######## block 1 ########
block_1/wires.png
Only two layers are drawn.
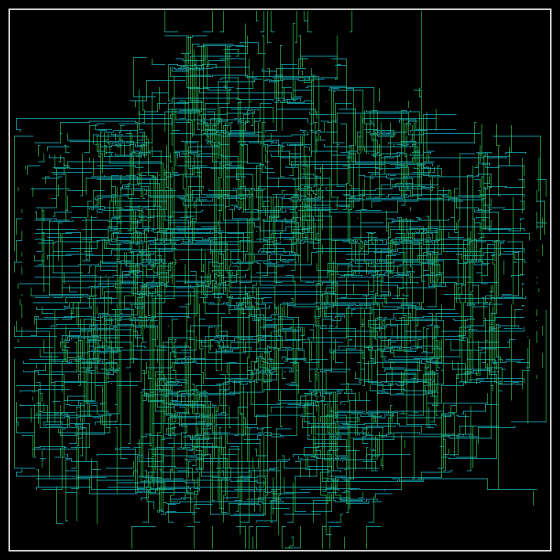
block_1/clocks.png
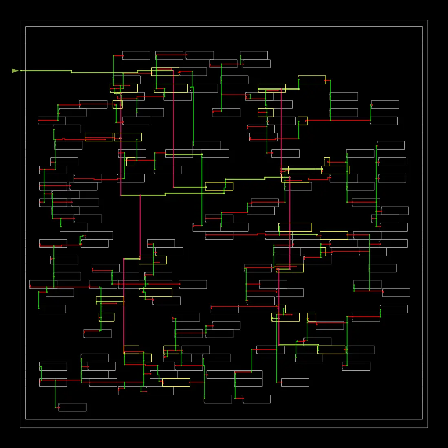
===== src/rtl/ram_to_notes_pkg.sv =====
// Shared definitions for the player piano song format.
// The recorder and this playback engine both decode entries through these
// field positions and helpers, so writer and reader cannot drift apart.
package ram_to_notes_pkg;

  // master_state encodings
  localparam logic [1:0] MS_IDLE   = 2'b00;
  localparam logic [1:0] MS_RECORD = 2'b01;
  localparam logic [1:0] MS_PLAY   = 2'b10;

  // Song RAM geometry
  localparam int ENTRY_W = 16;
  localparam int ADDR_W  = 7;

  // Entry field positions
  localparam int ENTRY_HOLD_BIT = 15;
  localparam int VOICE_MSB      = 14;
  localparam int VOICE_LSB      = 12;
  localparam int NOTE_MSB       = 11;
  localparam int NOTE_LSB       = 6;
  localparam int DUR_MSB        = 5;
  localparam int DUR_LSB        = 0;
  localparam int HOLD_CNT_MSB   = 6;
  localparam int HOLD_CNT_LSB   = 0;

  localparam int VOICE_W = VOICE_MSB - VOICE_LSB + 1;
  localparam int NOTE_W  = NOTE_MSB - NOTE_LSB + 1;
  localparam int DUR_W   = DUR_MSB - DUR_LSB + 1;
  localparam int HOLD_W  = HOLD_CNT_MSB - HOLD_CNT_LSB + 1;

  // An all-zero word terminates the song
  localparam logic [ENTRY_W-1:0] END_MARKER = 16'h0000;

  typedef logic [ENTRY_W-1:0] entry_t;

  typedef enum logic [2:0] {
    ST_IDLE,
    ST_FETCH,
    ST_WAIT,
    ST_DECODE,
    ST_HOLD,
    ST_DONE
  } play_state_t;

  function automatic logic entry_is_hold(input entry_t e);
    return e[ENTRY_HOLD_BIT];
  endfunction

  function automatic logic [VOICE_W-1:0] entry_voice(input entry_t e);
    return e[VOICE_MSB:VOICE_LSB];
  endfunction

  function automatic logic [NOTE_W-1:0] entry_note(input entry_t e);
    return e[NOTE_MSB:NOTE_LSB];
  endfunction

  function automatic logic [DUR_W-1:0] entry_dur(input entry_t e);
    return e[DUR_MSB:DUR_LSB];
  endfunction

  function automatic logic [HOLD_W-1:0] entry_hold_cnt(input entry_t e);
    return e[HOLD_CNT_MSB:HOLD_CNT_LSB];
  endfunction

endpackage


===== src/rtl/ram_to_notes_voice_timer.sv =====
// One playback voice: holds a note for a number of beats, then falls silent.
// A load always beats a concurrent tempo pulse; loading a zero duration
// silences the voice immediately.
module ram_to_notes_voice_timer
  import ram_to_notes_pkg::*;
(
  input  logic              clk,
  input  logic              reset,
  input  logic              beat,
  input  logic              load,
  input  logic [NOTE_W-1:0] load_note,
  input  logic [DUR_W-1:0]  load_dur,
  output logic [NOTE_W-1:0] note,
  output logic              active
);

  logic [DUR_W-1:0]  timer_reg;
  logic [NOTE_W-1:0] note_reg;

  // Load / count down the remaining beats; the note clears with the last beat
  always_ff @(posedge clk or negedge reset) begin
    if (!reset) begin
      timer_reg <= '0;
      note_reg  <= '0;
    end else if (load) begin
      timer_reg <= load_dur;
      note_reg  <= (load_dur != '0) ? load_note : '0;
    end else if (beat && (timer_reg != '0)) begin
      timer_reg <= timer_reg - DUR_W'(1);
      if (timer_reg == DUR_W'(1)) begin
        note_reg <= '0;
      end
    end
  end

  assign note   = note_reg;
  assign active = (timer_reg != '0);

endmodule


===== src/rtl/ram_to_notes.sv =====
// Song playback engine: walks the recorded song RAM while master_state is
// PLAY and drives up to NUM_VOICES simultaneous voices to the synth.
// Each entry costs FETCH, WAIT (RAM latency) and DECODE; HOLD entries add
// a beat-counted pause before the next fetch.
// Optional feature macro: RAM_TO_NOTES_LOOP_EN -- when defined, the end of
// the song restarts at address 0 (voices keep sounding) and
// finished_playback pulses for one cycle at each wrap instead of parking in
// DONE.
module ram_to_notes
  import ram_to_notes_pkg::*;
#(
  parameter int LAST_ADDR  = 127,
  parameter int NUM_VOICES = 8
) (
  input  logic                         clk,
  input  logic                         reset,
  input  logic                         beat,
  input  logic [1:0]                   master_state,
  input  logic [ENTRY_W-1:0]           read_data,
  output logic [ADDR_W-1:0]            read_address,
  output logic [NUM_VOICES*NOTE_W-1:0] notes,
  output logic [NUM_VOICES-1:0]        voices_active,
  output logic                         start_playback,
  output logic                         finished_playback
);

  play_state_t       state_reg;
  entry_t            entry_reg;
  logic [HOLD_W-1:0] hold_cnt_reg;
  logic              play_d_reg;

  logic              ms_play;
  logic              is_hold;
  logic [HOLD_W-1:0] hold_field;
  logic              at_last;
  logic              step_req;
  logic              end_req;
  logic              advance;
  logic              song_end;
  logic              decode_note;
  logic              clear_all;
  logic [NOTE_W-1:0] load_note;
  logic [DUR_W-1:0]  load_dur;
  logic [NUM_VOICES-1:0] voice_load;

  assign ms_play    = (master_state == MS_PLAY);
  assign is_hold    = entry_is_hold(entry_reg);
  assign hold_field = entry_hold_cnt(entry_reg);
  assign at_last    = (read_address == ADDR_W'(LAST_ADDR));

  // Decide whether this cycle moves on to the next entry or ends the song
  always_comb begin
    step_req = 1'b0;
    end_req  = 1'b0;
    case (state_reg)
      ST_DECODE: begin
        if (entry_reg == END_MARKER) begin
          end_req = 1'b1;
        end else if (!(is_hold && (hold_field != '0))) begin
          step_req = 1'b1;
        end
      end
      ST_HOLD: begin
        if (beat && (hold_cnt_reg == HOLD_W'(1))) begin
          step_req = 1'b1;
        end
      end
      default: begin
      end
    endcase
    advance  = step_req & ~at_last;
    song_end = end_req | (step_req & at_last);
  end

  // Sequencer: address walk, entry capture, hold counting and status pulses
  always_ff @(posedge clk or negedge reset) begin
    if (!reset) begin
      state_reg         <= ST_IDLE;
      read_address      <= '0;
      entry_reg         <= '0;
      hold_cnt_reg      <= '0;
      play_d_reg        <= 1'b0;
      start_playback    <= 1'b0;
      finished_playback <= 1'b0;
    end else begin
      play_d_reg        <= ms_play;
      start_playback    <= ms_play & ~play_d_reg;
      finished_playback <= 1'b0;
      if (!ms_play) begin
        // Leaving PLAY from anywhere aborts playback
        state_reg <= ST_IDLE;
      end else if (song_end) begin
`ifdef RAM_TO_NOTES_LOOP_EN
        state_reg    <= ST_FETCH;
        read_address <= '0;
`else
        state_reg    <= ST_DONE;
`endif
        finished_playback <= 1'b1;
      end else if (advance) begin
        read_address <= read_address + ADDR_W'(1);
        state_reg    <= ST_FETCH;
      end else begin
        case (state_reg)
          ST_IDLE: begin
            if (start_playback) begin
              state_reg    <= ST_FETCH;
              read_address <= '0;
            end
          end
          ST_FETCH: begin
            state_reg <= ST_WAIT;
          end
          ST_WAIT: begin
            entry_reg <= read_data;
            state_reg <= ST_DECODE;
          end
          ST_DECODE: begin
            // Only a hold entry with a nonzero count lands here
            hold_cnt_reg <= hold_field;
            state_reg    <= ST_HOLD;
          end
          ST_HOLD: begin
            if (beat) begin
              hold_cnt_reg <= hold_cnt_reg - HOLD_W'(1);
            end
          end
          ST_DONE: begin
            finished_playback <= 1'b1;
          end
          default: begin
            state_reg <= ST_IDLE;
          end
        endcase
      end
    end
  end

  // Outside PLAY every voice is force-loaded with a zero duration (silence)
  assign clear_all   = ~ms_play;
  assign decode_note = ms_play && (state_reg == ST_DECODE) &&
                       (entry_reg != END_MARKER) && !is_hold;
  assign load_note   = clear_all ? '0 : entry_note(entry_reg);
  assign load_dur    = clear_all ? '0 : entry_dur(entry_reg);

  generate
    for (genvar gi = 0; gi < NUM_VOICES; gi++) begin : g_voice
      logic [NOTE_W-1:0] voice_note;
      logic              voice_active;

      assign voice_load[gi] = clear_all |
                              (decode_note &&
                               (entry_voice(entry_reg) == VOICE_W'(gi)));

      ram_to_notes_voice_timer voice_timer (
        .clk       (clk),
        .reset     (reset),
        .beat      (beat),
        .load      (voice_load[gi]),
        .load_note (load_note),
        .load_dur  (load_dur),
        .note      (voice_note),
        .active    (voice_active)
      );

      assign notes[gi*NOTE_W +: NOTE_W] = voice_note;
      assign voices_active[gi]          = voice_active;
    end
  endgenerate

endmodule


===== config.mk =====
export PLATFORM = sky130hd
export DESIGN_NAME = ram_to_notes
export DESIGN_NICKNAME = d
export VERILOG_FILES = /design/src/rtl/ram_to_notes_pkg.sv /design/src/rtl/ram_to_notes_voice_timer.sv /design/src/rtl/ram_to_notes.sv
export SDC_FILE = /design/constraint.sdc
export NUM_CORES = 1
export LEC_CHECK = 0
export CAP_MARGIN = 25
export CORE_MARGIN = 1.5
export CORE_UTILIZATION = 45
export DETAILED_ROUTE_END_ITERATION = 10
export PLACE_DENSITY = 0.73
export SLEW_MARGIN = 10
export SYNTH_ARGS = -nofsm -noshare
export SYNTH_HDL_FRONTEND = slang
export SYNTH_HIERARCHICAL = 1
export SYNTH_SLANG_ARGS = --single-unit

===== constraint.sdc =====
create_clock -name clk -period 3.4 [get_ports clk]
set_input_delay 0.51 -clock clk [delete_from_list [all_inputs] [get_ports clk]]
set_output_delay 0.51 -clock clk [all_outputs]
set_load 0.005 [all_outputs]

==> results.py <==
# Auto-generated metrics
metrics = {
    "power_and_ir_drop": {
        "finalPower_w": 0.00436,
        "leakage_nw": 4.02,
        "vdd.ir_drop.worst_mv": 0.361,
    },
    "sta": {
        "finalClockPeriodUsage": 0.838,
        "fmax_ghz": 0.351,
        "hold_violations": 0,
        "slew_violations": 0,
    },
    "die": {
        "num_io_pins": 86,
        "fp-utilization": 0.459,
        "dieArea_mm2": 0.0184,
    },
    "outcome": {
        "status": "completed",
    },
    "cells_and_area": {
        "design.seq.count": 132,
    },
    "worst_setup_path": {
        "cp_top_family": "simple AND/OR/NAND/NOR gates",
        "start_kind": "flop",
        "crit_fanout": 16,
    },
    "synth": {
        "ys_area_mm2": 0.00790,
        "synth-cells-yosys": 783,
        "synth-simple-area-share": 0.232,
    },
    "placement": {
        "dp_slack_ns": 0.449,
        "place_hpwl_um": 13300,
    },
    "grt": {
        "grt_pass1_wl_um": 32200,
        "overflow": 0,
    },
    "drt": {
        "route.met3.wl_um": 1000,
        "wl_met2_um": 9400,
    },
    "clocking": {
        "cts_tree": "yes",
    },
}
About block_1/wires.png:
green -> metal 2  # wire length 9400 um
cyan -> metal 1  # wire length 9210 um
Detailed Route WL: 20000 um
overall global routing resource usage: 0.227
Vias: 6514
Avg WL per Cell: 18.2 um

About block_1/clocks.png:
P_clk: 0.00193 W
Layout Skew: 0.00736 ns
clk latency late pin: 0.43 ns


######## block 2 ########
[config.mk]
export PLATFORM = sky130hd
export DESIGN_NAME = ex_hilo_stage
export DESIGN_NICKNAME = d
export VERILOG_FILES = /design/src/rtl/ex_hilo_stage.sv
export SDC_FILE = /design/constraint.sdc
export NUM_CORES = 1
export LEC_CHECK = 0
export ABC_AREA = 1
export CAP_MARGIN = 30
export CORE_MARGIN = 2
export CORE_UTILIZATION = 54
export CTS_BUF_LIST = sky130_fd_sc_hd__clkbuf_4 sky130_fd_sc_hd__clkbuf_8
export CTS_CLUSTER_DIAMETER = 30
export DETAILED_ROUTE_END_ITERATION = 8
export GPL_ROUTABILITY_DRIVEN = 0
export PLACE_DENSITY = 0.94
export SLEW_MARGIN = 30
export SYNTH_ARGS = -nofsm -noshare
export SYNTH_HDL_FRONTEND = slang
export SYNTH_SLANG_ARGS = --single-unit
export TNS_END_PERCENT = 100
[constraint.sdc]
create_clock -name clk -period 10.67 [get_ports clk]
set_clock_uncertainty 0.05 [all_clocks]
set_input_delay 1.067 -clock clk [delete_from_list [all_inputs] [get_ports clk]]
set_output_delay 1.067 -clock clk [all_outputs]
set_load 0.05 [all_outputs]
[src/rtl/ex_hilo_stage.sv]
// ---------------------------------------------------------------------------
// ex_hilo_stage
//
// Execute-to-writeback boundary stage. Registers the ALU result, zero flag
// and destination information into a one-entry valid/ready slot, and owns
// the architectural HI/LO register pair. HI/LO writes ride along with the
// staged entry and commit only when that entry retires, so flushing the
// slot discards any in-flight HI/LO update.
//
// Optional feature macro: HILO_FWD_EN
//   defined   - MFHI/MFLO read the staged pending HI/LO write when that half
//               is enabled; no hazard stall.
//   undefined - MFHI/MFLO read the architectural register only; an incoming
//               MFHI/MFLO stalls (in_ready_o=0) while a matching write is
//               staged, costing one bubble.
//
// Ports:
//   clk          in   1   clock, rising edge
//   rst          in   1   asynchronous active-high reset
//   in_valid_i   in   1   upstream entry present
//   in_ready_o   out  1   stage accepts the entry this cycle
//   aluop_i      in   5   ALU op code (ALUOP_* in ex_hilo_pkg)
//   aluout_i     in   64  ALU result ({hi,lo} for MULT/DIV family)
//   zero_i       in   1   ALU zero flag
//   src0_i       in   32  rs value, data source for MTHI/MTLO
//   waddr_i      in   5   destination GPR
//   wen_i        in   1   destination write request
//   flush_i      in   1   discard the staged entry (wins over everything)
//   out_valid_o  out  1   staged entry present
//   out_ready_i  in   1   downstream accepts the staged entry
//   wb_data_o    out  32  write-back data
//   wb_addr_o    out  5   write-back address
//   wb_en_o      out  1   effective GPR write enable
//   zero_o       out  1   registered zero flag
//   hi_o         out  32  architectural HI
//   lo_o         out  32  architectural LO
// ---------------------------------------------------------------------------

package ex_hilo_pkg;

  localparam logic [4:0] ALUOP_NOP   = 5'd0;
  localparam logic [4:0] ALUOP_ADD   = 5'd1;
  localparam logic [4:0] ALUOP_ADDU  = 5'd2;
  localparam logic [4:0] ALUOP_SUB   = 5'd3;
  localparam logic [4:0] ALUOP_SUBU  = 5'd4;
  localparam logic [4:0] ALUOP_AND   = 5'd5;
  localparam logic [4:0] ALUOP_OR    = 5'd6;
  localparam logic [4:0] ALUOP_XOR   = 5'd7;
  localparam logic [4:0] ALUOP_NOR   = 5'd8;
  localparam logic [4:0] ALUOP_SLT   = 5'd9;
  localparam logic [4:0] ALUOP_SLTU  = 5'd10;
  localparam logic [4:0] ALUOP_SLL   = 5'd11;
  localparam logic [4:0] ALUOP_SRL   = 5'd12;
  localparam logic [4:0] ALUOP_SRA   = 5'd13;
  localparam logic [4:0] ALUOP_LUI   = 5'd14;
  localparam logic [4:0] ALUOP_MULT  = 5'd15;
  localparam logic [4:0] ALUOP_MULTU = 5'd16;
  localparam logic [4:0] ALUOP_DIV   = 5'd17;
  localparam logic [4:0] ALUOP_DIVU  = 5'd18;
  localparam logic [4:0] ALUOP_MFHI  = 5'd19;
  localparam logic [4:0] ALUOP_MFLO  = 5'd20;
  localparam logic [4:0] ALUOP_MTHI  = 5'd21;
  localparam logic [4:0] ALUOP_MTLO  = 5'd22;

  typedef enum logic {
    SLOT_EMPTY = 1'b0,
    SLOT_FULL  = 1'b1
  } slot_state_e;

endpackage : ex_hilo_pkg

module ex_hilo_stage
  import ex_hilo_pkg::*;
(
  input  logic        clk,
  input  logic        rst,
  input  logic        in_valid_i,
  output logic        in_ready_o,
  input  logic [4:0]  aluop_i,
  input  logic [63:0] aluout_i,
  input  logic        zero_i,
  input  logic [31:0] src0_i,
  input  logic [4:0]  waddr_i,
  input  logic        wen_i,
  input  logic        flush_i,
  output logic        out_valid_o,
  input  logic        out_ready_i,
  output logic [31:0] wb_data_o,
  output logic [4:0]  wb_addr_o,
  output logic        wb_en_o,
  output logic        zero_o,
  output logic [31:0] hi_o,
  output logic [31:0] lo_o
);

  // -------------------------------------------------------------------------
  // State
  // -------------------------------------------------------------------------
  slot_state_e state_q, state_d;

  logic [31:0] wb_data_q,   wb_data_d;
  logic [4:0]  wb_addr_q,   wb_addr_d;
  logic        wb_en_q,     wb_en_d;
  logic        zero_q,      zero_d;

  // Pending HI/LO write carried by the staged entry.
  logic [31:0] pend_hi_q,    pend_hi_d;
  logic [31:0] pend_lo_q,    pend_lo_d;
  logic        pend_hi_en_q, pend_hi_en_d;
  logic        pend_lo_en_q, pend_lo_en_d;

  // Architectural HI/LO.
  logic [31:0] hi_q, hi_d;
  logic [31:0] lo_q, lo_d;

  // -------------------------------------------------------------------------
  // Incoming op decode
  // -------------------------------------------------------------------------
  logic is_muldiv;
  logic is_mthi;
  logic is_mtlo;
  logic is_mfhi;
  logic is_mflo;
  logic is_nop;

  always_comb begin
    is_muldiv = (aluop_i == ALUOP_MULT)  || (aluop_i == ALUOP_MULTU) ||
                (aluop_i == ALUOP_DIV)   || (aluop_i == ALUOP_DIVU);
    is_mthi   = (aluop_i == ALUOP_MTHI);
    is_mtlo   = (aluop_i == ALUOP_MTLO);
    is_mfhi   = (aluop_i == ALUOP_MFHI);
    is_mflo   = (aluop_i == ALUOP_MFLO);
    is_nop    = (aluop_i == ALUOP_NOP);
  end

  // -------------------------------------------------------------------------
  // HI/LO view seen by an incoming MFHI/MFLO, and the read-after-write hazard
  // -------------------------------------------------------------------------
  logic        slot_full;
  logic        hazard;
  logic [31:0] hi_view;
  logic [31:0] lo_view;

  assign slot_full = (state_q == SLOT_FULL);

`ifdef HILO_FWD_EN
  // Bypass the staged write so the reader never waits for the writer.
  assign hi_view = (slot_full && pend_hi_en_q) ? pend_hi_q : hi_q;
  assign lo_view = (slot_full && pend_lo_en_q) ? pend_lo_q : lo_q;
  assign hazard  = 1'b0;
`else
  // No bypass: hold off the reader until the writer has committed HI/LO.
  assign hi_view = hi_q;
  assign lo_view = lo_q;
  assign hazard  = slot_full &&
                   ((pend_hi_en_q && is_mfhi) || (pend_lo_en_q && is_mflo));
`endif

  // -------------------------------------------------------------------------
  // Handshake
  // -------------------------------------------------------------------------
  logic accept;
  logic retire;

  assign in_ready_o = (!slot_full || out_ready_i) && !hazard;
  assign accept     = in_valid_i && in_ready_o && !flush_i;
  assign retire     = slot_full && out_ready_i && !flush_i;

  // -------------------------------------------------------------------------
  // Next-state logic
  // -------------------------------------------------------------------------
  // NOTE: every variable gets its hold value first, so no path through the
  // block leaves one unassigned and no latch is inferred.
  always_comb begin
    state_d      = state_q;
    wb_data_d    = wb_data_q;
    wb_addr_d    = wb_addr_q;
    wb_en_d      = wb_en_q;
    zero_d       = zero_q;
    pend_hi_d    = pend_hi_q;
    pend_lo_d    = pend_lo_q;
    pend_hi_en_d = pend_hi_en_q;
    pend_lo_en_d = pend_lo_en_q;
    hi_d         = hi_q;
    lo_d         = lo_q;

    // Slot occupancy.
    unique case (state_q)
      SLOT_EMPTY: if (accept) state_d = SLOT_FULL;
      SLOT_FULL:  if (retire && !accept) state_d = SLOT_EMPTY;
      default:    state_d = SLOT_EMPTY;
    endcase
    if (flush_i) state_d = SLOT_EMPTY;

    // HI/LO commit uses the entry being retired, before it is overwritten.
    if (retire) begin
      if (pend_hi_en_q) hi_d = pend_hi_q;
      if (pend_lo_en_q) lo_d = pend_lo_q;
    end

    if (accept) begin
      // Capture a new entry.
      if (is_mfhi)      wb_data_d = hi_view;
      else if (is_mflo) wb_data_d = lo_view;
      else              wb_data_d = aluout_i[31:0];

      wb_addr_d = waddr_i;
      wb_en_d   = wen_i && (waddr_i != 5'd0) &&
                  !(is_muldiv || is_mthi || is_mtlo || is_nop);
      zero_d    = zero_i;

      pend_hi_en_d = is_muldiv || is_mthi;
      pend_lo_en_d = is_muldiv || is_mtlo;
      pend_hi_d    = is_muldiv ? aluout_i[63:32] : src0_i;
      pend_lo_d    = is_muldiv ? aluout_i[31:0]  : src0_i;
    end else if (state_d == SLOT_EMPTY) begin
      // Slot drains (retire or flush): drop anything that could act later.
      wb_en_d      = 1'b0;
      pend_hi_en_d = 1'b0;
      pend_lo_en_d = 1'b0;
    end
  end

  // -------------------------------------------------------------------------
  // Registers
  // -------------------------------------------------------------------------
  // NOTE: non-blocking assignments make every flop sample the pre-edge value
  // of every other flop, regardless of statement order.
  // NOTE: all flops, including the pending data words, are reset so the
  // outputs read a defined 0 straight out of reset.
  always_ff @(posedge clk or posedge rst) begin
    if (rst) begin
      state_q      <= SLOT_EMPTY;
      wb_data_q    <= '0;
      wb_addr_q    <= '0;
      wb_en_q      <= 1'b0;
      zero_q       <= 1'b0;
      pend_hi_q    <= '0;
      pend_lo_q    <= '0;
      pend_hi_en_q <= 1'b0;
      pend_lo_en_q <= 1'b0;
      hi_q         <= '0;
      lo_q         <= '0;
    end else begin
      state_q      <= state_d;
      wb_data_q    <= wb_data_d;
      wb_addr_q    <= wb_addr_d;
      wb_en_q      <= wb_en_d;
      zero_q       <= zero_d;
      pend_hi_q    <= pend_hi_d;
      pend_lo_q    <= pend_lo_d;
      pend_hi_en_q <= pend_hi_en_d;
      pend_lo_en_q <= pend_lo_en_d;
      hi_q         <= hi_d;
      lo_q         <= lo_d;
    end
  end

  // -------------------------------------------------------------------------
  // Outputs
  // -------------------------------------------------------------------------
  assign out_valid_o = slot_full;
  assign wb_data_o   = wb_data_q;
  assign wb_addr_o   = wb_addr_q;
  assign wb_en_o     = wb_en_q;
  assign zero_o      = zero_q;
  assign hi_o        = hi_q;
  assign lo_o        = lo_q;

endmodule : ex_hilo_stage

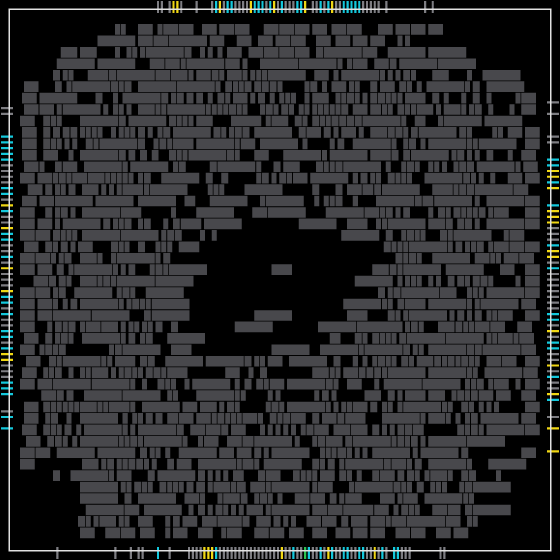
block_2/io_placement.png
Pins as bars across the die edge, other pins in gray.
green -> out_valid_o  # pins 1, direction output, edge south
cyan -> aluout_i  # pins 64, direction input, edge 22 west, 17 north, 13 south, 12 east
yellow -> lo_o  # pins 32, direction output, edge 13 east, 7 north, 6 south, 6 west
all pins by edge = 66 south, 53 north, 51 west, 48 east
Die Y: 128 um
Die X: 128 um
port bufs: 217

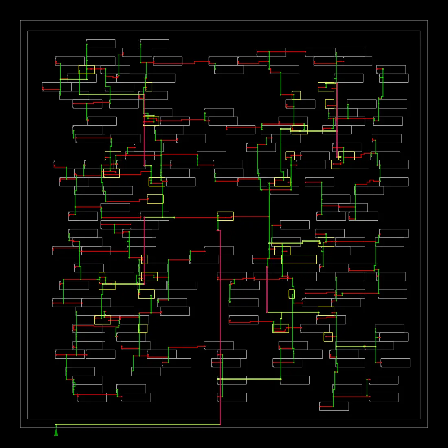
block_2/clocks.png
clk latency late pin: 0.45 ns
clk sink count: 170
Num CTS Buffers: 17
P_clk: 0.000424 W
Seq cells: 170

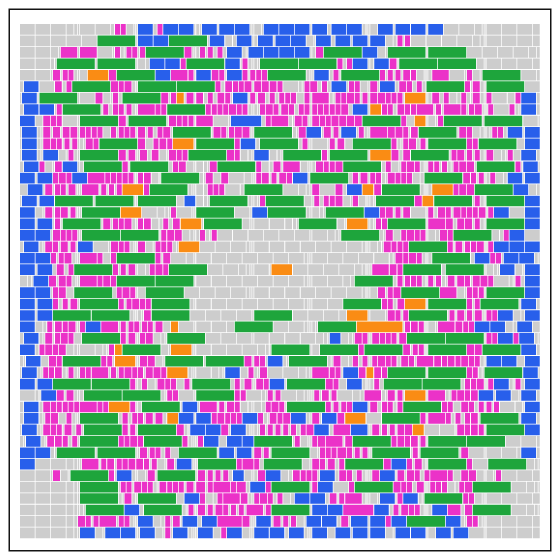
block_2/placement_by_type.png
Fill, decap, tap and diode cells in gray.
orange -> clock drivers and dummy loads  # cells 30, share of their area 3.3%
magenta -> combinational and other logic  # cells 845, share of their area 36%
blue -> other buffers and delay cells  # cells 224, share of their area 21%
green -> flops  # cells 170, share of their area 40%
Final Instance Area: 0.0109 mm^2
Final Core Density: 0.722
Seq area share: 0.389
core area: 0.0151 mm^2
Rows: 45

==> results.py <==
# Auto-generated metrics
metrics = {
    "outcome": {
        "status": "completed",
    },
    "cells_and_area": {
        "largest_class": "flip-flops and latches",
        "syn_to_final_growth_pct": 30.9,
        "logic_gate_count": 769,
        "buf_share": 0.205,
        "fill_cells": 1138,
        "clock_buffers": 22,
        "mi_logic_area_mm2": 0.00355,
        "clock_area_frac": 0.0326,
    },
    "min_path": {
        "min_from": "wb_data_o[20]$_DFFE_PP0P_",
        "worstHoldPathType": "reg -> reg",
    },
    "synth": {
        "synth-cells-yosys": 1089,
        "yosysTopAreaCell": "dfrtp_1",
        "yosys.area.top_type_share": 0.509,
        "synth-edff-count": 0,
        "synthArstFlopShare": 1.00,
        "ys_sh_aoi": 0.0207,
        "xor_area_frac": 0,
        "most_common_cell": "nand2_1",
    },
    "power_and_ir_drop": {
        "p_sw_w": 0.000651,
        "p_comb_w": 0.000560,
        "p_sw_frac": 0.365,
        "finalPower_w": 0.00178,
        "power_frac_seq": 0.448,
        "pg_seq_w": 0.000800,
    },
    "sta": {
        "fmax_ghz": 0.211,
        "fin_ws_ns": 5.94,
        "slew_violations": 0,
        "finalSetupTns_ns": 0,
        "slew_headroom": 0.344,
        "finalClockPeriodUsage": 0.444,
    },
    "clocking": {
        "clock_path_buffers": 2,
        "cts_tree": "yes",
        "h-tree-depth": 4,
    },
    "drt": {
        "drc_errors": 0,
        "drt_wl_total_um": 23800,
        "wire_per_inst_um": 16.3,
        "route.met3.wl_um": 1830,
    },
    "die": {
        "fp-utilization": 0.552,
    },
    "worst_setup_path": {
        "path_cells": "clkdlybuf4s50_1 -> nand2_1 -> nor2_4 -> nand3_1 -> nand3_1 -> nand2_4 -> clkdlybuf4s50_1",
        "worstReg2RegStart": "out_valid_o$_DFF_PP0_",
        "path_buffers": 2,
    },
    "job": {
        "drv_cap": 0,
    },
    "grt": {
        "grt_max_degree": 106,
        "grt_antenna_before_repair": 0,
    },
    "placement": {
        "dpl.cell_count": 1427,
    },
}

######## block 3 ########
block_3/logic_types.png
Bar = 50 um.
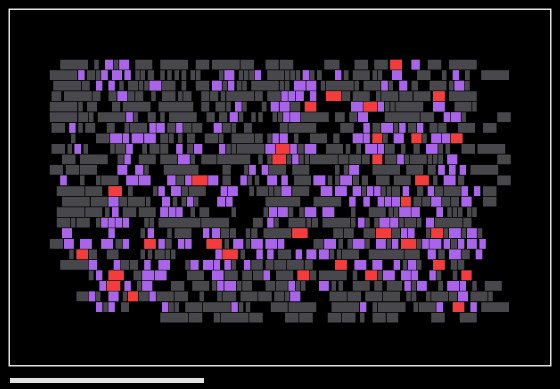
<file path="config.mk">
export PLATFORM = sky130hd
export DESIGN_NAME = pipe_processor
export DESIGN_NICKNAME = d
export VERILOG_FILES = /design/src/rtl/pipe_processor.sv
export SDC_FILE = /design/constraint.sdc
export NUM_CORES = 1
export LEC_CHECK = 0
export ABC_CLOCK_PERIOD_IN_PS = 7600
export CAP_MARGIN = 20
export CORE_ASPECT_RATIO = 0.6
export CORE_MARGIN = 10
export CORE_UTILIZATION = 60
export CTS_CLUSTER_DIAMETER = 100
export DETAILED_ROUTE_END_ITERATION = 10
export PLACE_DENSITY = 0.88
export SKIP_LAST_GASP = 1
export SYNTH_ARGS = -nofsm -noshare
export SYNTH_HDL_FRONTEND = slang
export SYNTH_SLANG_ARGS = --single-unit
export TNS_END_PERCENT = 5
</file>
<file path="constraint.sdc">
create_clock -name clk -period 7.6 [get_ports clk]
set_input_delay 2.28 -clock clk [delete_from_list [all_inputs] [get_ports clk]]
set_output_delay 2.28 -clock clk [all_outputs]
set_load 0.01 [all_outputs]
</file>
<file path="src/rtl/pipe_processor.sv">
// -----------------------------------------------------------------------------
// pipe_processor
//
// Minimal accumulator machine. Every instruction takes two cycles: FETCH reads
// the instruction word at PC into IR and increments PC; EXEC performs the
// opcode in IR[15:12] using the operand at address IR[4:0]. HLT parks the
// machine in HALT, which only reset leaves.
//
// Memory is external. Reads are combinational: data_in is valid in the same
// cycle that address is driven. A write is committed at the next rising edge
// while readwriteN is 1.
//
// Ports
//   clk         in   single clock, all state changes on the rising edge
//   reset       in   synchronous, active-high reset
//   data_in     in   [DATA_WIDTH]  word read from memory at address
//   data_out    out  [DATA_WIDTH]  word to be written (always the accumulator)
//   readwriteN  out  1 = write data_out at address on the next edge, 0 = read
//   address     out  [ADDR_WIDTH]  memory address
// -----------------------------------------------------------------------------
module pipe_processor #(
    parameter int DATA_WIDTH = 16,
    parameter int ADDR_WIDTH = 5
) (
    input  logic                  clk,
    input  logic                  reset,
    input  logic [DATA_WIDTH-1:0] data_in,
    output logic [DATA_WIDTH-1:0] data_out,
    output logic                  readwriteN,
    output logic [ADDR_WIDTH-1:0] address
);

    typedef enum logic [1:0] {
        FETCH = 2'd0,
        EXEC  = 2'd1,
        HALT  = 2'd2
    } state_t;

    localparam logic [3:0] OP_NOP = 4'h0;
    localparam logic [3:0] OP_LDA = 4'h1;
    localparam logic [3:0] OP_STA = 4'h2;
    localparam logic [3:0] OP_ADD = 4'h3;
    localparam logic [3:0] OP_SUB = 4'h4;
    localparam logic [3:0] OP_AND = 4'h5;
    localparam logic [3:0] OP_OR  = 4'h6;
    localparam logic [3:0] OP_XOR = 4'h7;
    localparam logic [3:0] OP_NOT = 4'h8;
    localparam logic [3:0] OP_SHL = 4'h9;
    localparam logic [3:0] OP_SHR = 4'hA;
    localparam logic [3:0] OP_JMP = 4'hB;
    localparam logic [3:0] OP_JZ  = 4'hC;
    localparam logic [3:0] OP_JC  = 4'hD;
    localparam logic [3:0] OP_LDI = 4'hE;
    localparam logic [3:0] OP_HLT = 4'hF;

    state_t                state_reg, state_next;
    logic [ADDR_WIDTH-1:0] pc_reg,    pc_next;
    logic [DATA_WIDTH-1:0] ir_reg,    ir_next;
    logic [DATA_WIDTH-1:0] acc_reg,   acc_next;
    logic                  c_reg,     c_next;
    logic                  z_reg,     z_next;

    logic [3:0]            opcode;
    logic [ADDR_WIDTH-1:0] operand;
    logic                  acc_write;

    assign opcode   = ir_reg[DATA_WIDTH-1 -: 4];
    assign operand  = ir_reg[ADDR_WIDTH-1:0];
    assign data_out = acc_reg;

    // State register
    always_ff @(posedge clk) begin
        if (reset) begin
            state_reg <= FETCH;
            pc_reg    <= '0;
            ir_reg    <= '0;
            acc_reg   <= '0;
            c_reg     <= 1'b0;
            z_reg     <= 1'b0;
        end else begin
            state_reg <= state_next;
            pc_reg    <= pc_next;
            ir_reg    <= ir_next;
            acc_reg   <= acc_next;
            c_reg     <= c_next;
            z_reg     <= z_next;
        end
    end

    // Next-state, datapath and memory-interface outputs
    always_comb begin
        state_next = state_reg;
        pc_next    = pc_reg;
        ir_next    = ir_reg;
        acc_next   = acc_reg;
        c_next     = c_reg;
        z_next     = z_reg;
        address    = pc_reg;
        readwriteN = 1'b0;
        acc_write  = 1'b0;

        case (state_reg)
            FETCH: begin
                ir_next    = data_in;
                pc_next    = pc_reg + 1'b1;   // natural wrap 31 -> 0
                state_next = EXEC;
            end

            EXEC: begin
                address    = operand;
                state_next = FETCH;
                case (opcode)
                    OP_NOP: ;
                    OP_LDA: begin
                        acc_next  = data_in;
                        acc_write = 1'b1;
                    end
                    // Gated by reset so a write pending in the reset cycle
                    // never reaches memory.
                    OP_STA: readwriteN = ~reset;
                    OP_ADD: begin
                        {c_next, acc_next} = {1'b0, acc_reg} + {1'b0, data_in};
                        acc_write = 1'b1;
                    end
                    OP_SUB: begin
                        acc_next  = acc_reg - data_in;
                        c_next    = (acc_reg < data_in);
                        acc_write = 1'b1;
                    end
                    OP_AND: begin
                        acc_next  = acc_reg & data_in;
                        acc_write = 1'b1;
                    end
                    OP_OR: begin
                        acc_next  = acc_reg | data_in;
                        acc_write = 1'b1;
                    end
                    OP_XOR: begin
                        acc_next  = acc_reg ^ data_in;
                        acc_write = 1'b1;
                    end
                    OP_NOT: begin
                        acc_next  = ~acc_reg;
                        acc_write = 1'b1;
                    end
                    OP_SHL: begin
                        {c_next, acc_next} = {acc_reg, 1'b0};
                        acc_write = 1'b1;
                    end
                    OP_SHR: begin
                        {acc_next, c_next} = {1'b0, acc_reg};
                        acc_write = 1'b1;
                    end
                    // Jumps overwrite the increment made during FETCH.
                    OP_JMP: pc_next = operand;
                    OP_JZ:  if (z_reg) pc_next = operand;
                    OP_JC:  if (c_reg) pc_next = operand;
                    OP_LDI: begin
                        acc_next  = DATA_WIDTH'(ir_reg[11:0]);
                        acc_write = 1'b1;
                    end
                    OP_HLT: state_next = HALT;
                    default: ;
                endcase
                if (acc_write) begin
                    z_next = (acc_next == '0);
                end
            end

            HALT: ;

            default: state_next = FETCH;
        endcase
    end

endmodule

</file>
==> results.py <==
# Auto-generated metrics
metrics = {
    "grt": {
        "use_met3": 0.157,
        "grt_antenna_before_repair": 0,
        "grt_pass1_vias": 5693,
        "globalRouteTotalUtil": 0.293,
    },
    "power_and_ir_drop": {
        "p_sw_w": 0.000360,
        "p_comb_w": 0.000357,
        "p_sw_frac": 0.411,
        "finalPower_w": 0.000875,
    },
    "worst_setup_path": {
        "start_kind": "input port",
        "startpoint": "reset",
        "arrival_ns": 3.60,
        "path_class": "in -> out",
        "worst_r2r_path_depth": 10,
        "cp.depth": 3,
        "cp-end-kind": "output pin",
        "crit_end": "readwriteN",
    },
    "placement": {
        "postPlaceCellArea_mm2": 0.00543,
        "dp_slack_ns": 1.53,
    },
    "sta": {
        "slew_headroom": 0.273,
        "fin_crit_ns": 5.88,
        "timing.hold.ws_ns": 0.464,
        "finalClockPeriodUsage": 0.774,
        "fin_ws_ns": 1.72,
        "setup_viol": 0,
        "slew_violations": 0,
    },
    "cells_and_area": {
        "final_cell_mix": "nand2_1, a21oi_1, nor2_1",
        "syn_to_final_growth_pct": 9.38,
        "antenna_cells": 1,
        "mi_logic_area_mm2": 0.00383,
        "buf_share": 0.0817,
        "clock_buffers": 5,
    },
    "drt": {
        "via_per_inst": 7.42,
        "highest_layer": "met4",
        "route.antenna.remaining_nets": 0,
        "drtIter0Drc": 1245,
        "route.met3.wl_um": 3690,
        "drt_wl_total_um": 20100,
    },
    "synth": {
        "synth-cells-yosys": 726,
        "yosys-top-cells-count": "nand2_1, a21oi_1, nor2_1",
        "ys_sh_mux": 0.0181,
        "ff_type": "dfxtp_1",
        "syn-num-nets": 798,
        "ys_area_mm2": 0.00512,
        "synth_cells": 726,
        "fa_ha_area_frac": 0.135,
        "synth-edff-count": 0,
        "area_leaders": "dfxtp_1, ha_1, a21oi_1",
        "ys_warn_count": 0,
    },
    "clocking": {
        "clk_pin_slew_ns": 0.07,
        "cts_hold_buf": 0,
        "clock_path_buffers": 2,
        "h-tree-depth": 2,
        "clockRootBuffer": "clkbuf_16",
    },
    "job": {
        "drv_cap": 0,
        "warnings": 61,
    },
    "min_path": {
        "min_delay_path_depth": 2,
        "worstHoldPathType": "reg -> reg",
    },
    "outcome": {
        "status": "completed",
    },
    "die": {
        "die_h_um": 91.6,
        "num_tap_cells": 108,
        "num_io_pins": 40,
        "chipWidth_um": 139,
    },
}
Notes on block_3/logic_types.png above:
red -> AND-OR and OR-AND gates  # cells 32
purple -> inverting AOI/OAI gates  # cells 227
combinational share of cell area: 0.683
Commonest Layout Cell: nand2_1
post-route insts no fill: 837


######## block 4 ########
block_4/clocks.png
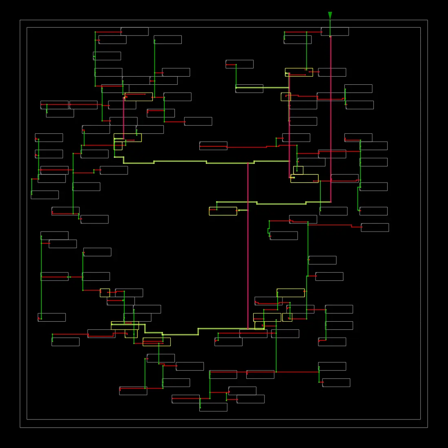
block_4/wires.png
Only two layers are drawn.
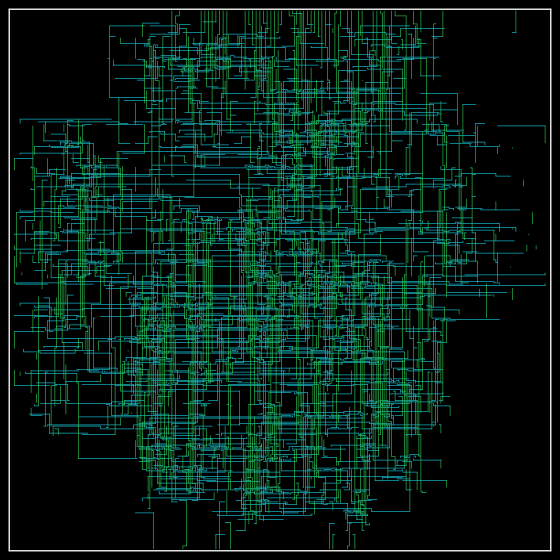
<file path="config.mk">
export PLATFORM = sky130hd
export DESIGN_NAME = decode_stage
export DESIGN_NICKNAME = d
export VERILOG_FILES = /design/src/rtl/decode_stage.sv
export SDC_FILE = /design/constraint.sdc
export NUM_CORES = 1
export LEC_CHECK = 0
export CAP_MARGIN = 20
export CORE_MARGIN = 2
export CORE_UTILIZATION = 30
export DETAILED_ROUTE_END_ITERATION = 10
export SETUP_SLACK_MARGIN = 0.1
export SYNTH_ARGS = -nofsm -noshare
export SYNTH_HDL_FRONTEND = slang
export SYNTH_SLANG_ARGS = --single-unit
export TNS_END_PERCENT = 50
</file>
<file path="constraint.sdc">
create_clock -name clk -period 6.83 [get_ports clk]
set_input_delay 2.049 -clock clk [delete_from_list [all_inputs] [get_ports clk]]
set_output_delay 2.049 -clock clk [all_outputs]
set_load 0.1 [all_outputs]
</file>
<file path="src/rtl/decode_stage.sv">
// Pipelined RV32I/RV64I decode stage (OP-IMM, OP, LUI) with a valid/ready output register
// and a destination scoreboard. Optional illegal-instruction trap/halt: DECODE_ILLEGAL_TRAP_EN.

package decode_pkg;
  typedef enum logic [3:0] {
    ALU_NONE = 4'd0,
    ALU_ADD  = 4'd1,
    ALU_SUB  = 4'd2,
    ALU_SLT  = 4'd3,
    ALU_SLTU = 4'd4,
    ALU_XOR  = 4'd5,
    ALU_OR   = 4'd6,
    ALU_AND  = 4'd7,
    ALU_SLL  = 4'd8,
    ALU_SRL  = 4'd9,
    ALU_SRA  = 4'd10
  } alu_command_t;
endpackage

module decode_stage
  import decode_pkg::*;
#(
  parameter int XLEN     = 32,
  parameter int NUM_REGS = 32,
  parameter bit SB_EN    = 1'b1,
  localparam int REG_AW  = $clog2(NUM_REGS)
) (
  input  logic              clk,
  input  logic              reset_n,
  input  logic              flush,
  input  logic              fetch_valid,
  output logic              fetch_ready,
  input  logic [31:0]       fetched_inst,
  output logic              dec_valid,
  input  logic              ex_ready,
  output logic [REG_AW-1:0] reg_rd0_addr,
  output logic [REG_AW-1:0] reg_rd1_addr,
  output logic [REG_AW-1:0] reg_wr_addr,
  output logic              reg_rd0_en,
  output logic              reg_rd1_en,
  output logic              reg_wr_en,
  output logic              input_b_is_immediate,
  output logic [XLEN-1:0]   inst_imm,
  output alu_command_t      alu_op,
  output logic              illegal_inst,
  input  logic              wb_en,
  input  logic [REG_AW-1:0] wb_addr
);

  localparam logic [6:0] OPC_OP_IMM = 7'b0010011;
  localparam logic [6:0] OPC_OP     = 7'b0110011;
  localparam logic [6:0] OPC_LUI    = 7'b0110111;

  typedef struct packed {
    logic [REG_AW-1:0] rs1;
    logic [REG_AW-1:0] rs2;
    logic [REG_AW-1:0] rd;
    logic              rd0_en;
    logic              rd1_en;
    logic              wr_en;
    logic              imm_sel;
    logic [XLEN-1:0]   imm;
    alu_command_t      op;
  } bundle_t;

  function automatic alu_command_t base_op(input logic [2:0] f3);
    case (f3)
      3'b000:  base_op = ALU_ADD;
      3'b001:  base_op = ALU_SLL;
      3'b010:  base_op = ALU_SLT;
      3'b011:  base_op = ALU_SLTU;
      3'b100:  base_op = ALU_XOR;
      3'b101:  base_op = ALU_SRL;
      3'b110:  base_op = ALU_OR;
      default: base_op = ALU_AND;
    endcase
  endfunction

  logic [6:0] opcode;
  logic [2:0] f3;
  logic [6:0] f7;
  logic [5:0] shamt;
  logic       shift_ok;
  logic       legal;
  bundle_t    dec;
  bundle_t    bundle_q;
  logic       dec_valid_q;
  logic       hazard;
  logic       halt;
  logic       accept;

  assign opcode = fetched_inst[6:0];
  assign f3     = fetched_inst[14:12];
  assign f7     = fetched_inst[31:25];

  // On RV64 inst[25] is shamt[5] and only funct6 qualifies the shift; on RV32 it must be 0.
  assign shamt    = {(XLEN == 64) & fetched_inst[25], fetched_inst[24:20]};
  assign shift_ok = (XLEN == 64)
                  ? ((f7[6:1] == 6'b000000) || (f3 == 3'b101 && f7[6:1] == 6'b010000))
                  : ((f7 == 7'b0000000) || (f3 == 3'b101 && f7 == 7'b0100000));

  always_comb begin
    dec       = '0;
    legal     = 1'b0;
    dec.rs1   = REG_AW'(fetched_inst[19:15]);
    dec.rs2   = REG_AW'(fetched_inst[24:20]);
    dec.rd    = REG_AW'(fetched_inst[11:7]);
    dec.op    = ALU_NONE;
    case (opcode)
      OPC_OP_IMM: begin
        legal       = 1'b1;
        dec.rd0_en  = 1'b1;
        dec.wr_en   = 1'b1;
        dec.imm_sel = 1'b1;
        dec.imm     = XLEN'($signed(fetched_inst[31:20]));
        dec.op      = base_op(f3);
        if (f3 == 3'b001 || f3 == 3'b101) begin
          dec.imm = XLEN'(shamt);
          legal   = shift_ok;
          if (f3 == 3'b101 && fetched_inst[30]) dec.op = ALU_SRA;
        end
      end
      OPC_OP: begin
        dec.rd0_en = 1'b1;
        dec.rd1_en = 1'b1;
        dec.wr_en  = 1'b1;
        if (f7 == 7'b0000000) begin
          legal  = 1'b1;
          dec.op = base_op(f3);
        end else if (f7 == 7'b0100000 && f3 == 3'b000) begin
          legal  = 1'b1;
          dec.op = ALU_SUB;
        end else if (f7 == 7'b0100000 && f3 == 3'b101) begin
          legal  = 1'b1;
          dec.op = ALU_SRA;
        end
      end
      OPC_LUI: begin
        legal       = 1'b1;
        dec.wr_en   = 1'b1;
        dec.imm_sel = 1'b1;
        dec.imm     = XLEN'($signed({fetched_inst[31:12], 12'b0}));
        dec.op      = ALU_ADD;
      end
      default: ;
    endcase
    if (dec.rd == '0) dec.wr_en = 1'b0;
    // Illegal encodings still travel down the pipe, but as a bundle that touches nothing.
    if (!legal) begin
      dec    = '0;
      dec.op = ALU_NONE;
    end
  end

  assign fetch_ready = (!dec_valid_q | ex_ready) & !hazard & !halt & !flush;
  assign accept      = fetch_valid & fetch_ready;

  if (SB_EN) begin : g_sb
    logic [NUM_REGS-1:0] busy_q, busy_d, busy_eff;

    // A writeback retiring this cycle already frees its register for the incoming decode.
    for (genvar r = 0; r < NUM_REGS; r++) begin : g_reg
      assign busy_eff[r] = busy_q[r] & ~(wb_en & (wb_addr == REG_AW'(r)));
    end

    assign hazard = (dec.rd0_en & busy_eff[dec.rs1])
                  | (dec.rd1_en & busy_eff[dec.rs2])
                  | (dec.wr_en  & busy_eff[dec.rd]);

    always_comb begin
      busy_d = busy_q;
      if (wb_en) busy_d[wb_addr] = 1'b0;
      if (accept && dec.wr_en) busy_d[dec.rd] = 1'b1;
      busy_d[0] = 1'b0;
    end

    always_ff @(posedge clk or negedge reset_n) begin
      if (!reset_n) busy_q <= '0;
      else          busy_q <= busy_d;
    end
  end else begin : g_nosb
    assign hazard = 1'b0;
  end

`ifdef DECODE_ILLEGAL_TRAP_EN
  logic halt_q, halt_d, illegal_q;

  always_comb begin
    halt_d = halt_q;
    if (flush)                halt_d = 1'b0;
    else if (accept && !legal) halt_d = 1'b1;
  end

  always_ff @(posedge clk or negedge reset_n) begin
    if (!reset_n) begin
      halt_q    <= 1'b0;
      illegal_q <= 1'b0;
    end else begin
      halt_q <= halt_d;
      if (accept) illegal_q <= !legal;
    end
  end

  assign halt         = halt_q;
  assign illegal_inst = illegal_q;
`else
  assign halt         = 1'b0;
  assign illegal_inst = 1'b0;
`endif

  always_ff @(posedge clk or negedge reset_n) begin
    if (!reset_n) begin
      dec_valid_q <= 1'b0;
      bundle_q    <= '0;
    end else if (flush) begin
      dec_valid_q <= 1'b0;
    end else if (accept) begin
      dec_valid_q <= 1'b1;
      bundle_q    <= dec;
    end else if (ex_ready) begin
      dec_valid_q <= 1'b0;
    end
  end

  assign dec_valid            = dec_valid_q;
  assign reg_rd0_addr         = bundle_q.rs1;
  assign reg_rd1_addr         = bundle_q.rs2;
  assign reg_wr_addr          = bundle_q.rd;
  assign reg_rd0_en           = bundle_q.rd0_en;
  assign reg_rd1_en           = bundle_q.rd1_en;
  assign reg_wr_en            = bundle_q.wr_en;
  assign input_b_is_immediate = bundle_q.imm_sel;
  assign inst_imm             = bundle_q.imm;
  assign alu_op               = bundle_q.op;

endmodule
</file>
==> results.py <==
# Auto-generated metrics
metrics = {
    "synth": {
        "topCombFamilyByArea": "AND-OR/OR-AND gates",
        "ys_sh_mux": 0.110,
        "ys_seq_frac": 0.418,
        "synth-simple-area-share": 0.150,
        "syn-num-nets": 579,
        "synthArstFlopShare": 1.00,
        "area_leaders": "dfrtp_1, mux2i_1, o2bb2ai_1",
    },
    "worst_setup_path": {
        "critPathRequiredTime_ns": 4.78,
        "startpoint": "fetched_inst[26]",
        "slowest_stage": "or4_4",
        "crit_path_max_incr_delay_ns": 0.56,
        "reg2reg_slack_ns": 3.28,
        "cp-end-kind": "output pin",
        "path_buffers": 4,
        "crit_fanout": 6,
    },
    "power_and_ir_drop": {
        "p_sw_frac": 0.312,
        "p_sw_w": 0.000392,
        "power_leader": "registers",
    },
    "clocking": {
        "cts_tree": "yes",
    },
    "sta": {
        "tightest_slew_ns": 1.02,
        "finClkSkew_ns": 0.00859,
        "timing.hold.ws_ns": 0.488,
        "finalSetupTns_ns": 0,
    },
    "die": {
        "chipWidth_um": 136,
        "num_tap_cells": 225,
        "die_h_um": 136,
        "dieArea_mm2": 0.0184,
    },
    "outcome": {
        "status": "completed",
    },
    "cells_and_area": {
        "clock_area_frac": 0.0368,
        "nets": 789,
        "largest_register_ffs": 32,
        "final_common_cell": "buf_4",
        "fill_cells": 1683,
        "seq_share": 0.278,
    },
    "drt": {
        "drc_errors": 0,
        "route.antenna.remaining_nets": 0,
    },
    "grt": {
        "grt_pass1_vias": 5473,
    },
    "placement": {
        "postPlaceCellArea_mm2": 0.00728,
        "numPortBuffers": 99,
    },
}
Notes on block_4/clocks.png above:
Num CTS Buffers: 9
clk sink count: 87
clock buffers: 9
clk latency late pin: 0.36 ns

Notes on block_4/wires.png above:
cyan -> metal 1  # wire length 9130 um
green -> metal 2  # wire length 9450 um
Vias: 5519
overall global routing resource usage: 0.227
Detailed Route WL: 20900 um
Avg WL per Cell: 21.4 um


######## block 5 ########
block_5/flops_by_reg.png
Bar = 50 um. Other sequential cells in the stronger gray, the rest of the logic in the fainter gray.
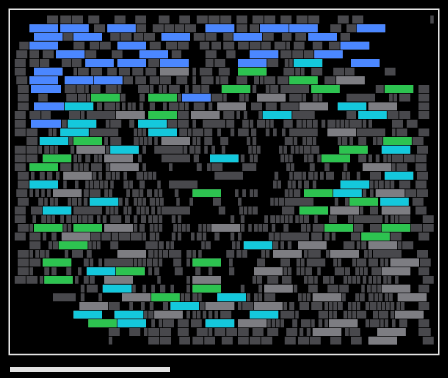
block_5/clocks.png
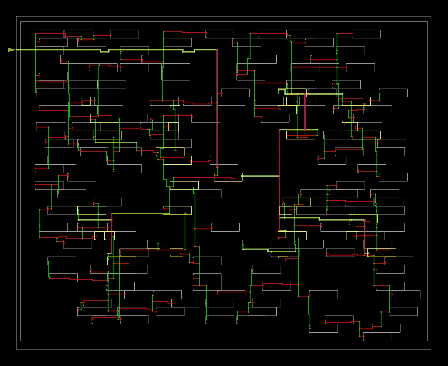
block_5/logic_types.png
Bar = 50 um.
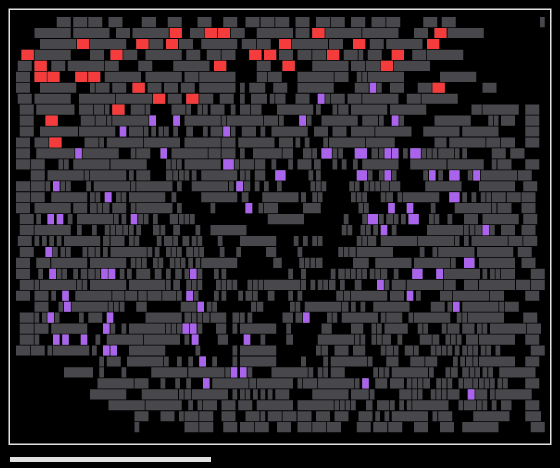
==> config.mk <==
export PLATFORM = sky130hd
export DESIGN_NAME = if_stage
export DESIGN_NICKNAME = d
export VERILOG_FILES = /design/src/rtl/if_stage.sv
export SDC_FILE = /design/constraint.sdc
export NUM_CORES = 1
export LEC_CHECK = 0
export ABC_AREA = 1
export CAP_MARGIN = 20
export CORE_ASPECT_RATIO = 0.8
export CORE_UTILIZATION = 46
export DETAILED_ROUTE_END_ITERATION = 6
export PLACE_DENSITY = 0.82
export SLEW_MARGIN = 20
export SYNTH_ARGS = -nofsm -noshare
export SYNTH_HDL_FRONTEND = slang
export SYNTH_SLANG_ARGS = --single-unit
==> constraint.sdc <==
create_clock -name clk_i -period 2 [get_ports clk_i]
set_input_delay 0.2 -clock clk_i [delete_from_list [all_inputs] [get_ports clk_i]]
set_output_delay 0.2 -clock clk_i [all_outputs]
set_load 0.02 [all_outputs]
==> src/rtl/if_stage.sv <==
// Instruction-fetch stage: owns the PC, drives the imem address and fills the IF/ID register.
// Branch redirects beat stalls and replace the fetched word with a NOP bubble.
module if_stage #(
  parameter int unsigned            AddrWidth  = 32,
  parameter int unsigned            InstrWidth = 32,
  parameter logic [AddrWidth-1:0]   ResetPc    = '0,
  parameter int unsigned            PcStep     = 4,
  parameter logic [InstrWidth-1:0]  NopInstr   = InstrWidth'(32'h00000013),
  parameter int unsigned            CntWidth   = 16
) (
  input  logic                  clk_i,
  input  logic                  rst_ni,
  input  logic                  stall_i,
  input  logic                  branch_taken_i,
  input  logic [AddrWidth-1:0]  branch_target_i,
  output logic [AddrWidth-1:0]  imem_addr_o,
  input  logic [InstrWidth-1:0] imem_rdata_i,
  output logic [AddrWidth-1:0]  id_pc_o,
  output logic [AddrWidth-1:0]  id_pc_next_o,
  output logic [InstrWidth-1:0] id_instr_o,
  output logic                  id_valid_o,
  output logic [CntWidth-1:0]   fetch_count_o
);

  localparam logic [AddrWidth-1:0] Step      = AddrWidth'(PcStep);
  // PcStep is a power of two, so clearing the bits below it aligns the redirect target.
  localparam logic [AddrWidth-1:0] AlignMask = ~(Step - AddrWidth'(1));

  logic [AddrWidth-1:0]  pc_q, pc_d, pc_inc;
  logic [AddrWidth-1:0]  id_pc_q, id_pc_d;
  logic [AddrWidth-1:0]  id_pc_next_q, id_pc_next_d;
  logic [InstrWidth-1:0] id_instr_q, id_instr_d;
  logic                  id_valid_q, id_valid_d;
  logic [CntWidth-1:0]   fetch_count_q, fetch_count_d;

  assign pc_inc = pc_q + Step;

  always_comb begin
    pc_d          = pc_q;
    id_pc_d       = id_pc_q;
    id_pc_next_d  = id_pc_next_q;
    id_instr_d    = id_instr_q;
    id_valid_d    = id_valid_q;
    fetch_count_d = fetch_count_q;
    if (branch_taken_i) begin
      pc_d         = branch_target_i & AlignMask;
      id_pc_d      = '0;
      id_pc_next_d = '0;
      id_instr_d   = NopInstr;
      id_valid_d   = 1'b0;
    end else if (!stall_i) begin
      pc_d         = pc_inc;
      id_pc_d      = pc_q;
      id_pc_next_d = pc_inc;
      id_instr_d   = imem_rdata_i;
      id_valid_d   = 1'b1;
      if (fetch_count_q != '1) begin
        fetch_count_d = fetch_count_q + CntWidth'(1);
      end
    end
  end

  always_ff @(posedge clk_i or negedge rst_ni) begin
    if (!rst_ni) begin
      pc_q          <= ResetPc;
      id_pc_q       <= '0;
      id_pc_next_q  <= '0;
      id_instr_q    <= NopInstr;
      id_valid_q    <= 1'b0;
      fetch_count_q <= '0;
    end else begin
      pc_q          <= pc_d;
      id_pc_q       <= id_pc_d;
      id_pc_next_q  <= id_pc_next_d;
      id_instr_q    <= id_instr_d;
      id_valid_q    <= id_valid_d;
      fetch_count_q <= fetch_count_d;
    end
  end

  assign imem_addr_o   = pc_q;
  assign id_pc_o       = id_pc_q;
  assign id_pc_next_o  = id_pc_next_q;
  assign id_instr_o    = id_instr_q;
  assign id_valid_o    = id_valid_q;
  assign fetch_count_o = fetch_count_q;

endmodule

==> results.py <==
# Auto-generated metrics
metrics = {
    "die": {
        "num_io_pins": 213,
        "rows": 38,
        "coreArea_mm2": 0.0136,
        "num_tap_cells": 180,
        "dieArea_mm2": 0.0144,
    },
    "cells_and_area": {
        "clock_area_frac": 0.0615,
        "antenna_cells": 0,
        "buf_share": 0.245,
        "nets": 1061,
        "final_cell_mix": "nand2_1, clkdlybuf4s50_1, dfrtp_1",
        "syn_to_final_growth_pct": 45.6,
    },
    "clocking": {
        "cts_hold_buf": 1,
        "clockRootBuffer": "clkbuf_16",
        "cts-resized-gates": 0,
        "clock.latency.late_pin_ns": 0.42,
        "h-tree-depth": 4,
    },
    "worst_setup_path": {
        "path_buffers": 0,
        "critPathRequiredTime_ns": 2.30,
        "worst_r2r_path_depth": 8,
        "reg2reg_slack_ns": 0.14,
        "start_kind": "flop",
        "worstReg2RegStart": "imem_addr_o[3]$_DFFE_PN0N_",
    },
    "drt": {
        "wl_met1_um": 8550,
        "drc_errors": 0,
        "route.vias.total": 6036,
        "wire_per_inst_um": 15.8,
    },
    "grt": {
        "grt_max_degree": 82,
        "grt_antenna_before_repair": 0,
        "grt_pass1_vias": 5811,
        "grtUsageMet1": 0.372,
        "grt-busiest-layer": "met2",
    },
    "outcome": {
        "status": "completed",
    },
    "sta": {
        "timing.hold.ws_ns": 0.304,
        "finClkSkew_ns": 0.0132,
        "setup_viol": 0,
        "finalClockPeriodUsage": 0.929,
    },
    "synth": {
        "fa_ha_area_frac": 0.00389,
        "ys_sh_mux": 0,
        "synth-cells-yosys": 773,
        "ys_warn_count": 0,
    },
    "power_and_ir_drop": {
        "vdd.ir_drop.worst_mv": 0.613,
        "power_leader": "registers",
    },
    "placement": {
        "dpl.cell_count": 1151,
        "place_hpwl_um": 13400,
    },
    "min_path": {
        "worstHoldPathType": "in -> async",
    },
}
About block_5/flops_by_reg.png:
cyan -> id_pc_next_o  # flops 30
green -> id_pc_o  # flops 31
blue -> id_instr_o  # flops 32, where a band across the top
Seq area share: 0.375
Final Core Density: 0.688
Seq. cell area: 0.00351 mm^2
flip-flop and latch power: 0.00330 W

About block_5/clocks.png:
clk sink count: 140
P_clk: 0.00305 W
Seq cells: 140

About block_5/logic_types.png:
purple -> inverting AOI/OAI gates  # cells 70
red -> AND-OR and OR-AND gates  # cells 32, where a band across the top
post-route insts no fill: 1184
combinational share of cell area: 0.267
Commonest Layout Cell: nand2_1


######## block 6 ########
block_6/wires.png
Only two layers are drawn.
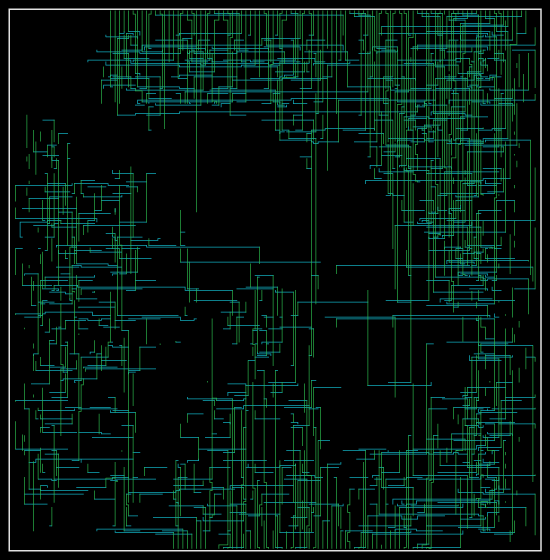
`src/rtl/alu_arbiter.sv`:
```
// Round-robin arbiter that shares one combinational ALU between the EX stage
// (requester 0) and the multi-cycle helper (requester 1), with a registered response.
module alu_arbiter #(
  parameter int WIDTH = 32
) (
  input  logic             clk,
  input  logic             rst_n,
  input  logic             req0_valid,
  output logic             req0_ready,
  input  logic [WIDTH-1:0] req0_a,
  input  logic [WIDTH-1:0] req0_b,
  input  logic [2:0]       req0_ctrl,
  input  logic             req1_valid,
  output logic             req1_ready,
  input  logic [WIDTH-1:0] req1_a,
  input  logic [WIDTH-1:0] req1_b,
  input  logic [2:0]       req1_ctrl,
  output logic [WIDTH-1:0] alu_a,
  output logic [WIDTH-1:0] alu_b,
  output logic [2:0]       alu_ctrl,
  input  logic [WIDTH-1:0] alu_out,
  input  logic [1:0]       alu_zero,
  output logic             rsp_valid,
  input  logic             rsp_ready,
  output logic             rsp_id,
  output logic [WIDTH-1:0] rsp_data,
  output logic             rsp_zero
);

  typedef enum logic {IDLE, HOLD} state_t;

  state_t state, state_next;
  logic   last_grant;
  logic   free;
  logic   grant_valid;
  logic   grant_id;
  logic   accept;
  logic   zero_unused;

  // The ALU reports a two-bit zero flag but only bit 0 is meaningful.
  assign zero_unused = alu_zero[1];

  always_ff @(posedge clk or negedge rst_n) begin
    if (!rst_n) begin
      state <= IDLE;
    end else begin
      state <= state_next;
    end
  end

  // Grant is only offered when the response slot is empty or draining this cycle.
  always_comb begin
    free        = (state == IDLE) || rsp_ready;
    grant_valid = 1'b0;
    grant_id    = 1'b0;
    if (free) begin
      if (req0_valid && req1_valid) begin
        grant_valid = 1'b1;
        grant_id    = ~last_grant;
      end else if (req0_valid) begin
        grant_valid = 1'b1;
        grant_id    = 1'b0;
      end else if (req1_valid) begin
        grant_valid = 1'b1;
        grant_id    = 1'b1;
      end
    end
    accept = grant_valid;
  end

  always_comb begin
    state_next = state;
    if (accept) begin
      state_next = HOLD;
    end else if ((state == HOLD) && rsp_ready) begin
      state_next = IDLE;
    end
  end

  // Without a grant the ALU inputs are parked at zero so they do not toggle.
  always_comb begin
    req0_ready = grant_valid && !grant_id;
    req1_ready = grant_valid && grant_id;
    alu_a      = '0;
    alu_b      = '0;
    alu_ctrl   = 3'b000;
    if (grant_valid) begin
      if (grant_id) begin
        alu_a    = req1_a;
        alu_b    = req1_b;
        alu_ctrl = req1_ctrl;
      end else begin
        alu_a    = req0_a;
        alu_b    = req0_b;
        alu_ctrl = req0_ctrl;
      end
    end
    rsp_valid = (state == HOLD);
  end

  // Response register and priority pointer change only on an accepted request.
  always_ff @(posedge clk or negedge rst_n) begin
    if (!rst_n) begin
      rsp_data   <= '0;
      rsp_zero   <= 1'b0;
      rsp_id     <= 1'b0;
      last_grant <= 1'b1;
    end else if (accept) begin
      rsp_data   <= alu_out;
      rsp_zero   <= alu_zero[0];
      rsp_id     <= grant_id;
      last_grant <= grant_id;
    end
  end

endmodule
```
`config.mk`:
```
export PLATFORM = sky130hd
export DESIGN_NAME = alu_arbiter
export DESIGN_NICKNAME = d
export VERILOG_FILES = /design/src/rtl/alu_arbiter.sv
export SDC_FILE = /design/constraint.sdc
export NUM_CORES = 1
export LEC_CHECK = 0
export ABC_CLOCK_PERIOD_IN_PS = 2000
export CAP_MARGIN = 20
export CORE_AREA = 2 2 106 108
export CTS_CLUSTER_SIZE = 25
export DETAILED_ROUTE_END_ITERATION = 10
export DIE_AREA = 0 0 108 110
export PLACE_DENSITY = 0.68
export SYNTH_ARGS = -nofsm -noshare
export SYNTH_HDL_FRONTEND = slang
export SYNTH_SLANG_ARGS = --single-unit
```
`constraint.sdc`:
```
create_clock -name clk -period 2 [get_ports clk]
set_input_delay 0.5 -clock clk [delete_from_list [all_inputs] [get_ports clk]]
set_output_delay 0.5 -clock clk [all_outputs]
set_load 0.02 [all_outputs]
```
==> results.py <==
# Auto-generated metrics
metrics = {
    "synth": {
        "syn-num-nets": 342,
        "ff_type": "dfrtp_1",
        "most_common_cell": "a22o_1",
        "yosys-top-cells-count": "a22o_1, dfrtp_1, mux2_2",
        "synth-edff-count": 0,
    },
    "worst_setup_path": {
        "cp.depth": 7,
        "worst_r2r_path_depth": 5,
        "arrival_ns": 1.85,
        "start_kind": "flop",
    },
    "sta": {
        "fin_ws_ns": -0.352,
        "slew_headroom": 0.699,
        "setup_viol": 66,
        "fin_crit_ns": 2.35,
        "hold_violations": 0,
    },
    "power_and_ir_drop": {
        "leakage_nw": 2.44,
        "p_sw_w": 0.000987,
    },
    "placement": {
        "dpl.cell_count": 578,
        "postPlaceCellArea_mm2": 0.00508,
        "gp_congestion": 0.793,
    },
    "clocking": {
        "clockRootBuffer": "clkbuf_8",
        "cts-resized-gates": 402,
        "clock_path_buffers": 2,
    },
    "job": {
        "drv_cap": 0,
    },
    "drt": {
        "drt_wl_total_um": 11400,
    },
    "outcome": {
        "violations": "setup timing",
        "status": "complete, but fails checks",
    },
    "cells_and_area": {
        "nets": 641,
        "antenna_cells": 1,
        "comb_area_frac": 0.196,
        "drive_gt1_frac": 0.339,
    },
    "die": {
        "die_h_um": 110,
    },
}
Notes on block_6/wires.png above:
green -> metal 2  # wire length 5830 um
cyan -> metal 1  # wire length 4190 um
overall global routing resource usage: 0.172
Vias: 2798
Avg WL per Cell: 18.7 um


######## block 7 ########
block_7/wires.png
Only two layers are drawn.
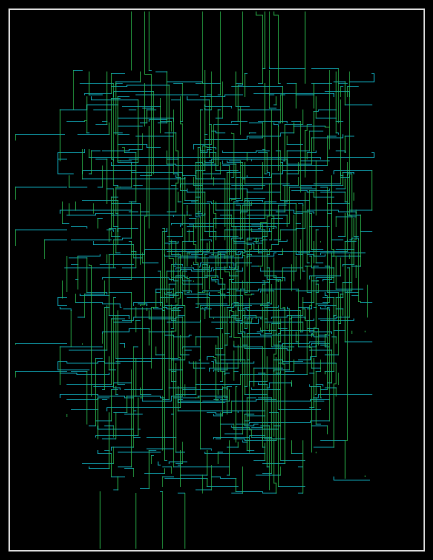
block_7/flops_by_reg.png
Bar = 20 um. Other sequential cells in the stronger gray, the rest of the logic in the fainter gray.
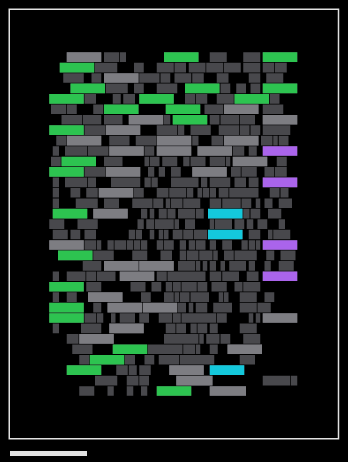
## src/rtl/iiitb_rtc_uart_tx_if.sv

```systemverilog
// iiitb_rtc_uart_tx_if: RTC digit bus, report enable and UART status between RTC and transmitter
interface iiitb_rtc_uart_tx_if;
  logic en;
  logic [3:0] hrm, hrl, minm, minl, secm, secl;
  logic txd, busy, frame_done, overrun;
  modport master (
    output en, hrm, hrl, minm, minl, secm, secl,
    input txd, busy, frame_done, overrun
  );
  modport slave (
    input en, hrm, hrl, minm, minl, secm, secl,
    output txd, busy, frame_done, overrun
  );
endinterface

```

## src/rtl/iiitb_rtc_uart_tx.sv

```systemverilog
// iiitb_rtc_uart_tx: sends the RTC time as "HH:MM:SS" over an 8N1 UART whenever a digit changes.
// Defining IIITB_RTC_TX_CRLF_EN appends CR LF to every frame.
module iiitb_rtc_uart_tx #(
  parameter int CLKS_PER_BIT = 16
) (
  input logic clkin,
  input logic rst,
  iiitb_rtc_uart_tx_if.slave bus
);
  localparam int BW = $clog2(CLKS_PER_BIT);
`ifdef IIITB_RTC_TX_CRLF_EN
  localparam logic [3:0] LAST = 4'd9;
`else
  localparam logic [3:0] LAST = 4'd7;
`endif
  typedef enum logic [1:0] {IDLE, START, DATA, STOP} state_t;
  state_t state, state_d;
  logic [BW-1:0] baud, baud_d;
  logic [2:0] bitc, bitc_d;
  logic [3:0] idx, idx_d;
  logic [23:0] digits, prev, snap, snap_d;
  logic pending, pending_d, change, start, baud_end;
  logic [7:0] chr;
  function automatic logic [7:0] enc(input logic [3:0] d);
    return d < 4'd10 ? {4'h3, d} : 8'h3F;
  endfunction
  assign digits = {bus.hrm, bus.hrl, bus.minm, bus.minl, bus.secm, bus.secl};
  assign change = digits != prev;
  assign baud_end = baud == BW'(CLKS_PER_BIT - 1);
  assign start = state == IDLE && bus.en && (change || pending);
  assign bus.busy = state != IDLE;
  assign bus.overrun = change && bus.busy;
  assign bus.frame_done = state == STOP && baud_end && idx == LAST;
  assign bus.txd = state == DATA ? chr[bitc] : state != START;
  // a change seen while a frame is running or reports are disabled is remembered
  assign pending_d = start ? 1'b0 : pending | (change & (bus.busy | ~bus.en));
  always_comb begin
    chr = 8'h3A;
    case (idx)
      4'd0: chr = enc(snap[23:20]);
      4'd1: chr = enc(snap[19:16]);
      4'd3: chr = enc(snap[15:12]);
      4'd4: chr = enc(snap[11:8]);
      4'd6: chr = enc(snap[7:4]);
      4'd7: chr = enc(snap[3:0]);
`ifdef IIITB_RTC_TX_CRLF_EN
      4'd8: chr = 8'h0D;
      4'd9: chr = 8'h0A;
`endif
      default: chr = 8'h3A;
    endcase
  end
  always_comb begin
    state_d = state;
    bitc_d = bitc;
    idx_d = idx;
    snap_d = snap;
    baud_d = (state == IDLE || baud_end) ? '0 : baud + BW'(1);
    case (state)
      IDLE: if (start) begin
        state_d = START;
        snap_d = digits;
        idx_d = 4'd0;
      end
      START: if (baud_end) begin
        state_d = DATA;
        bitc_d = 3'd0;
      end
      DATA: if (baud_end) begin
        bitc_d = bitc + 3'd1;
        state_d = bitc == 3'd7 ? STOP : DATA;
      end
      STOP: if (baud_end) begin
        state_d = idx == LAST ? IDLE : START;
        idx_d = idx == LAST ? idx : idx + 4'd1;
      end
      default: state_d = IDLE;
    endcase
  end
  always_ff @(posedge clkin or negedge rst) begin
    if (!rst) begin
      state <= IDLE;
      baud <= '0;
      bitc <= 3'd0;
      idx <= 4'd0;
      snap <= 24'd0;
      prev <= 24'd0;
      pending <= 1'b0;
    end else begin
      state <= state_d;
      baud <= baud_d;
      bitc <= bitc_d;
      idx <= idx_d;
      snap <= snap_d;
      prev <= digits;
      pending <= pending_d;
    end
  end
endmodule

```

## src/flat_wrapper.sv

```systemverilog
// flat-port wrapper written by rule: the top's interface ports become plain ports
module iiitb_rtc_uart_tx_flat 
#(
  parameter int CLKS_PER_BIT = 16
)
  (clkin, rst, bus_en, bus_hrm, bus_hrl, bus_minm, bus_minl, bus_secm, bus_secl, bus_txd, bus_busy, bus_frame_done, bus_overrun);
  iiitb_rtc_uart_tx_if bus_i ();
  input logic clkin;
  input logic rst;
  input wire logic [$bits(bus_i.en)-1:0] bus_en;
  input wire logic [$bits(bus_i.hrm)-1:0] bus_hrm;
  input wire logic [$bits(bus_i.hrl)-1:0] bus_hrl;
  input wire logic [$bits(bus_i.minm)-1:0] bus_minm;
  input wire logic [$bits(bus_i.minl)-1:0] bus_minl;
  input wire logic [$bits(bus_i.secm)-1:0] bus_secm;
  input wire logic [$bits(bus_i.secl)-1:0] bus_secl;
  output wire logic [$bits(bus_i.txd)-1:0] bus_txd;
  output wire logic [$bits(bus_i.busy)-1:0] bus_busy;
  output wire logic [$bits(bus_i.frame_done)-1:0] bus_frame_done;
  output wire logic [$bits(bus_i.overrun)-1:0] bus_overrun;
  assign bus_i.en = bus_en;
  assign bus_i.hrm = bus_hrm;
  assign bus_i.hrl = bus_hrl;
  assign bus_i.minm = bus_minm;
  assign bus_i.minl = bus_minl;
  assign bus_i.secm = bus_secm;
  assign bus_i.secl = bus_secl;
  assign bus_txd = bus_i.txd;
  assign bus_busy = bus_i.busy;
  assign bus_frame_done = bus_i.frame_done;
  assign bus_overrun = bus_i.overrun;
  iiitb_rtc_uart_tx #(.CLKS_PER_BIT(CLKS_PER_BIT)) u_core (.clkin(clkin), .rst(rst), .bus(bus_i));
endmodule
```

## config.mk

```make
export PLATFORM = sky130hd
export DESIGN_NAME = iiitb_rtc_uart_tx_flat
export DESIGN_NICKNAME = d
export VERILOG_FILES = /design/src/rtl/iiitb_rtc_uart_tx_if.sv /design/src/rtl/iiitb_rtc_uart_tx.sv /design/src/flat_wrapper.sv
export SDC_FILE = /design/constraint.sdc
export NUM_CORES = 1
export LEC_CHECK = 0
export CORE_ASPECT_RATIO = 1.4
export CORE_MARGIN = 10
export CORE_UTILIZATION = 51
export DETAILED_ROUTE_END_ITERATION = 8
export HOLD_SLACK_MARGIN = 0.12
export PLACE_DENSITY_LB_ADDON = 0.12
export REMOVE_ABC_BUFFERS = 1
export SYNTH_ARGS = -nofsm -noshare
export SYNTH_HDL_FRONTEND = slang
export SYNTH_SLANG_ARGS = --single-unit
```

## constraint.sdc

```tcl
create_clock -name clkin -period 2.4 [get_ports clkin]
set_input_delay 0.72 -clock clkin [delete_from_list [all_inputs] [get_ports clkin]]
set_output_delay 0.72 -clock clkin [all_outputs]
set_load 0.03 [all_outputs]
```

==> results.py <==
# Auto-generated metrics
metrics = {
    "outcome": {
        "status": "complete, but fails checks",
        "violations": "setup timing",
    },
    "worst_setup_path": {
        "path_cells": "ha_4 -> buf_4 -> a2111oi_4 -> nor3b_2 -> a311oi_1 -> a221o_1 -> buf_6",
        "worst_r2r_path_depth": 9,
    },
    "clocking": {
        "h-tree-depth": 3,
        "cts-resized-gates": 59,
        "clock_path_buffers": 2,
    },
    "grt": {
        "grt_pass1_vias": 2349,
        "met2_usage": 0.252,
    },
    "sta": {
        "setup_viol": 2,
        "finalClockPeriodUsage": 1.18,
        "fin_ws_ns": -0.430,
    },
    "cells_and_area": {
        "stdcell_count": 418,
        "final_common_cell": "dfrtp_1",
        "syn_to_final_growth_pct": 38.5,
    },
    "job": {
        "drv_cap": 0,
    },
    "die": {
        "num_tap_cells": 70,
    },
    "synth": {
        "area_leaders": "dfrtp_1, mux2_4, ha_1",
    },
}
About block_7/wires.png:
cyan -> metal 1  # wire length 2940 um
green -> metal 2  # wire length 3680 um
Avg WL per Cell: 17.1 um
Detailed Route WL: 7140 um

About block_7/flops_by_reg.png:
green -> u_core.prev  # flops 24
cyan -> u_core.bitc  # flops 3
purple -> u_core.baud  # flops 4, where east
Seq area share: 0.367
Final Core Density: 0.727
flip-flop and latch power: 0.00108 W
Seq. cell area: 0.00155 mm^2


######## block 8 ########
block_8/io_placement.png
Pins as bars across the die edge, other pins in gray.
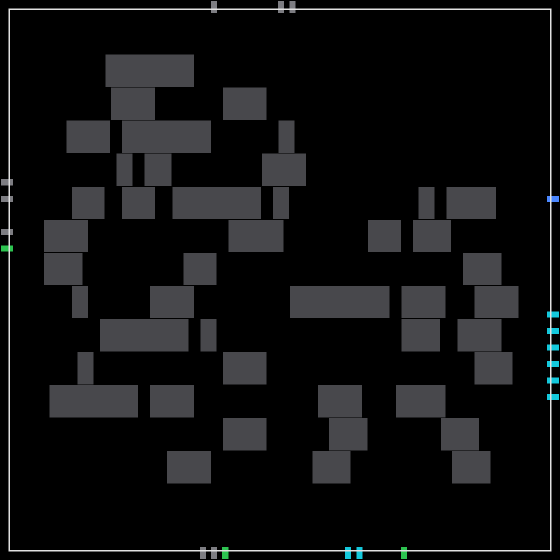
`config.mk`:
```
export PLATFORM = sky130hd
export DESIGN_NAME = mux8to1_sync
export DESIGN_NICKNAME = d
export VERILOG_FILES = /design/src/rtl/mux8to1_sync.sv
export SDC_FILE = /design/constraint.sdc
export NUM_CORES = 1
export LEC_CHECK = 0
export CAP_MARGIN = 20
export CELL_PAD_IN_SITES_DETAIL_PLACEMENT = 1
export CELL_PAD_IN_SITES_GLOBAL_PLACEMENT = 2
export CORE_MARGIN = 2
export CORE_UTILIZATION = 15
export DETAILED_ROUTE_END_ITERATION = 16
export GPL_TIMING_DRIVEN = 0
export HOLD_SLACK_MARGIN = 0.02
export PLACE_DENSITY_LB_ADDON = 0.15
export SKIP_LAST_GASP = 1
export SYNTH_ARGS = -nofsm -noshare
export SYNTH_HDL_FRONTEND = slang
export SYNTH_SLANG_ARGS = --single-unit
```
`constraint.sdc`:
```
create_clock -name clk -period 1.38 [get_ports clk]
set_input_delay 0.138 -clock clk [delete_from_list [all_inputs] [get_ports clk]]
set_output_delay 0.138 -clock clk [all_outputs]
set_load 0.02 [all_outputs]
```
`src/rtl/mux8to1_sync.sv`:
```
// Eight-lane selector: a combinational output that follows the select directly,
// and a registered copy of the selected lane and its select code with a one-cycle valid strobe.
module mux8to1_sync #(
  parameter int WIDTH = 1
) (
  input  logic               clk,
  input  logic               rst,
  input  logic [8*WIDTH-1:0] a,
  input  logic [2:0]         s,
  input  logic               in_valid,
  output logic [WIDTH-1:0]   c,
  output logic [WIDTH-1:0]   c_q,
  output logic [2:0]         s_q,
  output logic               out_valid
);

  logic [WIDTH-1:0] lanes [8];

  // Split the packed bus into lanes, with lane 0 taken from the LSBs.
  always_comb begin
    for (int k = 0; k < 8; k++) begin
      lanes[k] = a[k*WIDTH +: WIDTH];
    end
  end

  // Every select code maps to a lane, so a known select never gives X.
  always_comb begin
    c = lanes[s];
  end

  // Capture register. Reset wins over in_valid.
  // The data and select hold when in_valid is low, but the valid flag drops.
  always_ff @(posedge clk) begin
    if (rst) begin
      c_q       <= '0;
      s_q       <= '0;
      out_valid <= 1'b0;
    end else if (in_valid) begin
      c_q       <= lanes[s];
      s_q       <= s;
      out_valid <= 1'b1;
    end else begin
      out_valid <= 1'b0;
    end
  end

endmodule

```
==> results.py <==
# Auto-generated metrics
metrics = {
    "synth": {
        "synth-edff-count": 0,
        "yosysTopAreaCell": "dfxtp_1",
        "topCombFamilyByArea": "multiplexers",
        "fa_ha_area_frac": 0,
        "synthArstFlopShare": 0,
    },
    "worst_setup_path": {
        "crit_end": "s_q[2]",
        "start_kind": "flop",
        "cp.depth": 1,
        "path_buffers": 1,
        "critPathRequiredTime_ns": 1.24,
    },
    "cells_and_area": {
        "design.seq.count": 5,
        "logic_gate_count": 14,
        "fill_cells": 189,
        "antenna_cells": 0,
        "buf_share": 0.398,
        "layout.non_clock_buffers": 20,
    },
    "outcome": {
        "status": "completed",
    },
    "sta": {
        "fmax_ghz": 0.767,
        "slew_headroom": 0.776,
        "tightest_slew_ns": 0.336,
        "finalSetupTns_ns": 0,
        "fin_crit_ns": 1.30,
        "fin_ws_ns": 0.0760,
        "hold_violations": 0,
    },
    "grt": {
        "grtUsageMet1": 0.0918,
        "globalRouteTotalUtil": 0.0842,
    },
    "drt": {
        "wire_per_inst_um": 11.5,
    },
}
## Picture notes: block_8/io_placement.png
green -> s  # pins 3, direction input, edge 2 south, 1 west
blue -> c  # pins 1, direction output, edge east
cyan -> a  # pins 8, direction input, edge 6 east, 2 south
all pins by edge = 7 east, 6 south, 4 west, 3 north
port bufs: 17
Die Y: 44.4 um
Die X: 44.4 um


######## block 9 ########
File: config.mk
export PLATFORM = sky130hd
export DESIGN_NAME = psram_arbiter
export DESIGN_NICKNAME = d
export VERILOG_FILES = /design/src/rtl/psram_pkg.sv /design/src/rtl/rr_arb2.sv /design/src/rtl/psram_arbiter.sv
export SDC_FILE = /design/constraint.sdc
export NUM_CORES = 1
export LEC_CHECK = 0
export ABC_AREA = 1
export CAP_MARGIN = 20
export CORE_MARGIN = 2
export CORE_UTILIZATION = 42
export CTS_CLUSTER_SIZE = 12
export DETAILED_ROUTE_END_ITERATION = 12
export PLACE_DENSITY = 0.85
export SYNTH_ARGS = -nofsm -noshare
export SYNTH_HDL_FRONTEND = slang
export SYNTH_SLANG_ARGS = --single-unit
export TNS_END_PERCENT = 100
File: constraint.sdc
create_clock -name mem_clk -period 4.45 [get_ports mem_clk]
set_input_delay 0.445 -clock mem_clk [delete_from_list [all_inputs] [get_ports mem_clk]]
set_output_delay 0.445 -clock mem_clk [all_outputs]
set_load 0.03 [all_outputs]
File: src/rtl/psram_pkg.sv
// Shared definitions for the QPI PSRAM driver and its two-port arbiter:
// sizes, arbiter FSM encoding, port identifiers, error fill and command opcodes.
package psram_pkg;

    localparam int PSRAM_ADDR_W = 24;
    localparam int PSRAM_DATA_W = 16;

    // Returned to the winner when a transaction is abandoned by the watchdog.
    localparam logic [PSRAM_DATA_W-1:0] PSRAM_ERR_FILL = 16'hDEAD;

    localparam logic [7:0] CMD_QUAD_READ  = 8'hEB;
    localparam logic [7:0] CMD_QUAD_WRITE = 8'h38;
    localparam logic [7:0] CMD_ENTER_QPI  = 8'h35;
    localparam logic [7:0] CMD_RESET_EN   = 8'h66;
    localparam logic [7:0] CMD_RESET      = 8'h99;

    typedef enum logic [1:0] {
        ST_IDLE  = 2'd0,
        ST_ISSUE = 2'd1,
        ST_WAIT  = 2'd2,
        ST_GAP   = 2'd3
    } arb_state_e;

    typedef enum logic {
        PORT_A = 1'b0,
        PORT_B = 1'b1
    } port_e;

endpackage

File: src/rtl/rr_arb2.sv
// Two-way round-robin pick: combinational winner plus the last-grant register,
// which only moves when the caller commits the pick with take.
module rr_arb2
    import psram_pkg::*;
(
    input  logic mem_clk,
    input  logic rst,
    input  logic a_req,
    input  logic b_req,
    input  logic take,
    output logic valid,
    output logic pick
);

    port_e last_grant;

    assign valid = a_req | b_req;

    always_comb begin
        pick = PORT_A;
        if (a_req && b_req) begin
            pick = (last_grant == PORT_A) ? PORT_B : PORT_A;
        end else if (b_req) begin
            pick = PORT_B;
        end
    end

    // Starting from B means A wins the first tie after reset.
    always_ff @(posedge mem_clk) begin
        if (rst) begin
            last_grant <= PORT_B;
        end else if (take) begin
            last_grant <= port_e'(pick);
        end
    end

endmodule

File: src/rtl/psram_arbiter.sv
// Two-port round-robin arbiter/sequencer in front of the QPI PSRAM driver.
// Define PSRAM_ARB_TIMEOUT_EN to add the WAIT watchdog and the sticky err flag.
module psram_arbiter
    import psram_pkg::*;
#(
    parameter int GAP_CYCLES     = 4,
    parameter int TIMEOUT_CYCLES = 255
) (
    input  logic                    mem_clk,
    input  logic                    rst,
    input  logic                    qpi_on,
    input  logic                    a_req,
    input  logic                    a_we,
    input  logic [PSRAM_ADDR_W-1:0] a_addr,
    input  logic [PSRAM_DATA_W-1:0] a_wdata,
    output logic                    a_ack,
    output logic [PSRAM_DATA_W-1:0] a_rdata,
    input  logic                    b_req,
    input  logic                    b_we,
    input  logic [PSRAM_ADDR_W-1:0] b_addr,
    input  logic [PSRAM_DATA_W-1:0] b_wdata,
    output logic                    b_ack,
    output logic [PSRAM_DATA_W-1:0] b_rdata,
    output logic                    read_sw,
    output logic                    write_sw,
    output logic [PSRAM_ADDR_W-1:0] address,
    output logic [PSRAM_DATA_W-1:0] data_in,
    input  logic [PSRAM_DATA_W-1:0] data_out,
    input  logic                    psram_done,
    output logic                    busy,
    output logic                    err
);

    if (GAP_CYCLES < 1 || GAP_CYCLES > 15 || TIMEOUT_CYCLES < 1) begin : g_bad_param
        $error("psram_arbiter: GAP_CYCLES must be 1..15 and TIMEOUT_CYCLES >= 1");
    end

    arb_state_e              state, state_d;
    logic [3:0]              gap_cnt;
    logic                    we_q;
    logic                    owner_b;
    logic                    arb_valid;
    logic                    arb_pick;
    logic                    grant;
    logic                    timeout_hit;
    logic                    done_hit;
    logic [PSRAM_DATA_W-1:0] rd_val;

    assign grant    = (state == ST_IDLE) && qpi_on && arb_valid;
    assign done_hit = (state == ST_WAIT) && (psram_done || timeout_hit);
    assign rd_val   = timeout_hit ? PSRAM_ERR_FILL : data_out;
    assign busy     = (state != ST_IDLE);

    rr_arb2 u_rr_arb2 (
        .mem_clk (mem_clk),
        .rst     (rst),
        .a_req   (a_req),
        .b_req   (b_req),
        .take    (grant),
        .valid   (arb_valid),
        .pick    (arb_pick)
    );

`ifdef PSRAM_ARB_TIMEOUT_EN
    localparam int TO_W = $clog2(TIMEOUT_CYCLES + 1);

    logic [TO_W-1:0] to_cnt;
    logic            err_q;

    // A done pulse on the final cycle still wins over the watchdog.
    assign timeout_hit = (state == ST_WAIT) && !psram_done
                         && (to_cnt == TO_W'(TIMEOUT_CYCLES - 1));
    assign err = err_q;

    always_ff @(posedge mem_clk) begin
        if (rst) begin
            to_cnt <= '0;
            err_q  <= 1'b0;
        end else begin
            to_cnt <= (state == ST_WAIT) ? to_cnt + 1'b1 : '0;
            if (timeout_hit) begin
                err_q <= 1'b1;
            end
        end
    end
`else
    assign timeout_hit = 1'b0;
    assign err         = 1'b0;
`endif

    // NOTE: every variable written here gets a default first, so no path leaves it unassigned and no latch is inferred.
    always_comb begin
        state_d = state;
        unique case (state)
            ST_IDLE:  if (grant) state_d = ST_ISSUE;
            ST_ISSUE: state_d = ST_WAIT;
            ST_WAIT:  if (done_hit) state_d = ST_GAP;
            ST_GAP:   if (gap_cnt == 4'd0) state_d = ST_IDLE;
            default:  state_d = ST_IDLE;
        endcase
    end

    // NOTE: sequential state uses non-blocking assignments so every register samples pre-edge values.
    always_ff @(posedge mem_clk) begin
        if (rst) begin
            state <= ST_IDLE;
        end else begin
            state <= state_d;
        end
    end

    always_ff @(posedge mem_clk) begin
        if (rst) begin
            read_sw  <= 1'b0;
            write_sw <= 1'b0;
            address  <= '0;
            data_in  <= '0;
            a_ack    <= 1'b0;
            b_ack    <= 1'b0;
            a_rdata  <= '0;
            b_rdata  <= '0;
            we_q     <= 1'b0;
            owner_b  <= 1'b0;
            gap_cnt  <= '0;
        end else begin
            a_ack <= 1'b0;
            b_ack <= 1'b0;

            if (grant) begin
                owner_b <= arb_pick;
                we_q    <= arb_pick ? b_we    : a_we;
                address <= arb_pick ? b_addr  : a_addr;
                data_in <= arb_pick ? b_wdata : a_wdata;
            end

            if (state == ST_ISSUE) begin
                read_sw  <= !we_q;
                write_sw <= we_q;
            end

            if (done_hit) begin
                read_sw  <= 1'b0;
                write_sw <= 1'b0;
                a_ack    <= !owner_b;
                b_ack    <= owner_b;
                gap_cnt  <= 4'(GAP_CYCLES - 1);
                // Writes keep the old rdata unless the watchdog aborted them.
                if (!we_q || timeout_hit) begin
                    if (owner_b) begin
                        b_rdata <= rd_val;
                    end else begin
                        a_rdata <= rd_val;
                    end
                end
            end else if (state == ST_GAP && gap_cnt != 4'd0) begin
                gap_cnt <= gap_cnt - 4'd1;
            end
        end
    end

endmodule

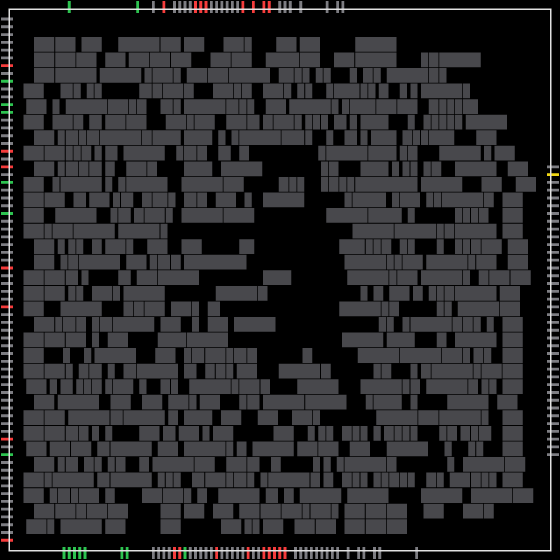
block_9/io_placement.png
Pins as bars across the die edge, other pins in gray.
yellow -> a_ack  # pins 1, direction output, edge east
green -> data_in  # pins 16, direction output, edge 8 south, 6 west, 2 north
red -> address  # pins 24, direction output, edge 9 south, 8 north, 7 west
Die Y: 94.4 um
Die X: 94.4 um

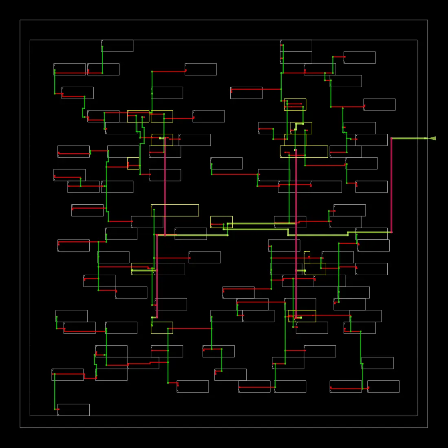
block_9/clocks.png
Layout Skew: 0.0105 ns
clk latency late pin: 0.35 ns
Num CTS Buffers: 9
P_clk: 0.000619 W
clock buffers: 13

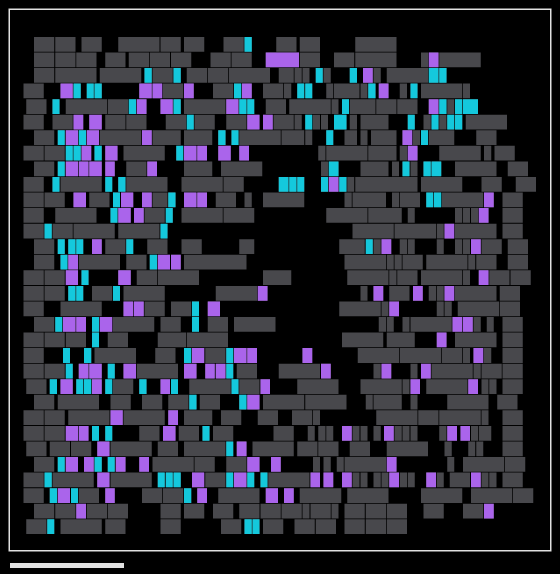
block_9/logic_types.png
Bar = 20 um.
cyan -> NAND gates  # cells 114, where spread over the die
purple -> inverting AOI/OAI gates  # cells 122, where spread over the die
post-route insts no fill: 730
combinational share of cell area: 0.277
Commonest Layout Cell: clkdlybuf4s50_1

==> results.py <==
# Auto-generated metrics
metrics = {
    "outcome": {
        "status": "completed",
    },
    "sta": {
        "slew_violations": 0,
        "hold_violations": 0,
        "setup_viol": 0,
        "fin_crit_ns": 2.32,
        "timing.hold.ws_ns": 0.481,
        "tightest_slew_ns": 0.759,
    },
    "power_and_ir_drop": {
        "pg_seq_w": 0.000967,
        "combPwrFrac": 0.381,
        "p_sw_w": 0.000922,
    },
    "cells_and_area": {
        "largest_class": "buffers",
        "logic_gate_count": 324,
        "layout.non_clock_buffers": 184,
        "syn_to_final_growth_pct": 60.3,
    },
    "drt": {
        "highest_layer": "met4",
        "first_pass_iters": 4,
        "route.antenna.remaining_nets": 0,
        "via_per_inst": 5.12,
        "wl_met1_um": 4130,
    },
    "clocking": {
        "h-tree-depth": 3,
        "clockRootBuffer": "clkbuf_8",
        "clock_path_buffers": 2,
        "clk_pin_slew_ns": 0.09,
    },
    "worst_setup_path": {
        "crit_fanout": 4,
        "path_class": "reg -> out",
        "crit_end": "busy",
        "reg2reg_slack_ns": 2.18,
    },
    "die": {
        "rows": 32,
    },
    "min_path": {
        "min_from": "write_sw$_SDFFE_PP0N_",
    },
    "placement": {
        "dp_slack_ns": 1.83,
    },
    "grt": {
        "grt_pass1_wl_um": 16300,
    },
    "synth": {
        "xor_area_frac": 0,
        "synthArstFlopShare": 0,
        "synth-seq-cells": 85,
        "yosysTopAreaCell": "dfxtp_1",
    },
}

######## block 10 ########
block_10/io_placement.png
Pins as bars across the die edge, other pins in gray.
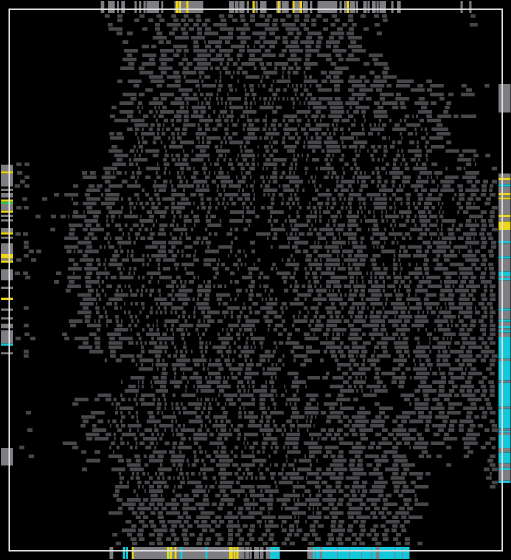
block_10/flops_by_reg.png
Bar = 100 um. Other sequential cells in the stronger gray, the rest of the logic in the fainter gray.
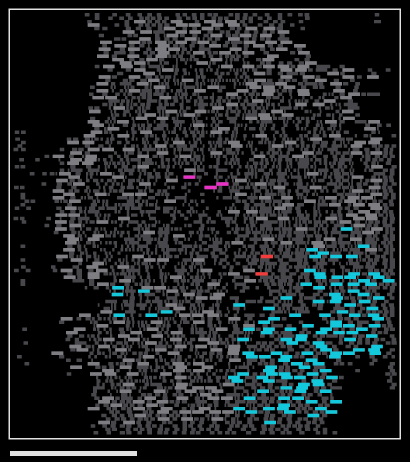
block_10/clocks.png
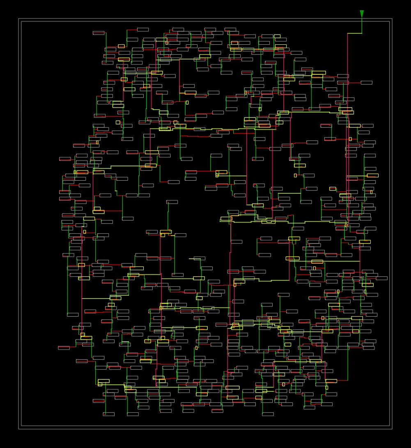
### src/rtl/aes_round_seq.sv
// rtl/aes_round_seq.sv - one AES round sequenced over a shared 32-bit SubBytes/MixColumns unit
//
// Executes a full AES round (forward or inverse) on a 128-bit state by feeding
// one column per cycle through an external combinational 32-bit unit that does
// SubBytes or MixColumns. ShiftRows/InvShiftRows and AddRoundKey are done here.
//
// Step order: encrypt = S, SR, M, ARK ; decrypt = IS, ISR, ARK, IM.
// M / IM are skipped on the final round.
//
// Ports:
//   clk        rising-edge clock
//   rst_n      asynchronous active-low reset
//   start      round request, sampled only while idle
//   inv_in     0 = encrypt round, 1 = decrypt round
//   last_in    1 = final round (no MixColumns step)
//   state_in   input state, byte i at [8i+7:8i], row i%4, column i/4
//   rkey       round key, same byte order, sampled with start
//   busy       high from the cycle after start is accepted through the done cycle
//   done       one-cycle pulse, state_out valid in that cycle
//   state_out  registered result, held until the next done
//   u_sub      shared unit: SubBytes select
//   u_mix      shared unit: MixColumns select
//   u_inv      shared unit: inverse-operation select
//   u_a, u_b   shared unit operands (always the same column)
//   u_c        shared unit result, combinational from the u_* outputs

module aes_round_seq (
  input  logic         clk,
  input  logic         rst_n,
  input  logic         start,
  input  logic         inv_in,
  input  logic         last_in,
  input  logic [127:0] state_in,
  input  logic [127:0] rkey,
  output logic         busy,
  output logic         done,
  output logic [127:0] state_out,
  output logic         u_sub,
  output logic         u_mix,
  output logic         u_inv,
  output logic [31:0]  u_a,
  output logic [31:0]  u_b,
  input  logic [31:0]  u_c
);

  typedef enum logic [2:0] {
    S_IDLE,
    S_SUB,
    S_MIX,
    S_ARK,
    S_FIN
  } fsm_t;

  fsm_t         fsm;
  logic [127:0] st;
  logic [127:0] tmp;
  logic [127:0] key;
  logic         inv_r;
  logic         last_r;
  logic [1:0]   cnt;

  logic [127:0] work;
  logic [31:0]  col_sel;
  logic [127:0] tmp_upd;
  logic [127:0] tmp_ark;

  // Column idx (0..3) of a 128-bit state.
  function automatic logic [31:0] get_col(input logic [127:0] w, input logic [1:0] idx);
    logic [31:0] c;
    c = '0;
    case (idx)
      2'd0: c = w[31:0];
      2'd1: c = w[63:32];
      2'd2: c = w[95:64];
      2'd3: c = w[127:96];
      default: c = '0;
    endcase
    return c;
  endfunction

  // Forward: out(r,c) = in(r,(c+r)%4). Inverse: out(r,c) = in(r,(c-r)%4).
  // The 2-bit column index wraps modulo 4 for free.
  function automatic logic [127:0] shift_rows(input logic [127:0] s, input logic inv);
    logic [127:0] o;
    logic [1:0]   src;
    o = '0;
    for (int c = 0; c < 4; c++) begin
      for (int r = 0; r < 4; r++) begin
        src = inv ? 2'(c - r) : 2'(c + r);
        o[8*(4*c+r) +: 8] = s[8*(4*int'(src)+r) +: 8];
      end
    end
    return o;
  endfunction

  // SUB works on the latched input state, MIX on the partially built result.
  assign work    = (fsm == S_SUB) ? st : tmp;
  assign col_sel = get_col(work, cnt);
  assign tmp_ark = tmp ^ key;

  // tmp with the current column replaced by the unit result.
  always_comb begin
    tmp_upd = tmp;
    case (cnt)
      2'd0: tmp_upd[31:0]   = u_c;
      2'd1: tmp_upd[63:32]  = u_c;
      2'd2: tmp_upd[95:64]  = u_c;
      2'd3: tmp_upd[127:96] = u_c;
      default: tmp_upd = tmp;
    endcase
  end

  // Shared-unit bus is quiet (all zero) outside the SUB and MIX phases.
  always_comb begin
    u_sub = 1'b0;
    u_mix = 1'b0;
    u_inv = 1'b0;
    u_a   = '0;
    case (fsm)
      S_SUB: begin
        u_sub = 1'b1;
        u_inv = inv_r;
        u_a   = col_sel;
      end
      S_MIX: begin
        u_mix = 1'b1;
        u_inv = inv_r;
        u_a   = col_sel;
      end
      default: begin
        u_sub = 1'b0;
      end
    endcase
  end

  // Identical operands make every byte lane of the unit act on one column.
  assign u_b = u_a;

  // done and state_out are loaded on the edge that enters FIN so that the
  // result is already valid during the done cycle.
  always_ff @(posedge clk or negedge rst_n) begin
    if (!rst_n) begin
      fsm       <= S_IDLE;
      st        <= '0;
      tmp       <= '0;
      key       <= '0;
      inv_r     <= 1'b0;
      last_r    <= 1'b0;
      cnt       <= 2'd0;
      busy      <= 1'b0;
      done      <= 1'b0;
      state_out <= '0;
    end else begin
      case (fsm)
        S_IDLE: begin
          done <= 1'b0;
          if (start) begin
            st     <= state_in;
            key    <= rkey;
            inv_r  <= inv_in;
            last_r <= last_in;
            cnt    <= 2'd0;
            busy   <= 1'b1;
            fsm    <= S_SUB;
          end
        end

        S_SUB: begin
          cnt <= cnt + 2'd1;
          if (cnt == 2'd3) begin
            tmp <= shift_rows(tmp_upd, inv_r);
            if (!inv_r && !last_r) begin
              fsm <= S_MIX;
            end else begin
              fsm <= S_ARK;
            end
          end else begin
            tmp <= tmp_upd;
          end
        end

        S_MIX: begin
          cnt <= cnt + 2'd1;
          tmp <= tmp_upd;
          if (cnt == 2'd3) begin
            if (inv_r) begin
              state_out <= tmp_upd;
              done      <= 1'b1;
              fsm       <= S_FIN;
            end else begin
              fsm <= S_ARK;
            end
          end
        end

        S_ARK: begin
          tmp <= tmp_ark;
          if (inv_r && !last_r) begin
            // cnt already wrapped to 0 on SUB exit.
            fsm <= S_MIX;
          end else begin
            state_out <= tmp_ark;
            done      <= 1'b1;
            fsm       <= S_FIN;
          end
        end

        S_FIN: begin
          done <= 1'b0;
          busy <= 1'b0;
          fsm  <= S_IDLE;
        end

        default: begin
          fsm <= S_IDLE;
        end
      endcase
    end
  end

endmodule

### config.mk
export PLATFORM = sky130hd
export DESIGN_NAME = aes_round_seq
export DESIGN_NICKNAME = d
export VERILOG_FILES = /design/src/rtl/aes_round_seq.sv
export SDC_FILE = /design/constraint.sdc
export NUM_CORES = 1
export LEC_CHECK = 0
export CAP_MARGIN = 5
export CELL_PAD_IN_SITES_DETAIL_PLACEMENT = 1
export CELL_PAD_IN_SITES_GLOBAL_PLACEMENT = 2
export CORE_ASPECT_RATIO = 1.1
export CORE_MARGIN = 2
export CORE_UTILIZATION = 30
export CTS_CLUSTER_DIAMETER = 120
export DETAILED_ROUTE_END_ITERATION = 6
export GPL_TIMING_DRIVEN = 0
export PLACE_DENSITY = 0.84
export SYNTH_ARGS = -nofsm -noshare
export SYNTH_HDL_FRONTEND = slang
export SYNTH_SLANG_ARGS = --single-unit
### constraint.sdc
create_clock -name clk -period 2.36 [get_ports clk]
set_input_delay 0.472 -clock clk [delete_from_list [all_inputs] [get_ports clk]]
set_output_delay 0.472 -clock clk [all_outputs]
set_load 0.02 [all_outputs]
==> results.py <==
# Auto-generated metrics
metrics = {
    "sta": {
        "fin_ws_ns": -1.87,
        "setup_viol": 224,
        "finalSetupTns_ns": -98.33,
        "slew_violations": 1,
    },
    "clocking": {
        "cts_tree": "yes",
        "postCtsSetupRepairBufs": 78,
    },
    "power_and_ir_drop": {
        "p_comb_w": 0.0485,
        "power_leader": "combinational logic",
    },
    "worst_setup_path": {
        "path_buffers": 4,
    },
    "outcome": {
        "status": "complete, but fails checks",
        "violations": "slew limit, setup timing",
    },
    "synth": {
        "synth-edff-count": 0,
    },
    "cells_and_area": {
        "buf_share": 0.209,
        "fin_area_mm2": 0.0430,
        "comb_area_frac": 0.389,
        "nets": 3891,
    },
    "die": {
        "fp-utilization": 0.301,
    },
}
About block_10/io_placement.png:
yellow -> u_c  # pins 32, direction input, edge 8 south, 8 west, 8 east, 8 north
cyan -> state_in  # pins 128, direction input, edge 64 south, 63 east, 1 west
green -> busy  # pins 1, direction output, edge west
all pins by edge = 166 south, 155 east, 108 north, 61 west
Die Y: 337 um
port bufs: 487
Die X: 307 um

About block_10/flops_by_reg.png:
magenta -> fsm  # flops 3
red -> cnt  # flops 2
cyan -> st  # flops 128, where south-east
Seq. cell area: 0.0130 mm^2
Seq area share: 0.304
flip-flop and latch power: 0.0189 W
Final Core Density: 0.428

About block_10/clocks.png:
P_clk: 0.0103 W
clk sink count: 521


######## block 11 ########
[src/rtl/lenet_input_reader_if.sv]
// BRAM read port plus pixel stream toward the LeNet engine.
// master = reader side, slave = BRAM/consumer side.
interface lenet_input_reader_if #(
  parameter int DATA_W = 8,
  parameter int ADDR_W = 10
);
  logic              rd_en;
  logic [ADDR_W-1:0] rd_addr;
  logic [DATA_W-1:0] rd_data;
  logic              m_valid;
  logic              m_ready;
  logic [DATA_W-1:0] m_data;
  logic              m_first;
  logic              m_last;

  modport master (
    output rd_en, rd_addr,
    input  rd_data,
    output m_valid, m_data, m_first, m_last,
    input  m_ready
  );

  modport slave (
    input  rd_en, rd_addr,
    output rd_data,
    input  m_valid, m_data, m_first, m_last,
    output m_ready
  );
endinterface

[src/rtl/lenet_input_reader.sv]
// Streams a 32x32 LeNet input frame from BRAM to a valid/ready sink.
// Define LENET_READER_PAD_GEN_EN to generate border pixels as zero.
module lenet_input_reader #(
  parameter int CNN_REAL_WIDTH  = 32,
  parameter int CNN_REAL_HEIGHT = 32,
  parameter int CNN_INPUT_PAD   = 2,
  parameter int DATA_W          = 8,
  parameter int ADDR_W          = 10
) (
  input  logic clk24,
  input  logic rst_n,
  input  logic lenet_data_ready,
  output logic capture_req,
  output logic busy,
  output logic frame_done,
  output logic overrun,
  lenet_input_reader_if.master bus
);
  localparam int W  = CNN_REAL_WIDTH;
  localparam int H  = CNN_REAL_HEIGHT;
  localparam int N  = W * H;
  localparam int IW = ADDR_W + 1;
  localparam int CW = $clog2(W);
  localparam int RW = $clog2(H);

  localparam logic [IW-1:0] NUM     = IW'(N);
  localparam logic [CW-1:0] COL_MAX = CW'(W - 1);
  localparam logic [RW-1:0] ROW_MAX = RW'(H - 1);

  localparam logic [1:0] IDLE   = 2'd0;
  localparam logic [1:0] STREAM = 2'd1;
  localparam logic [1:0] DONE   = 2'd2;

  typedef struct packed {
    logic [DATA_W-1:0] d;
    logic              f;
    logic              l;
  } pix_t;

  logic [1:0]    state;
  logic [IW-1:0] index;
  logic [CW-1:0] col;
  logic [RW-1:0] row;

  pix_t out_r, skid_r;
  logic out_v, skid_v;
  logic inf_v, inf_f, inf_l;

  logic acc, slot_ok, want, issue;
  logic rd_go, gen_v, is_first, is_last;
  logic [1:0] held;
  pix_t gen_p, ret_p, a_p, nxt_o, nxt_s;
  logic a_v, nxt_ov, nxt_sv;

  assign acc  = out_v & bus.m_ready;
  // Pixels still held after this edge, not counting a new issue.
  assign held = 2'(out_v) + 2'(skid_v)
              + 2'(inf_v) - 2'(acc);
  assign slot_ok = (held <= 2'd1);

  assign want = ((state == IDLE) & lenet_data_ready)
              | ((state == STREAM) & (index < NUM));
  assign issue = rst_n & want & slot_ok;

  assign is_first = (index == '0);
  assign is_last  = (row == ROW_MAX) && (col == COL_MAX);

`ifdef LENET_READER_PAD_GEN_EN
  localparam logic [CW-1:0] C_LO = CW'(CNN_INPUT_PAD);
  localparam logic [CW-1:0] C_HI = CW'(W - CNN_INPUT_PAD);
  localparam logic [RW-1:0] R_LO = RW'(CNN_INPUT_PAD);
  localparam logic [RW-1:0] R_HI = RW'(H - CNN_INPUT_PAD);
  logic is_pad;
  assign is_pad = (row < R_LO) | (row >= R_HI)
                | (col < C_LO) | (col >= C_HI);
  assign rd_go = issue & ~is_pad;
  assign gen_v = issue & is_pad;
`else
  assign rd_go = issue;
  assign gen_v = 1'b0;
`endif

  assign gen_p = '{d: '0, f: is_first, l: is_last};
  assign ret_p = '{d: bus.rd_data, f: inf_f, l: inf_l};

  // Pop on accept, then append returning read, then generated pixel.
  always_comb begin
    a_p    = acc ? skid_r : out_r;
    a_v    = acc ? skid_v : out_v;
    nxt_o  = a_p;
    nxt_ov = a_v;
    nxt_s  = skid_r;
    nxt_sv = skid_v & ~acc;
    if (inf_v) begin
      if (!nxt_ov) begin
        nxt_o  = ret_p;
        nxt_ov = 1'b1;
      end else begin
        nxt_s  = ret_p;
        nxt_sv = 1'b1;
      end
    end
    if (gen_v) begin
      if (!nxt_ov) begin
        nxt_o  = gen_p;
        nxt_ov = 1'b1;
      end else begin
        nxt_s  = gen_p;
        nxt_sv = 1'b1;
      end
    end
  end

  always_ff @(posedge clk24) begin
    if (!rst_n) begin
      state   <= IDLE;
      index   <= '0;
      col     <= '0;
      row     <= '0;
      out_r   <= '0;
      skid_r  <= '0;
      out_v   <= 1'b0;
      skid_v  <= 1'b0;
      inf_v   <= 1'b0;
      inf_f   <= 1'b0;
      inf_l   <= 1'b0;
      overrun <= 1'b0;
    end else begin
      out_r  <= nxt_o;
      out_v  <= nxt_ov;
      skid_r <= nxt_s;
      skid_v <= nxt_sv;
      inf_v  <= rd_go;
      if (rd_go) begin
        inf_f <= is_first;
        inf_l <= is_last;
      end
      if (lenet_data_ready && state != IDLE)
        overrun <= 1'b1;
      if (issue) begin
        index <= index + 1'b1;
        if (col == COL_MAX) begin
          col <= '0;
          row <= row + 1'b1;
        end else begin
          col <= col + 1'b1;
        end
      end
      unique case (state)
        IDLE:
          if (lenet_data_ready) state <= STREAM;
        STREAM:
          if (acc && out_r.l) state <= DONE;
        DONE: begin
          state <= IDLE;
          index <= '0;
          col   <= '0;
          row   <= '0;
        end
        default: state <= IDLE;
      endcase
    end
  end

  assign bus.rd_en   = rd_go;
  assign bus.rd_addr = index[ADDR_W-1:0];
  assign bus.m_valid = out_v;
  assign bus.m_data  = out_r.d;
  assign bus.m_first = out_r.f;
  assign bus.m_last  = out_r.l;

  assign capture_req = (state == IDLE);
  assign busy        = (state != IDLE);
  assign frame_done  = (state == DONE);
endmodule
[src/flat_wrapper.sv]
// flat-port wrapper written by rule: the top's interface ports become plain ports
module lenet_input_reader_flat 
#(
  parameter int CNN_REAL_WIDTH  = 32,
  parameter int CNN_REAL_HEIGHT = 32,
  parameter int CNN_INPUT_PAD   = 2,
  parameter int DATA_W          = 8,
  parameter int ADDR_W          = 10
)
  (clk24, rst_n, lenet_data_ready, capture_req, busy, frame_done, overrun, bus_rd_en, bus_rd_addr, bus_rd_data, bus_m_valid, bus_m_data, bus_m_first, bus_m_last, bus_m_ready);
  lenet_input_reader_if #(.DATA_W(DATA_W), .ADDR_W(ADDR_W)) bus_i ();
  input  logic clk24;
  input  logic rst_n;
  input  logic lenet_data_ready;
  output logic capture_req;
  output logic busy;
  output logic frame_done;
  output logic overrun;
  output wire logic [$bits(bus_i.rd_en)-1:0] bus_rd_en;
  output wire logic [$bits(bus_i.rd_addr)-1:0] bus_rd_addr;
  input wire logic [$bits(bus_i.rd_data)-1:0] bus_rd_data;
  output wire logic [$bits(bus_i.m_valid)-1:0] bus_m_valid;
  output wire logic [$bits(bus_i.m_data)-1:0] bus_m_data;
  output wire logic [$bits(bus_i.m_first)-1:0] bus_m_first;
  output wire logic [$bits(bus_i.m_last)-1:0] bus_m_last;
  input wire logic [$bits(bus_i.m_ready)-1:0] bus_m_ready;
  assign bus_rd_en = bus_i.rd_en;
  assign bus_rd_addr = bus_i.rd_addr;
  assign bus_i.rd_data = bus_rd_data;
  assign bus_m_valid = bus_i.m_valid;
  assign bus_m_data = bus_i.m_data;
  assign bus_m_first = bus_i.m_first;
  assign bus_m_last = bus_i.m_last;
  assign bus_i.m_ready = bus_m_ready;
  lenet_input_reader #(.CNN_REAL_WIDTH(CNN_REAL_WIDTH), .CNN_REAL_HEIGHT(CNN_REAL_HEIGHT), .CNN_INPUT_PAD(CNN_INPUT_PAD), .DATA_W(DATA_W), .ADDR_W(ADDR_W)) u_core (.clk24(clk24), .rst_n(rst_n), .lenet_data_ready(lenet_data_ready), .capture_req(capture_req), .busy(busy), .frame_done(frame_done), .overrun(overrun), .bus(bus_i));
endmodule
[config.mk]
export PLATFORM = sky130hd
export DESIGN_NAME = lenet_input_reader_flat
export DESIGN_NICKNAME = d
export VERILOG_FILES = /design/src/rtl/lenet_input_reader_if.sv /design/src/rtl/lenet_input_reader.sv /design/src/flat_wrapper.sv
export SDC_FILE = /design/constraint.sdc
export NUM_CORES = 1
export LEC_CHECK = 0
export ABC_AREA = 1
export CAP_MARGIN = 20
export CORE_AREA = 2 2 72 74
export CTS_CLUSTER_SIZE = 40
export DETAILED_ROUTE_END_ITERATION = 16
export DIE_AREA = 0 0 74 76
export HOLD_SLACK_MARGIN = 0.05
export PLACE_DENSITY_LB_ADDON = 0.08
export SLEW_MARGIN = 10
export SYNTH_ARGS = -nofsm -noshare
export SYNTH_HDL_FRONTEND = slang
export SYNTH_SLANG_ARGS = --single-unit
export TNS_END_PERCENT = 100
[constraint.sdc]
create_clock -name clk24 -period 4.25 [get_ports clk24]
set_input_delay 1.0625 -clock clk24 [delete_from_list [all_inputs] [get_ports clk24]]
set_output_delay 1.0625 -clock clk24 [all_outputs]
set_load 0.05 [all_outputs]
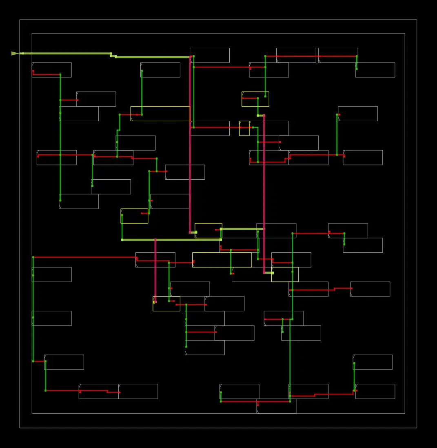
block_11/clocks.png
clk sink count: 49
Seq cells: 49
Layout Skew: 0.00786 ns
Num CTS Buffers: 5

==> results.py <==
# Auto-generated metrics
metrics = {
    "outcome": {
        "status": "completed",
    },
    "cells_and_area": {
        "clock_area_frac": 0.0451,
        "drive_gt1_frac": 0.0989,
        "final_cell_mix": "nand2_1, dfxtp_1, inv_1",
    },
    "worst_setup_path": {
        "startpoint": "bus_m_ready",
        "crit_top_cell": "nand2_1",
        "cp-end-kind": "output pin",
        "critPathRequiredTime_ns": 3.19,
    },
    "synth": {
        "ys_warn_count": 0,
        "synth_area_mm2": 0.00246,
        "yosys-top-cells-count": "nand2_1, dfxtp_1, inv_1",
    },
    "grt": {
        "grt_max_degree": 19,
        "met2_usage": 0.327,
    },
    "clocking": {
        "cts_tree": "yes",
        "clock.latency.late_pin_ns": 0.30,
    },
    "power_and_ir_drop": {
        "power.internal_w": 0.000821,
    },
}

######## block 12 ########
block_12/clocks.png
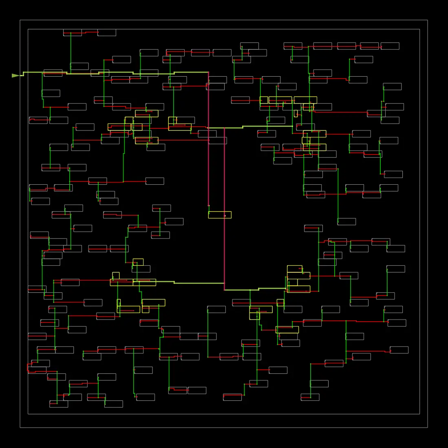
block_12/io_placement.png
Pins as bars across the die edge, other pins in gray.
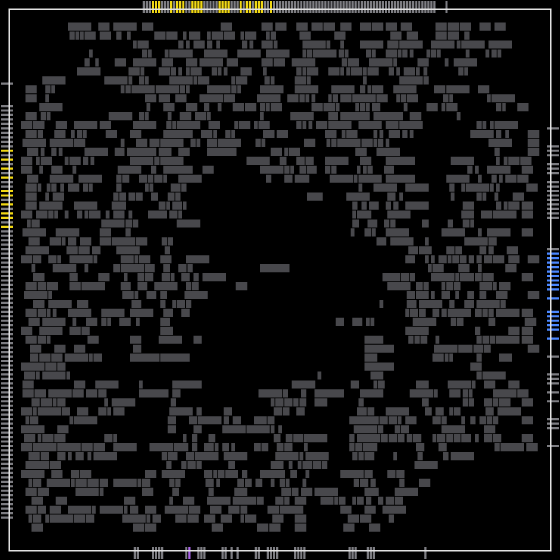
<file path="src/rtl/data_memory_initiator.sv">
// Requester-side data memory controller for the MEM stage: one load or store at a time,
// waits out write-miss latency on mem_ready, with a write watchdog and saturating counters.
module data_memory_initiator #(
  parameter int DATA_WIDTH = 32,
  parameter int ADDR_WIDTH = 32,
  parameter int TIMEOUT    = 16,
  parameter int CNT_WIDTH  = 16
) (
  input  logic                  clk,
  input  logic                  reset,
  input  logic                  req_valid,
  output logic                  req_ready,
  input  logic                  req_we,
  input  logic [ADDR_WIDTH-1:0] req_addr,
  input  logic [DATA_WIDTH-1:0] req_wdata,
  output logic                  resp_valid,
  output logic                  resp_is_load,
  output logic [DATA_WIDTH-1:0] resp_data,
  output logic                  resp_err,
  output logic                  mem_wr_en,
  output logic                  mem_rd_en,
  output logic [ADDR_WIDTH-1:0] mem_addr,
  output logic [DATA_WIDTH-1:0] mem_wr_data,
  input  logic [DATA_WIDTH-1:0] mem_rd_data,
  input  logic                  mem_ready,
  output logic [CNT_WIDTH-1:0]  load_count,
  output logic [CNT_WIDTH-1:0]  store_count,
  output logic [CNT_WIDTH-1:0]  err_count,
  output logic [CNT_WIDTH-1:0]  stall_count
);

  localparam int WAIT_W = (TIMEOUT > 2) ? $clog2(TIMEOUT) : 1;
  localparam logic [WAIT_W-1:0] WAIT_LAST = WAIT_W'(TIMEOUT - 1);

  localparam logic [1:0] IDLE     = 2'd0;
  localparam logic [1:0] RD       = 2'd1;
  localparam logic [1:0] WR_ISSUE = 2'd2;
  localparam logic [1:0] WR_WAIT  = 2'd3;

  logic [1:0]        state;
  logic [WAIT_W-1:0] wait_cnt;
  logic              wr_done;
  logic              wr_abort;

  function automatic logic [CNT_WIDTH-1:0] sat_inc(input logic [CNT_WIDTH-1:0] v);
    return (&v) ? v : v + CNT_WIDTH'(1);
  endfunction

  assign req_ready = (state == IDLE);

  // mem_ready wins over the watchdog when both land on the same cycle
  assign wr_done  = (state == WR_WAIT) && (mem_ready || (wait_cnt == WAIT_LAST));
  assign wr_abort = wr_done && !mem_ready;

  always_ff @(posedge clk) begin
    if (reset) begin
      state        <= IDLE;
      wait_cnt     <= '0;
      mem_wr_en    <= 1'b0;
      mem_rd_en    <= 1'b0;
      mem_addr     <= '0;
      mem_wr_data  <= '0;
      resp_valid   <= 1'b0;
      resp_err     <= 1'b0;
      resp_is_load <= 1'b0;
      resp_data    <= '0;
      load_count   <= '0;
      store_count  <= '0;
      err_count    <= '0;
      stall_count  <= '0;
    end else begin
      resp_valid <= 1'b0;
      resp_err   <= 1'b0;
      if (state == WR_ISSUE || state == WR_WAIT) begin
        stall_count <= sat_inc(stall_count);
      end
      case (state)
        IDLE: begin
          if (req_valid) begin
            mem_addr <= req_addr;
            if (req_we) begin
              mem_wr_data <= req_wdata;
              mem_wr_en   <= 1'b1;
              wait_cnt    <= '0;
              state       <= WR_ISSUE;
            end else begin
              mem_rd_en <= 1'b1;
              state     <= RD;
            end
          end
        end
        RD: begin
          resp_data    <= mem_rd_data;
          resp_is_load <= 1'b1;
          resp_valid   <= 1'b1;
          mem_rd_en    <= 1'b0;
          load_count   <= sat_inc(load_count);
          state        <= IDLE;
        end
        // mem_ready still shows its idle value here, so it is not looked at
        WR_ISSUE: begin
          state <= WR_WAIT;
        end
        WR_WAIT: begin
          wait_cnt <= wait_cnt + WAIT_W'(1);
          if (wr_done) begin
            mem_wr_en    <= 1'b0;
            resp_valid   <= 1'b1;
            resp_is_load <= 1'b0;
            resp_data    <= '0;
            store_count  <= sat_inc(store_count);
            state        <= IDLE;
            if (wr_abort) begin
              resp_err  <= 1'b1;
              err_count <= sat_inc(err_count);
            end
          end
        end
        default: state <= IDLE;
      endcase
    end
  end

endmodule

</file>
<file path="config.mk">
export PLATFORM = sky130hd
export DESIGN_NAME = data_memory_initiator
export DESIGN_NICKNAME = d
export VERILOG_FILES = /design/src/rtl/data_memory_initiator.sv
export SDC_FILE = /design/constraint.sdc
export NUM_CORES = 1
export LEC_CHECK = 0
export CAP_MARGIN = 15
export CORE_MARGIN = 3
export CORE_UTILIZATION = 28
export CTS_CLUSTER_SIZE = 8
export DETAILED_ROUTE_END_ITERATION = 8
export GPL_TIMING_DRIVEN = 1
export PLACE_DENSITY = 0.59
export SLEW_MARGIN = 15
export SYNTH_ARGS = -nofsm -noshare
export SYNTH_HDL_FRONTEND = slang
export SYNTH_SLANG_ARGS = --single-unit
</file>
<file path="constraint.sdc">
create_clock -name clk -period 5.09 [get_ports clk]
set_input_delay 0.7635 -clock clk [delete_from_list [all_inputs] [get_ports clk]]
set_output_delay 0.7635 -clock clk [all_outputs]
set_load 0.02 [all_outputs]
</file>
==> results.py <==
# Auto-generated metrics
metrics = {
    "grt": {
        "grt_pass1_wl_um": 33400,
        "grtUsageMet1": 0.195,
        "globalRouteTotalUtil": 0.154,
        "use_met3": 0.0620,
        "grt-busiest-layer": "met2",
    },
    "power_and_ir_drop": {
        "power.internal_w": 0.00222,
        "clock_power_share": 0.413,
        "p_per_area_mw_per_mm2": 291,
        "vdd.ir_drop.worst_mv": 0.167,
    },
    "worst_setup_path": {
        "critPathRequiredTime_ns": 4.33,
        "worstReg2RegStart": "state[1]$_SDFFE_PP0P_",
        "r2r_end": "store_count[15]$_SDFFE_PP0P_",
        "crit_fanout": 16,
        "slowest_stage": "dfxtp_1",
        "cp_top_family": "flip-flops",
        "arrival_ns": 1.98,
        "reg2reg_slack_ns": 2.53,
        "path_cells": "nor2_1 -> clkdlybuf4s50_1",
    },
    "drt": {
        "highest_layer": "met4",
        "wire_per_inst_um": 15.3,
        "first_pass_iters": 4,
        "drc_errors": 0,
        "wl_met1_um": 9390,
        "route.met3.wl_um": 1750,
        "via_per_inst": 4.84,
    },
    "clocking": {
        "clockRootBuffer": "clkbuf_16",
        "clk_pin_slew_ns": 0.07,
        "h-tree-depth": 4,
        "cts_sinks": 171,
        "clock.latency.late_pin_ns": 0.42,
    },
    "cells_and_area": {
        "fill_cells": 2432,
        "syn_to_final_growth_pct": 49.7,
        "seq_share": 0.326,
        "layout.non_clock_buffers": 272,
        "clock_area_frac": 0.0537,
        "largest_class": "flip-flops and latches",
    },
    "synth": {
        "ff_type": "dfxtp_1",
        "yosys-top-cells-count": "dfxtp_1, nand2_1, a21oi_1",
        "syn-num-nets": 939,
        "synthArstFlopShare": 0,
        "most_common_cell": "dfxtp_1",
        "xor_area_frac": 0.00750,
        "ys_sh_aoi": 0.172,
        "fa_ha_area_frac": 0.00893,
        "ys_sh_mux": 0.0236,
        "topCombFamilyByArea": "simple AND/OR/NAND/NOR gates",
    },
    "min_path": {
        "worstHoldPathType": "reg -> reg",
    },
    "job": {
        "drv_cap": 0,
    },
    "die": {
        "num_io_pins": 267,
    },
    "placement": {
        "dp_slack_ns": 2.17,
        "place_hpwl_um": 15000,
        "postPlaceCellArea_mm2": 0.00991,
    },
    "sta": {
        "slew_violations": 0,
        "setup_viol": 0,
        "fin_ws_ns": 2.34,
        "finClkSkew_ns": 0.0125,
    },
    "outcome": {
        "status": "completed",
    },
}
About block_12/clocks.png:
P_clk: 0.00126 W
Seq cells: 171
clock buffers: 19
Num CTS Buffers: 17

About block_12/io_placement.png:
yellow -> req_addr  # pins 32, direction input, edge 22 north, 10 west
purple -> resp_err  # pins 1, direction output, edge south
blue -> load_count  # pins 16, direction output, edge east
all pins by edge = 98 north, 94 west, 43 east, 32 south
Die X: 164 um
Die Y: 164 um
port bufs: 266



==> gallery <==
Metal layers overlaid.
Only two layers are drawn.
Plate I
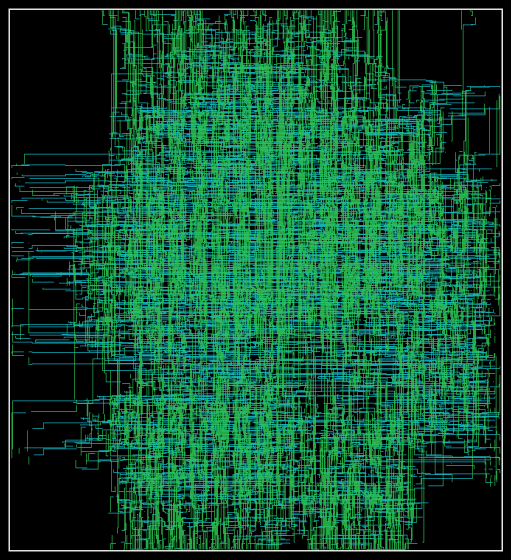
Plate II
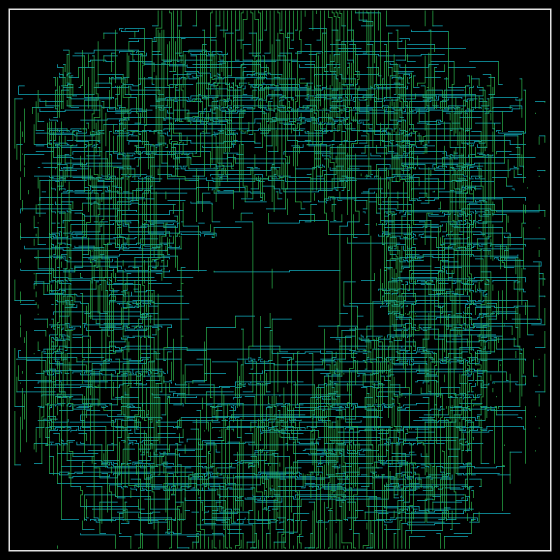
Plate III
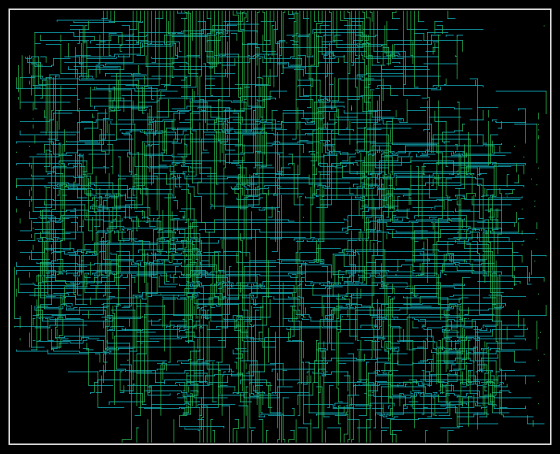
Plate IV
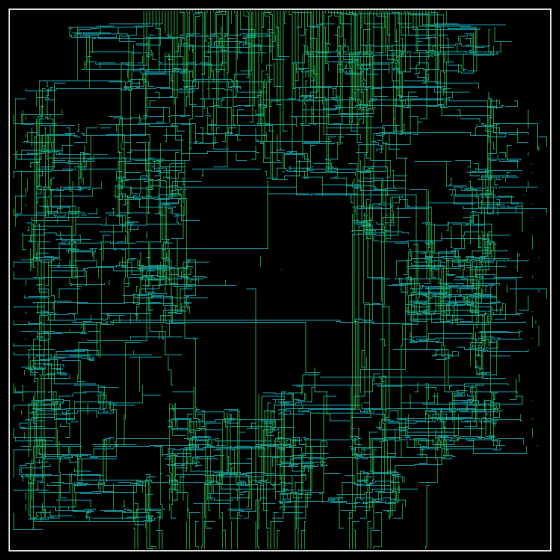
Plate V
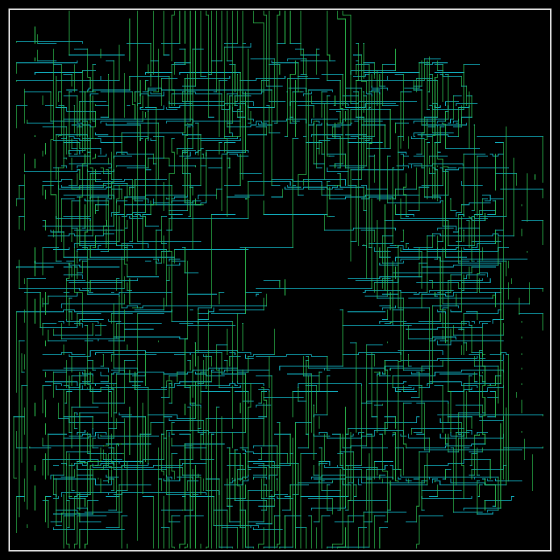
Plate VI
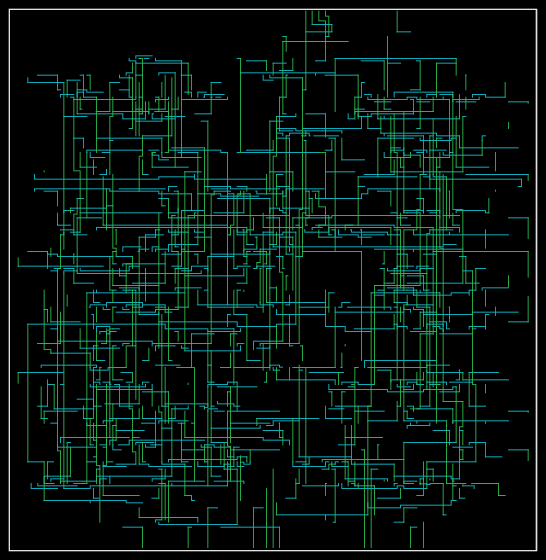
Of these, most wire: Plate I
Of these, least wire: Plate VI
Plate III: block 5
Plate IV: block 12
Plate VI: block 11
Plate V: block 9
Plate II: block 2
Plate I: block 10


==> notes/layouts.md <==
Pictures saved along the way, in no particular order.

I/O pins on the die edge.
Pins as bars across the die edge, other pins in gray.
(a)
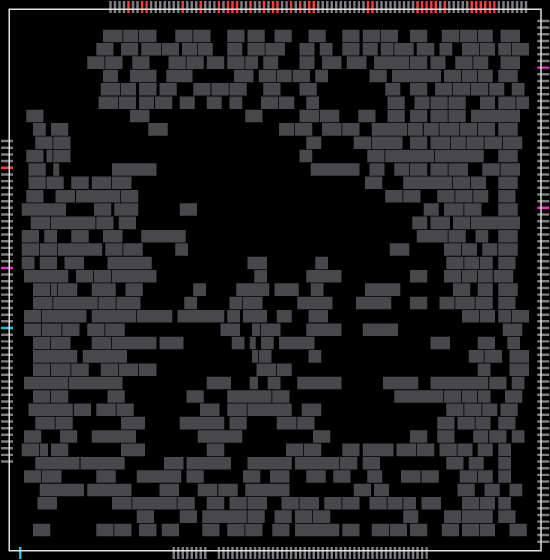
(b)
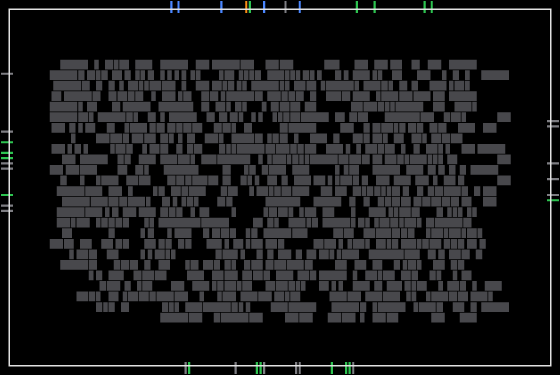
(c)
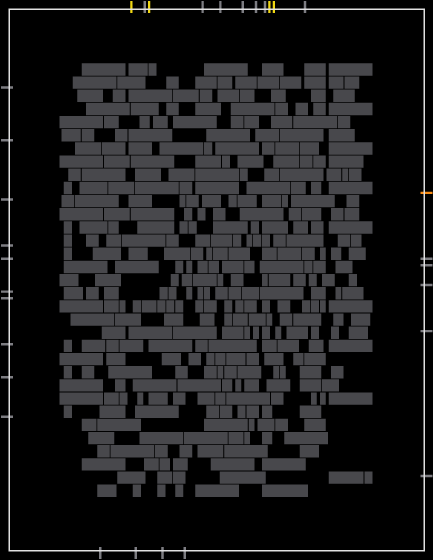
(d)
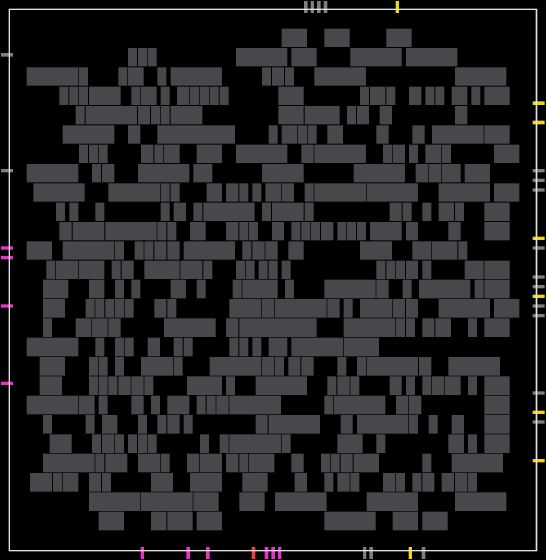
(e)
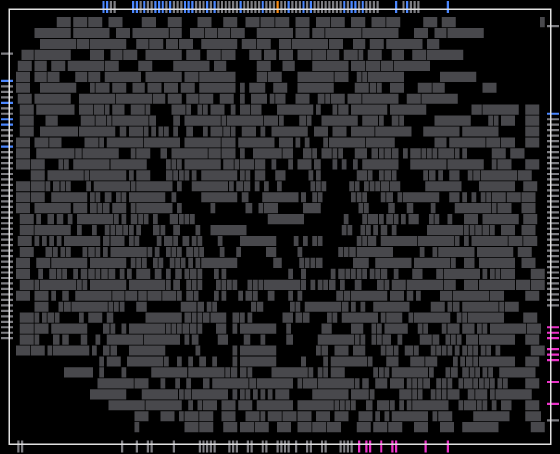
(f)
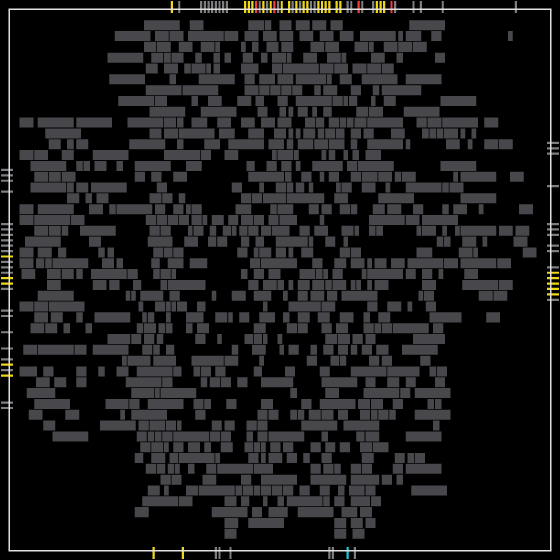
block 4 -> (f)
block 7 -> (c)
block 3 -> (b)
block 11 -> (d)
block 6 -> (a)
block 5 -> (e)
- fewest pins: (c)
- most pins: (a)

Key to (b):
blue -> address  # pins 5, direction output, edge north
orange -> readwriteN  # pins 1, direction output, edge north
green -> data_in  # pins 16, direction input, edge 6 south, 5 north, 4 west, 1 east

No activity file was given, so power comes from the tool's default toggle rates.
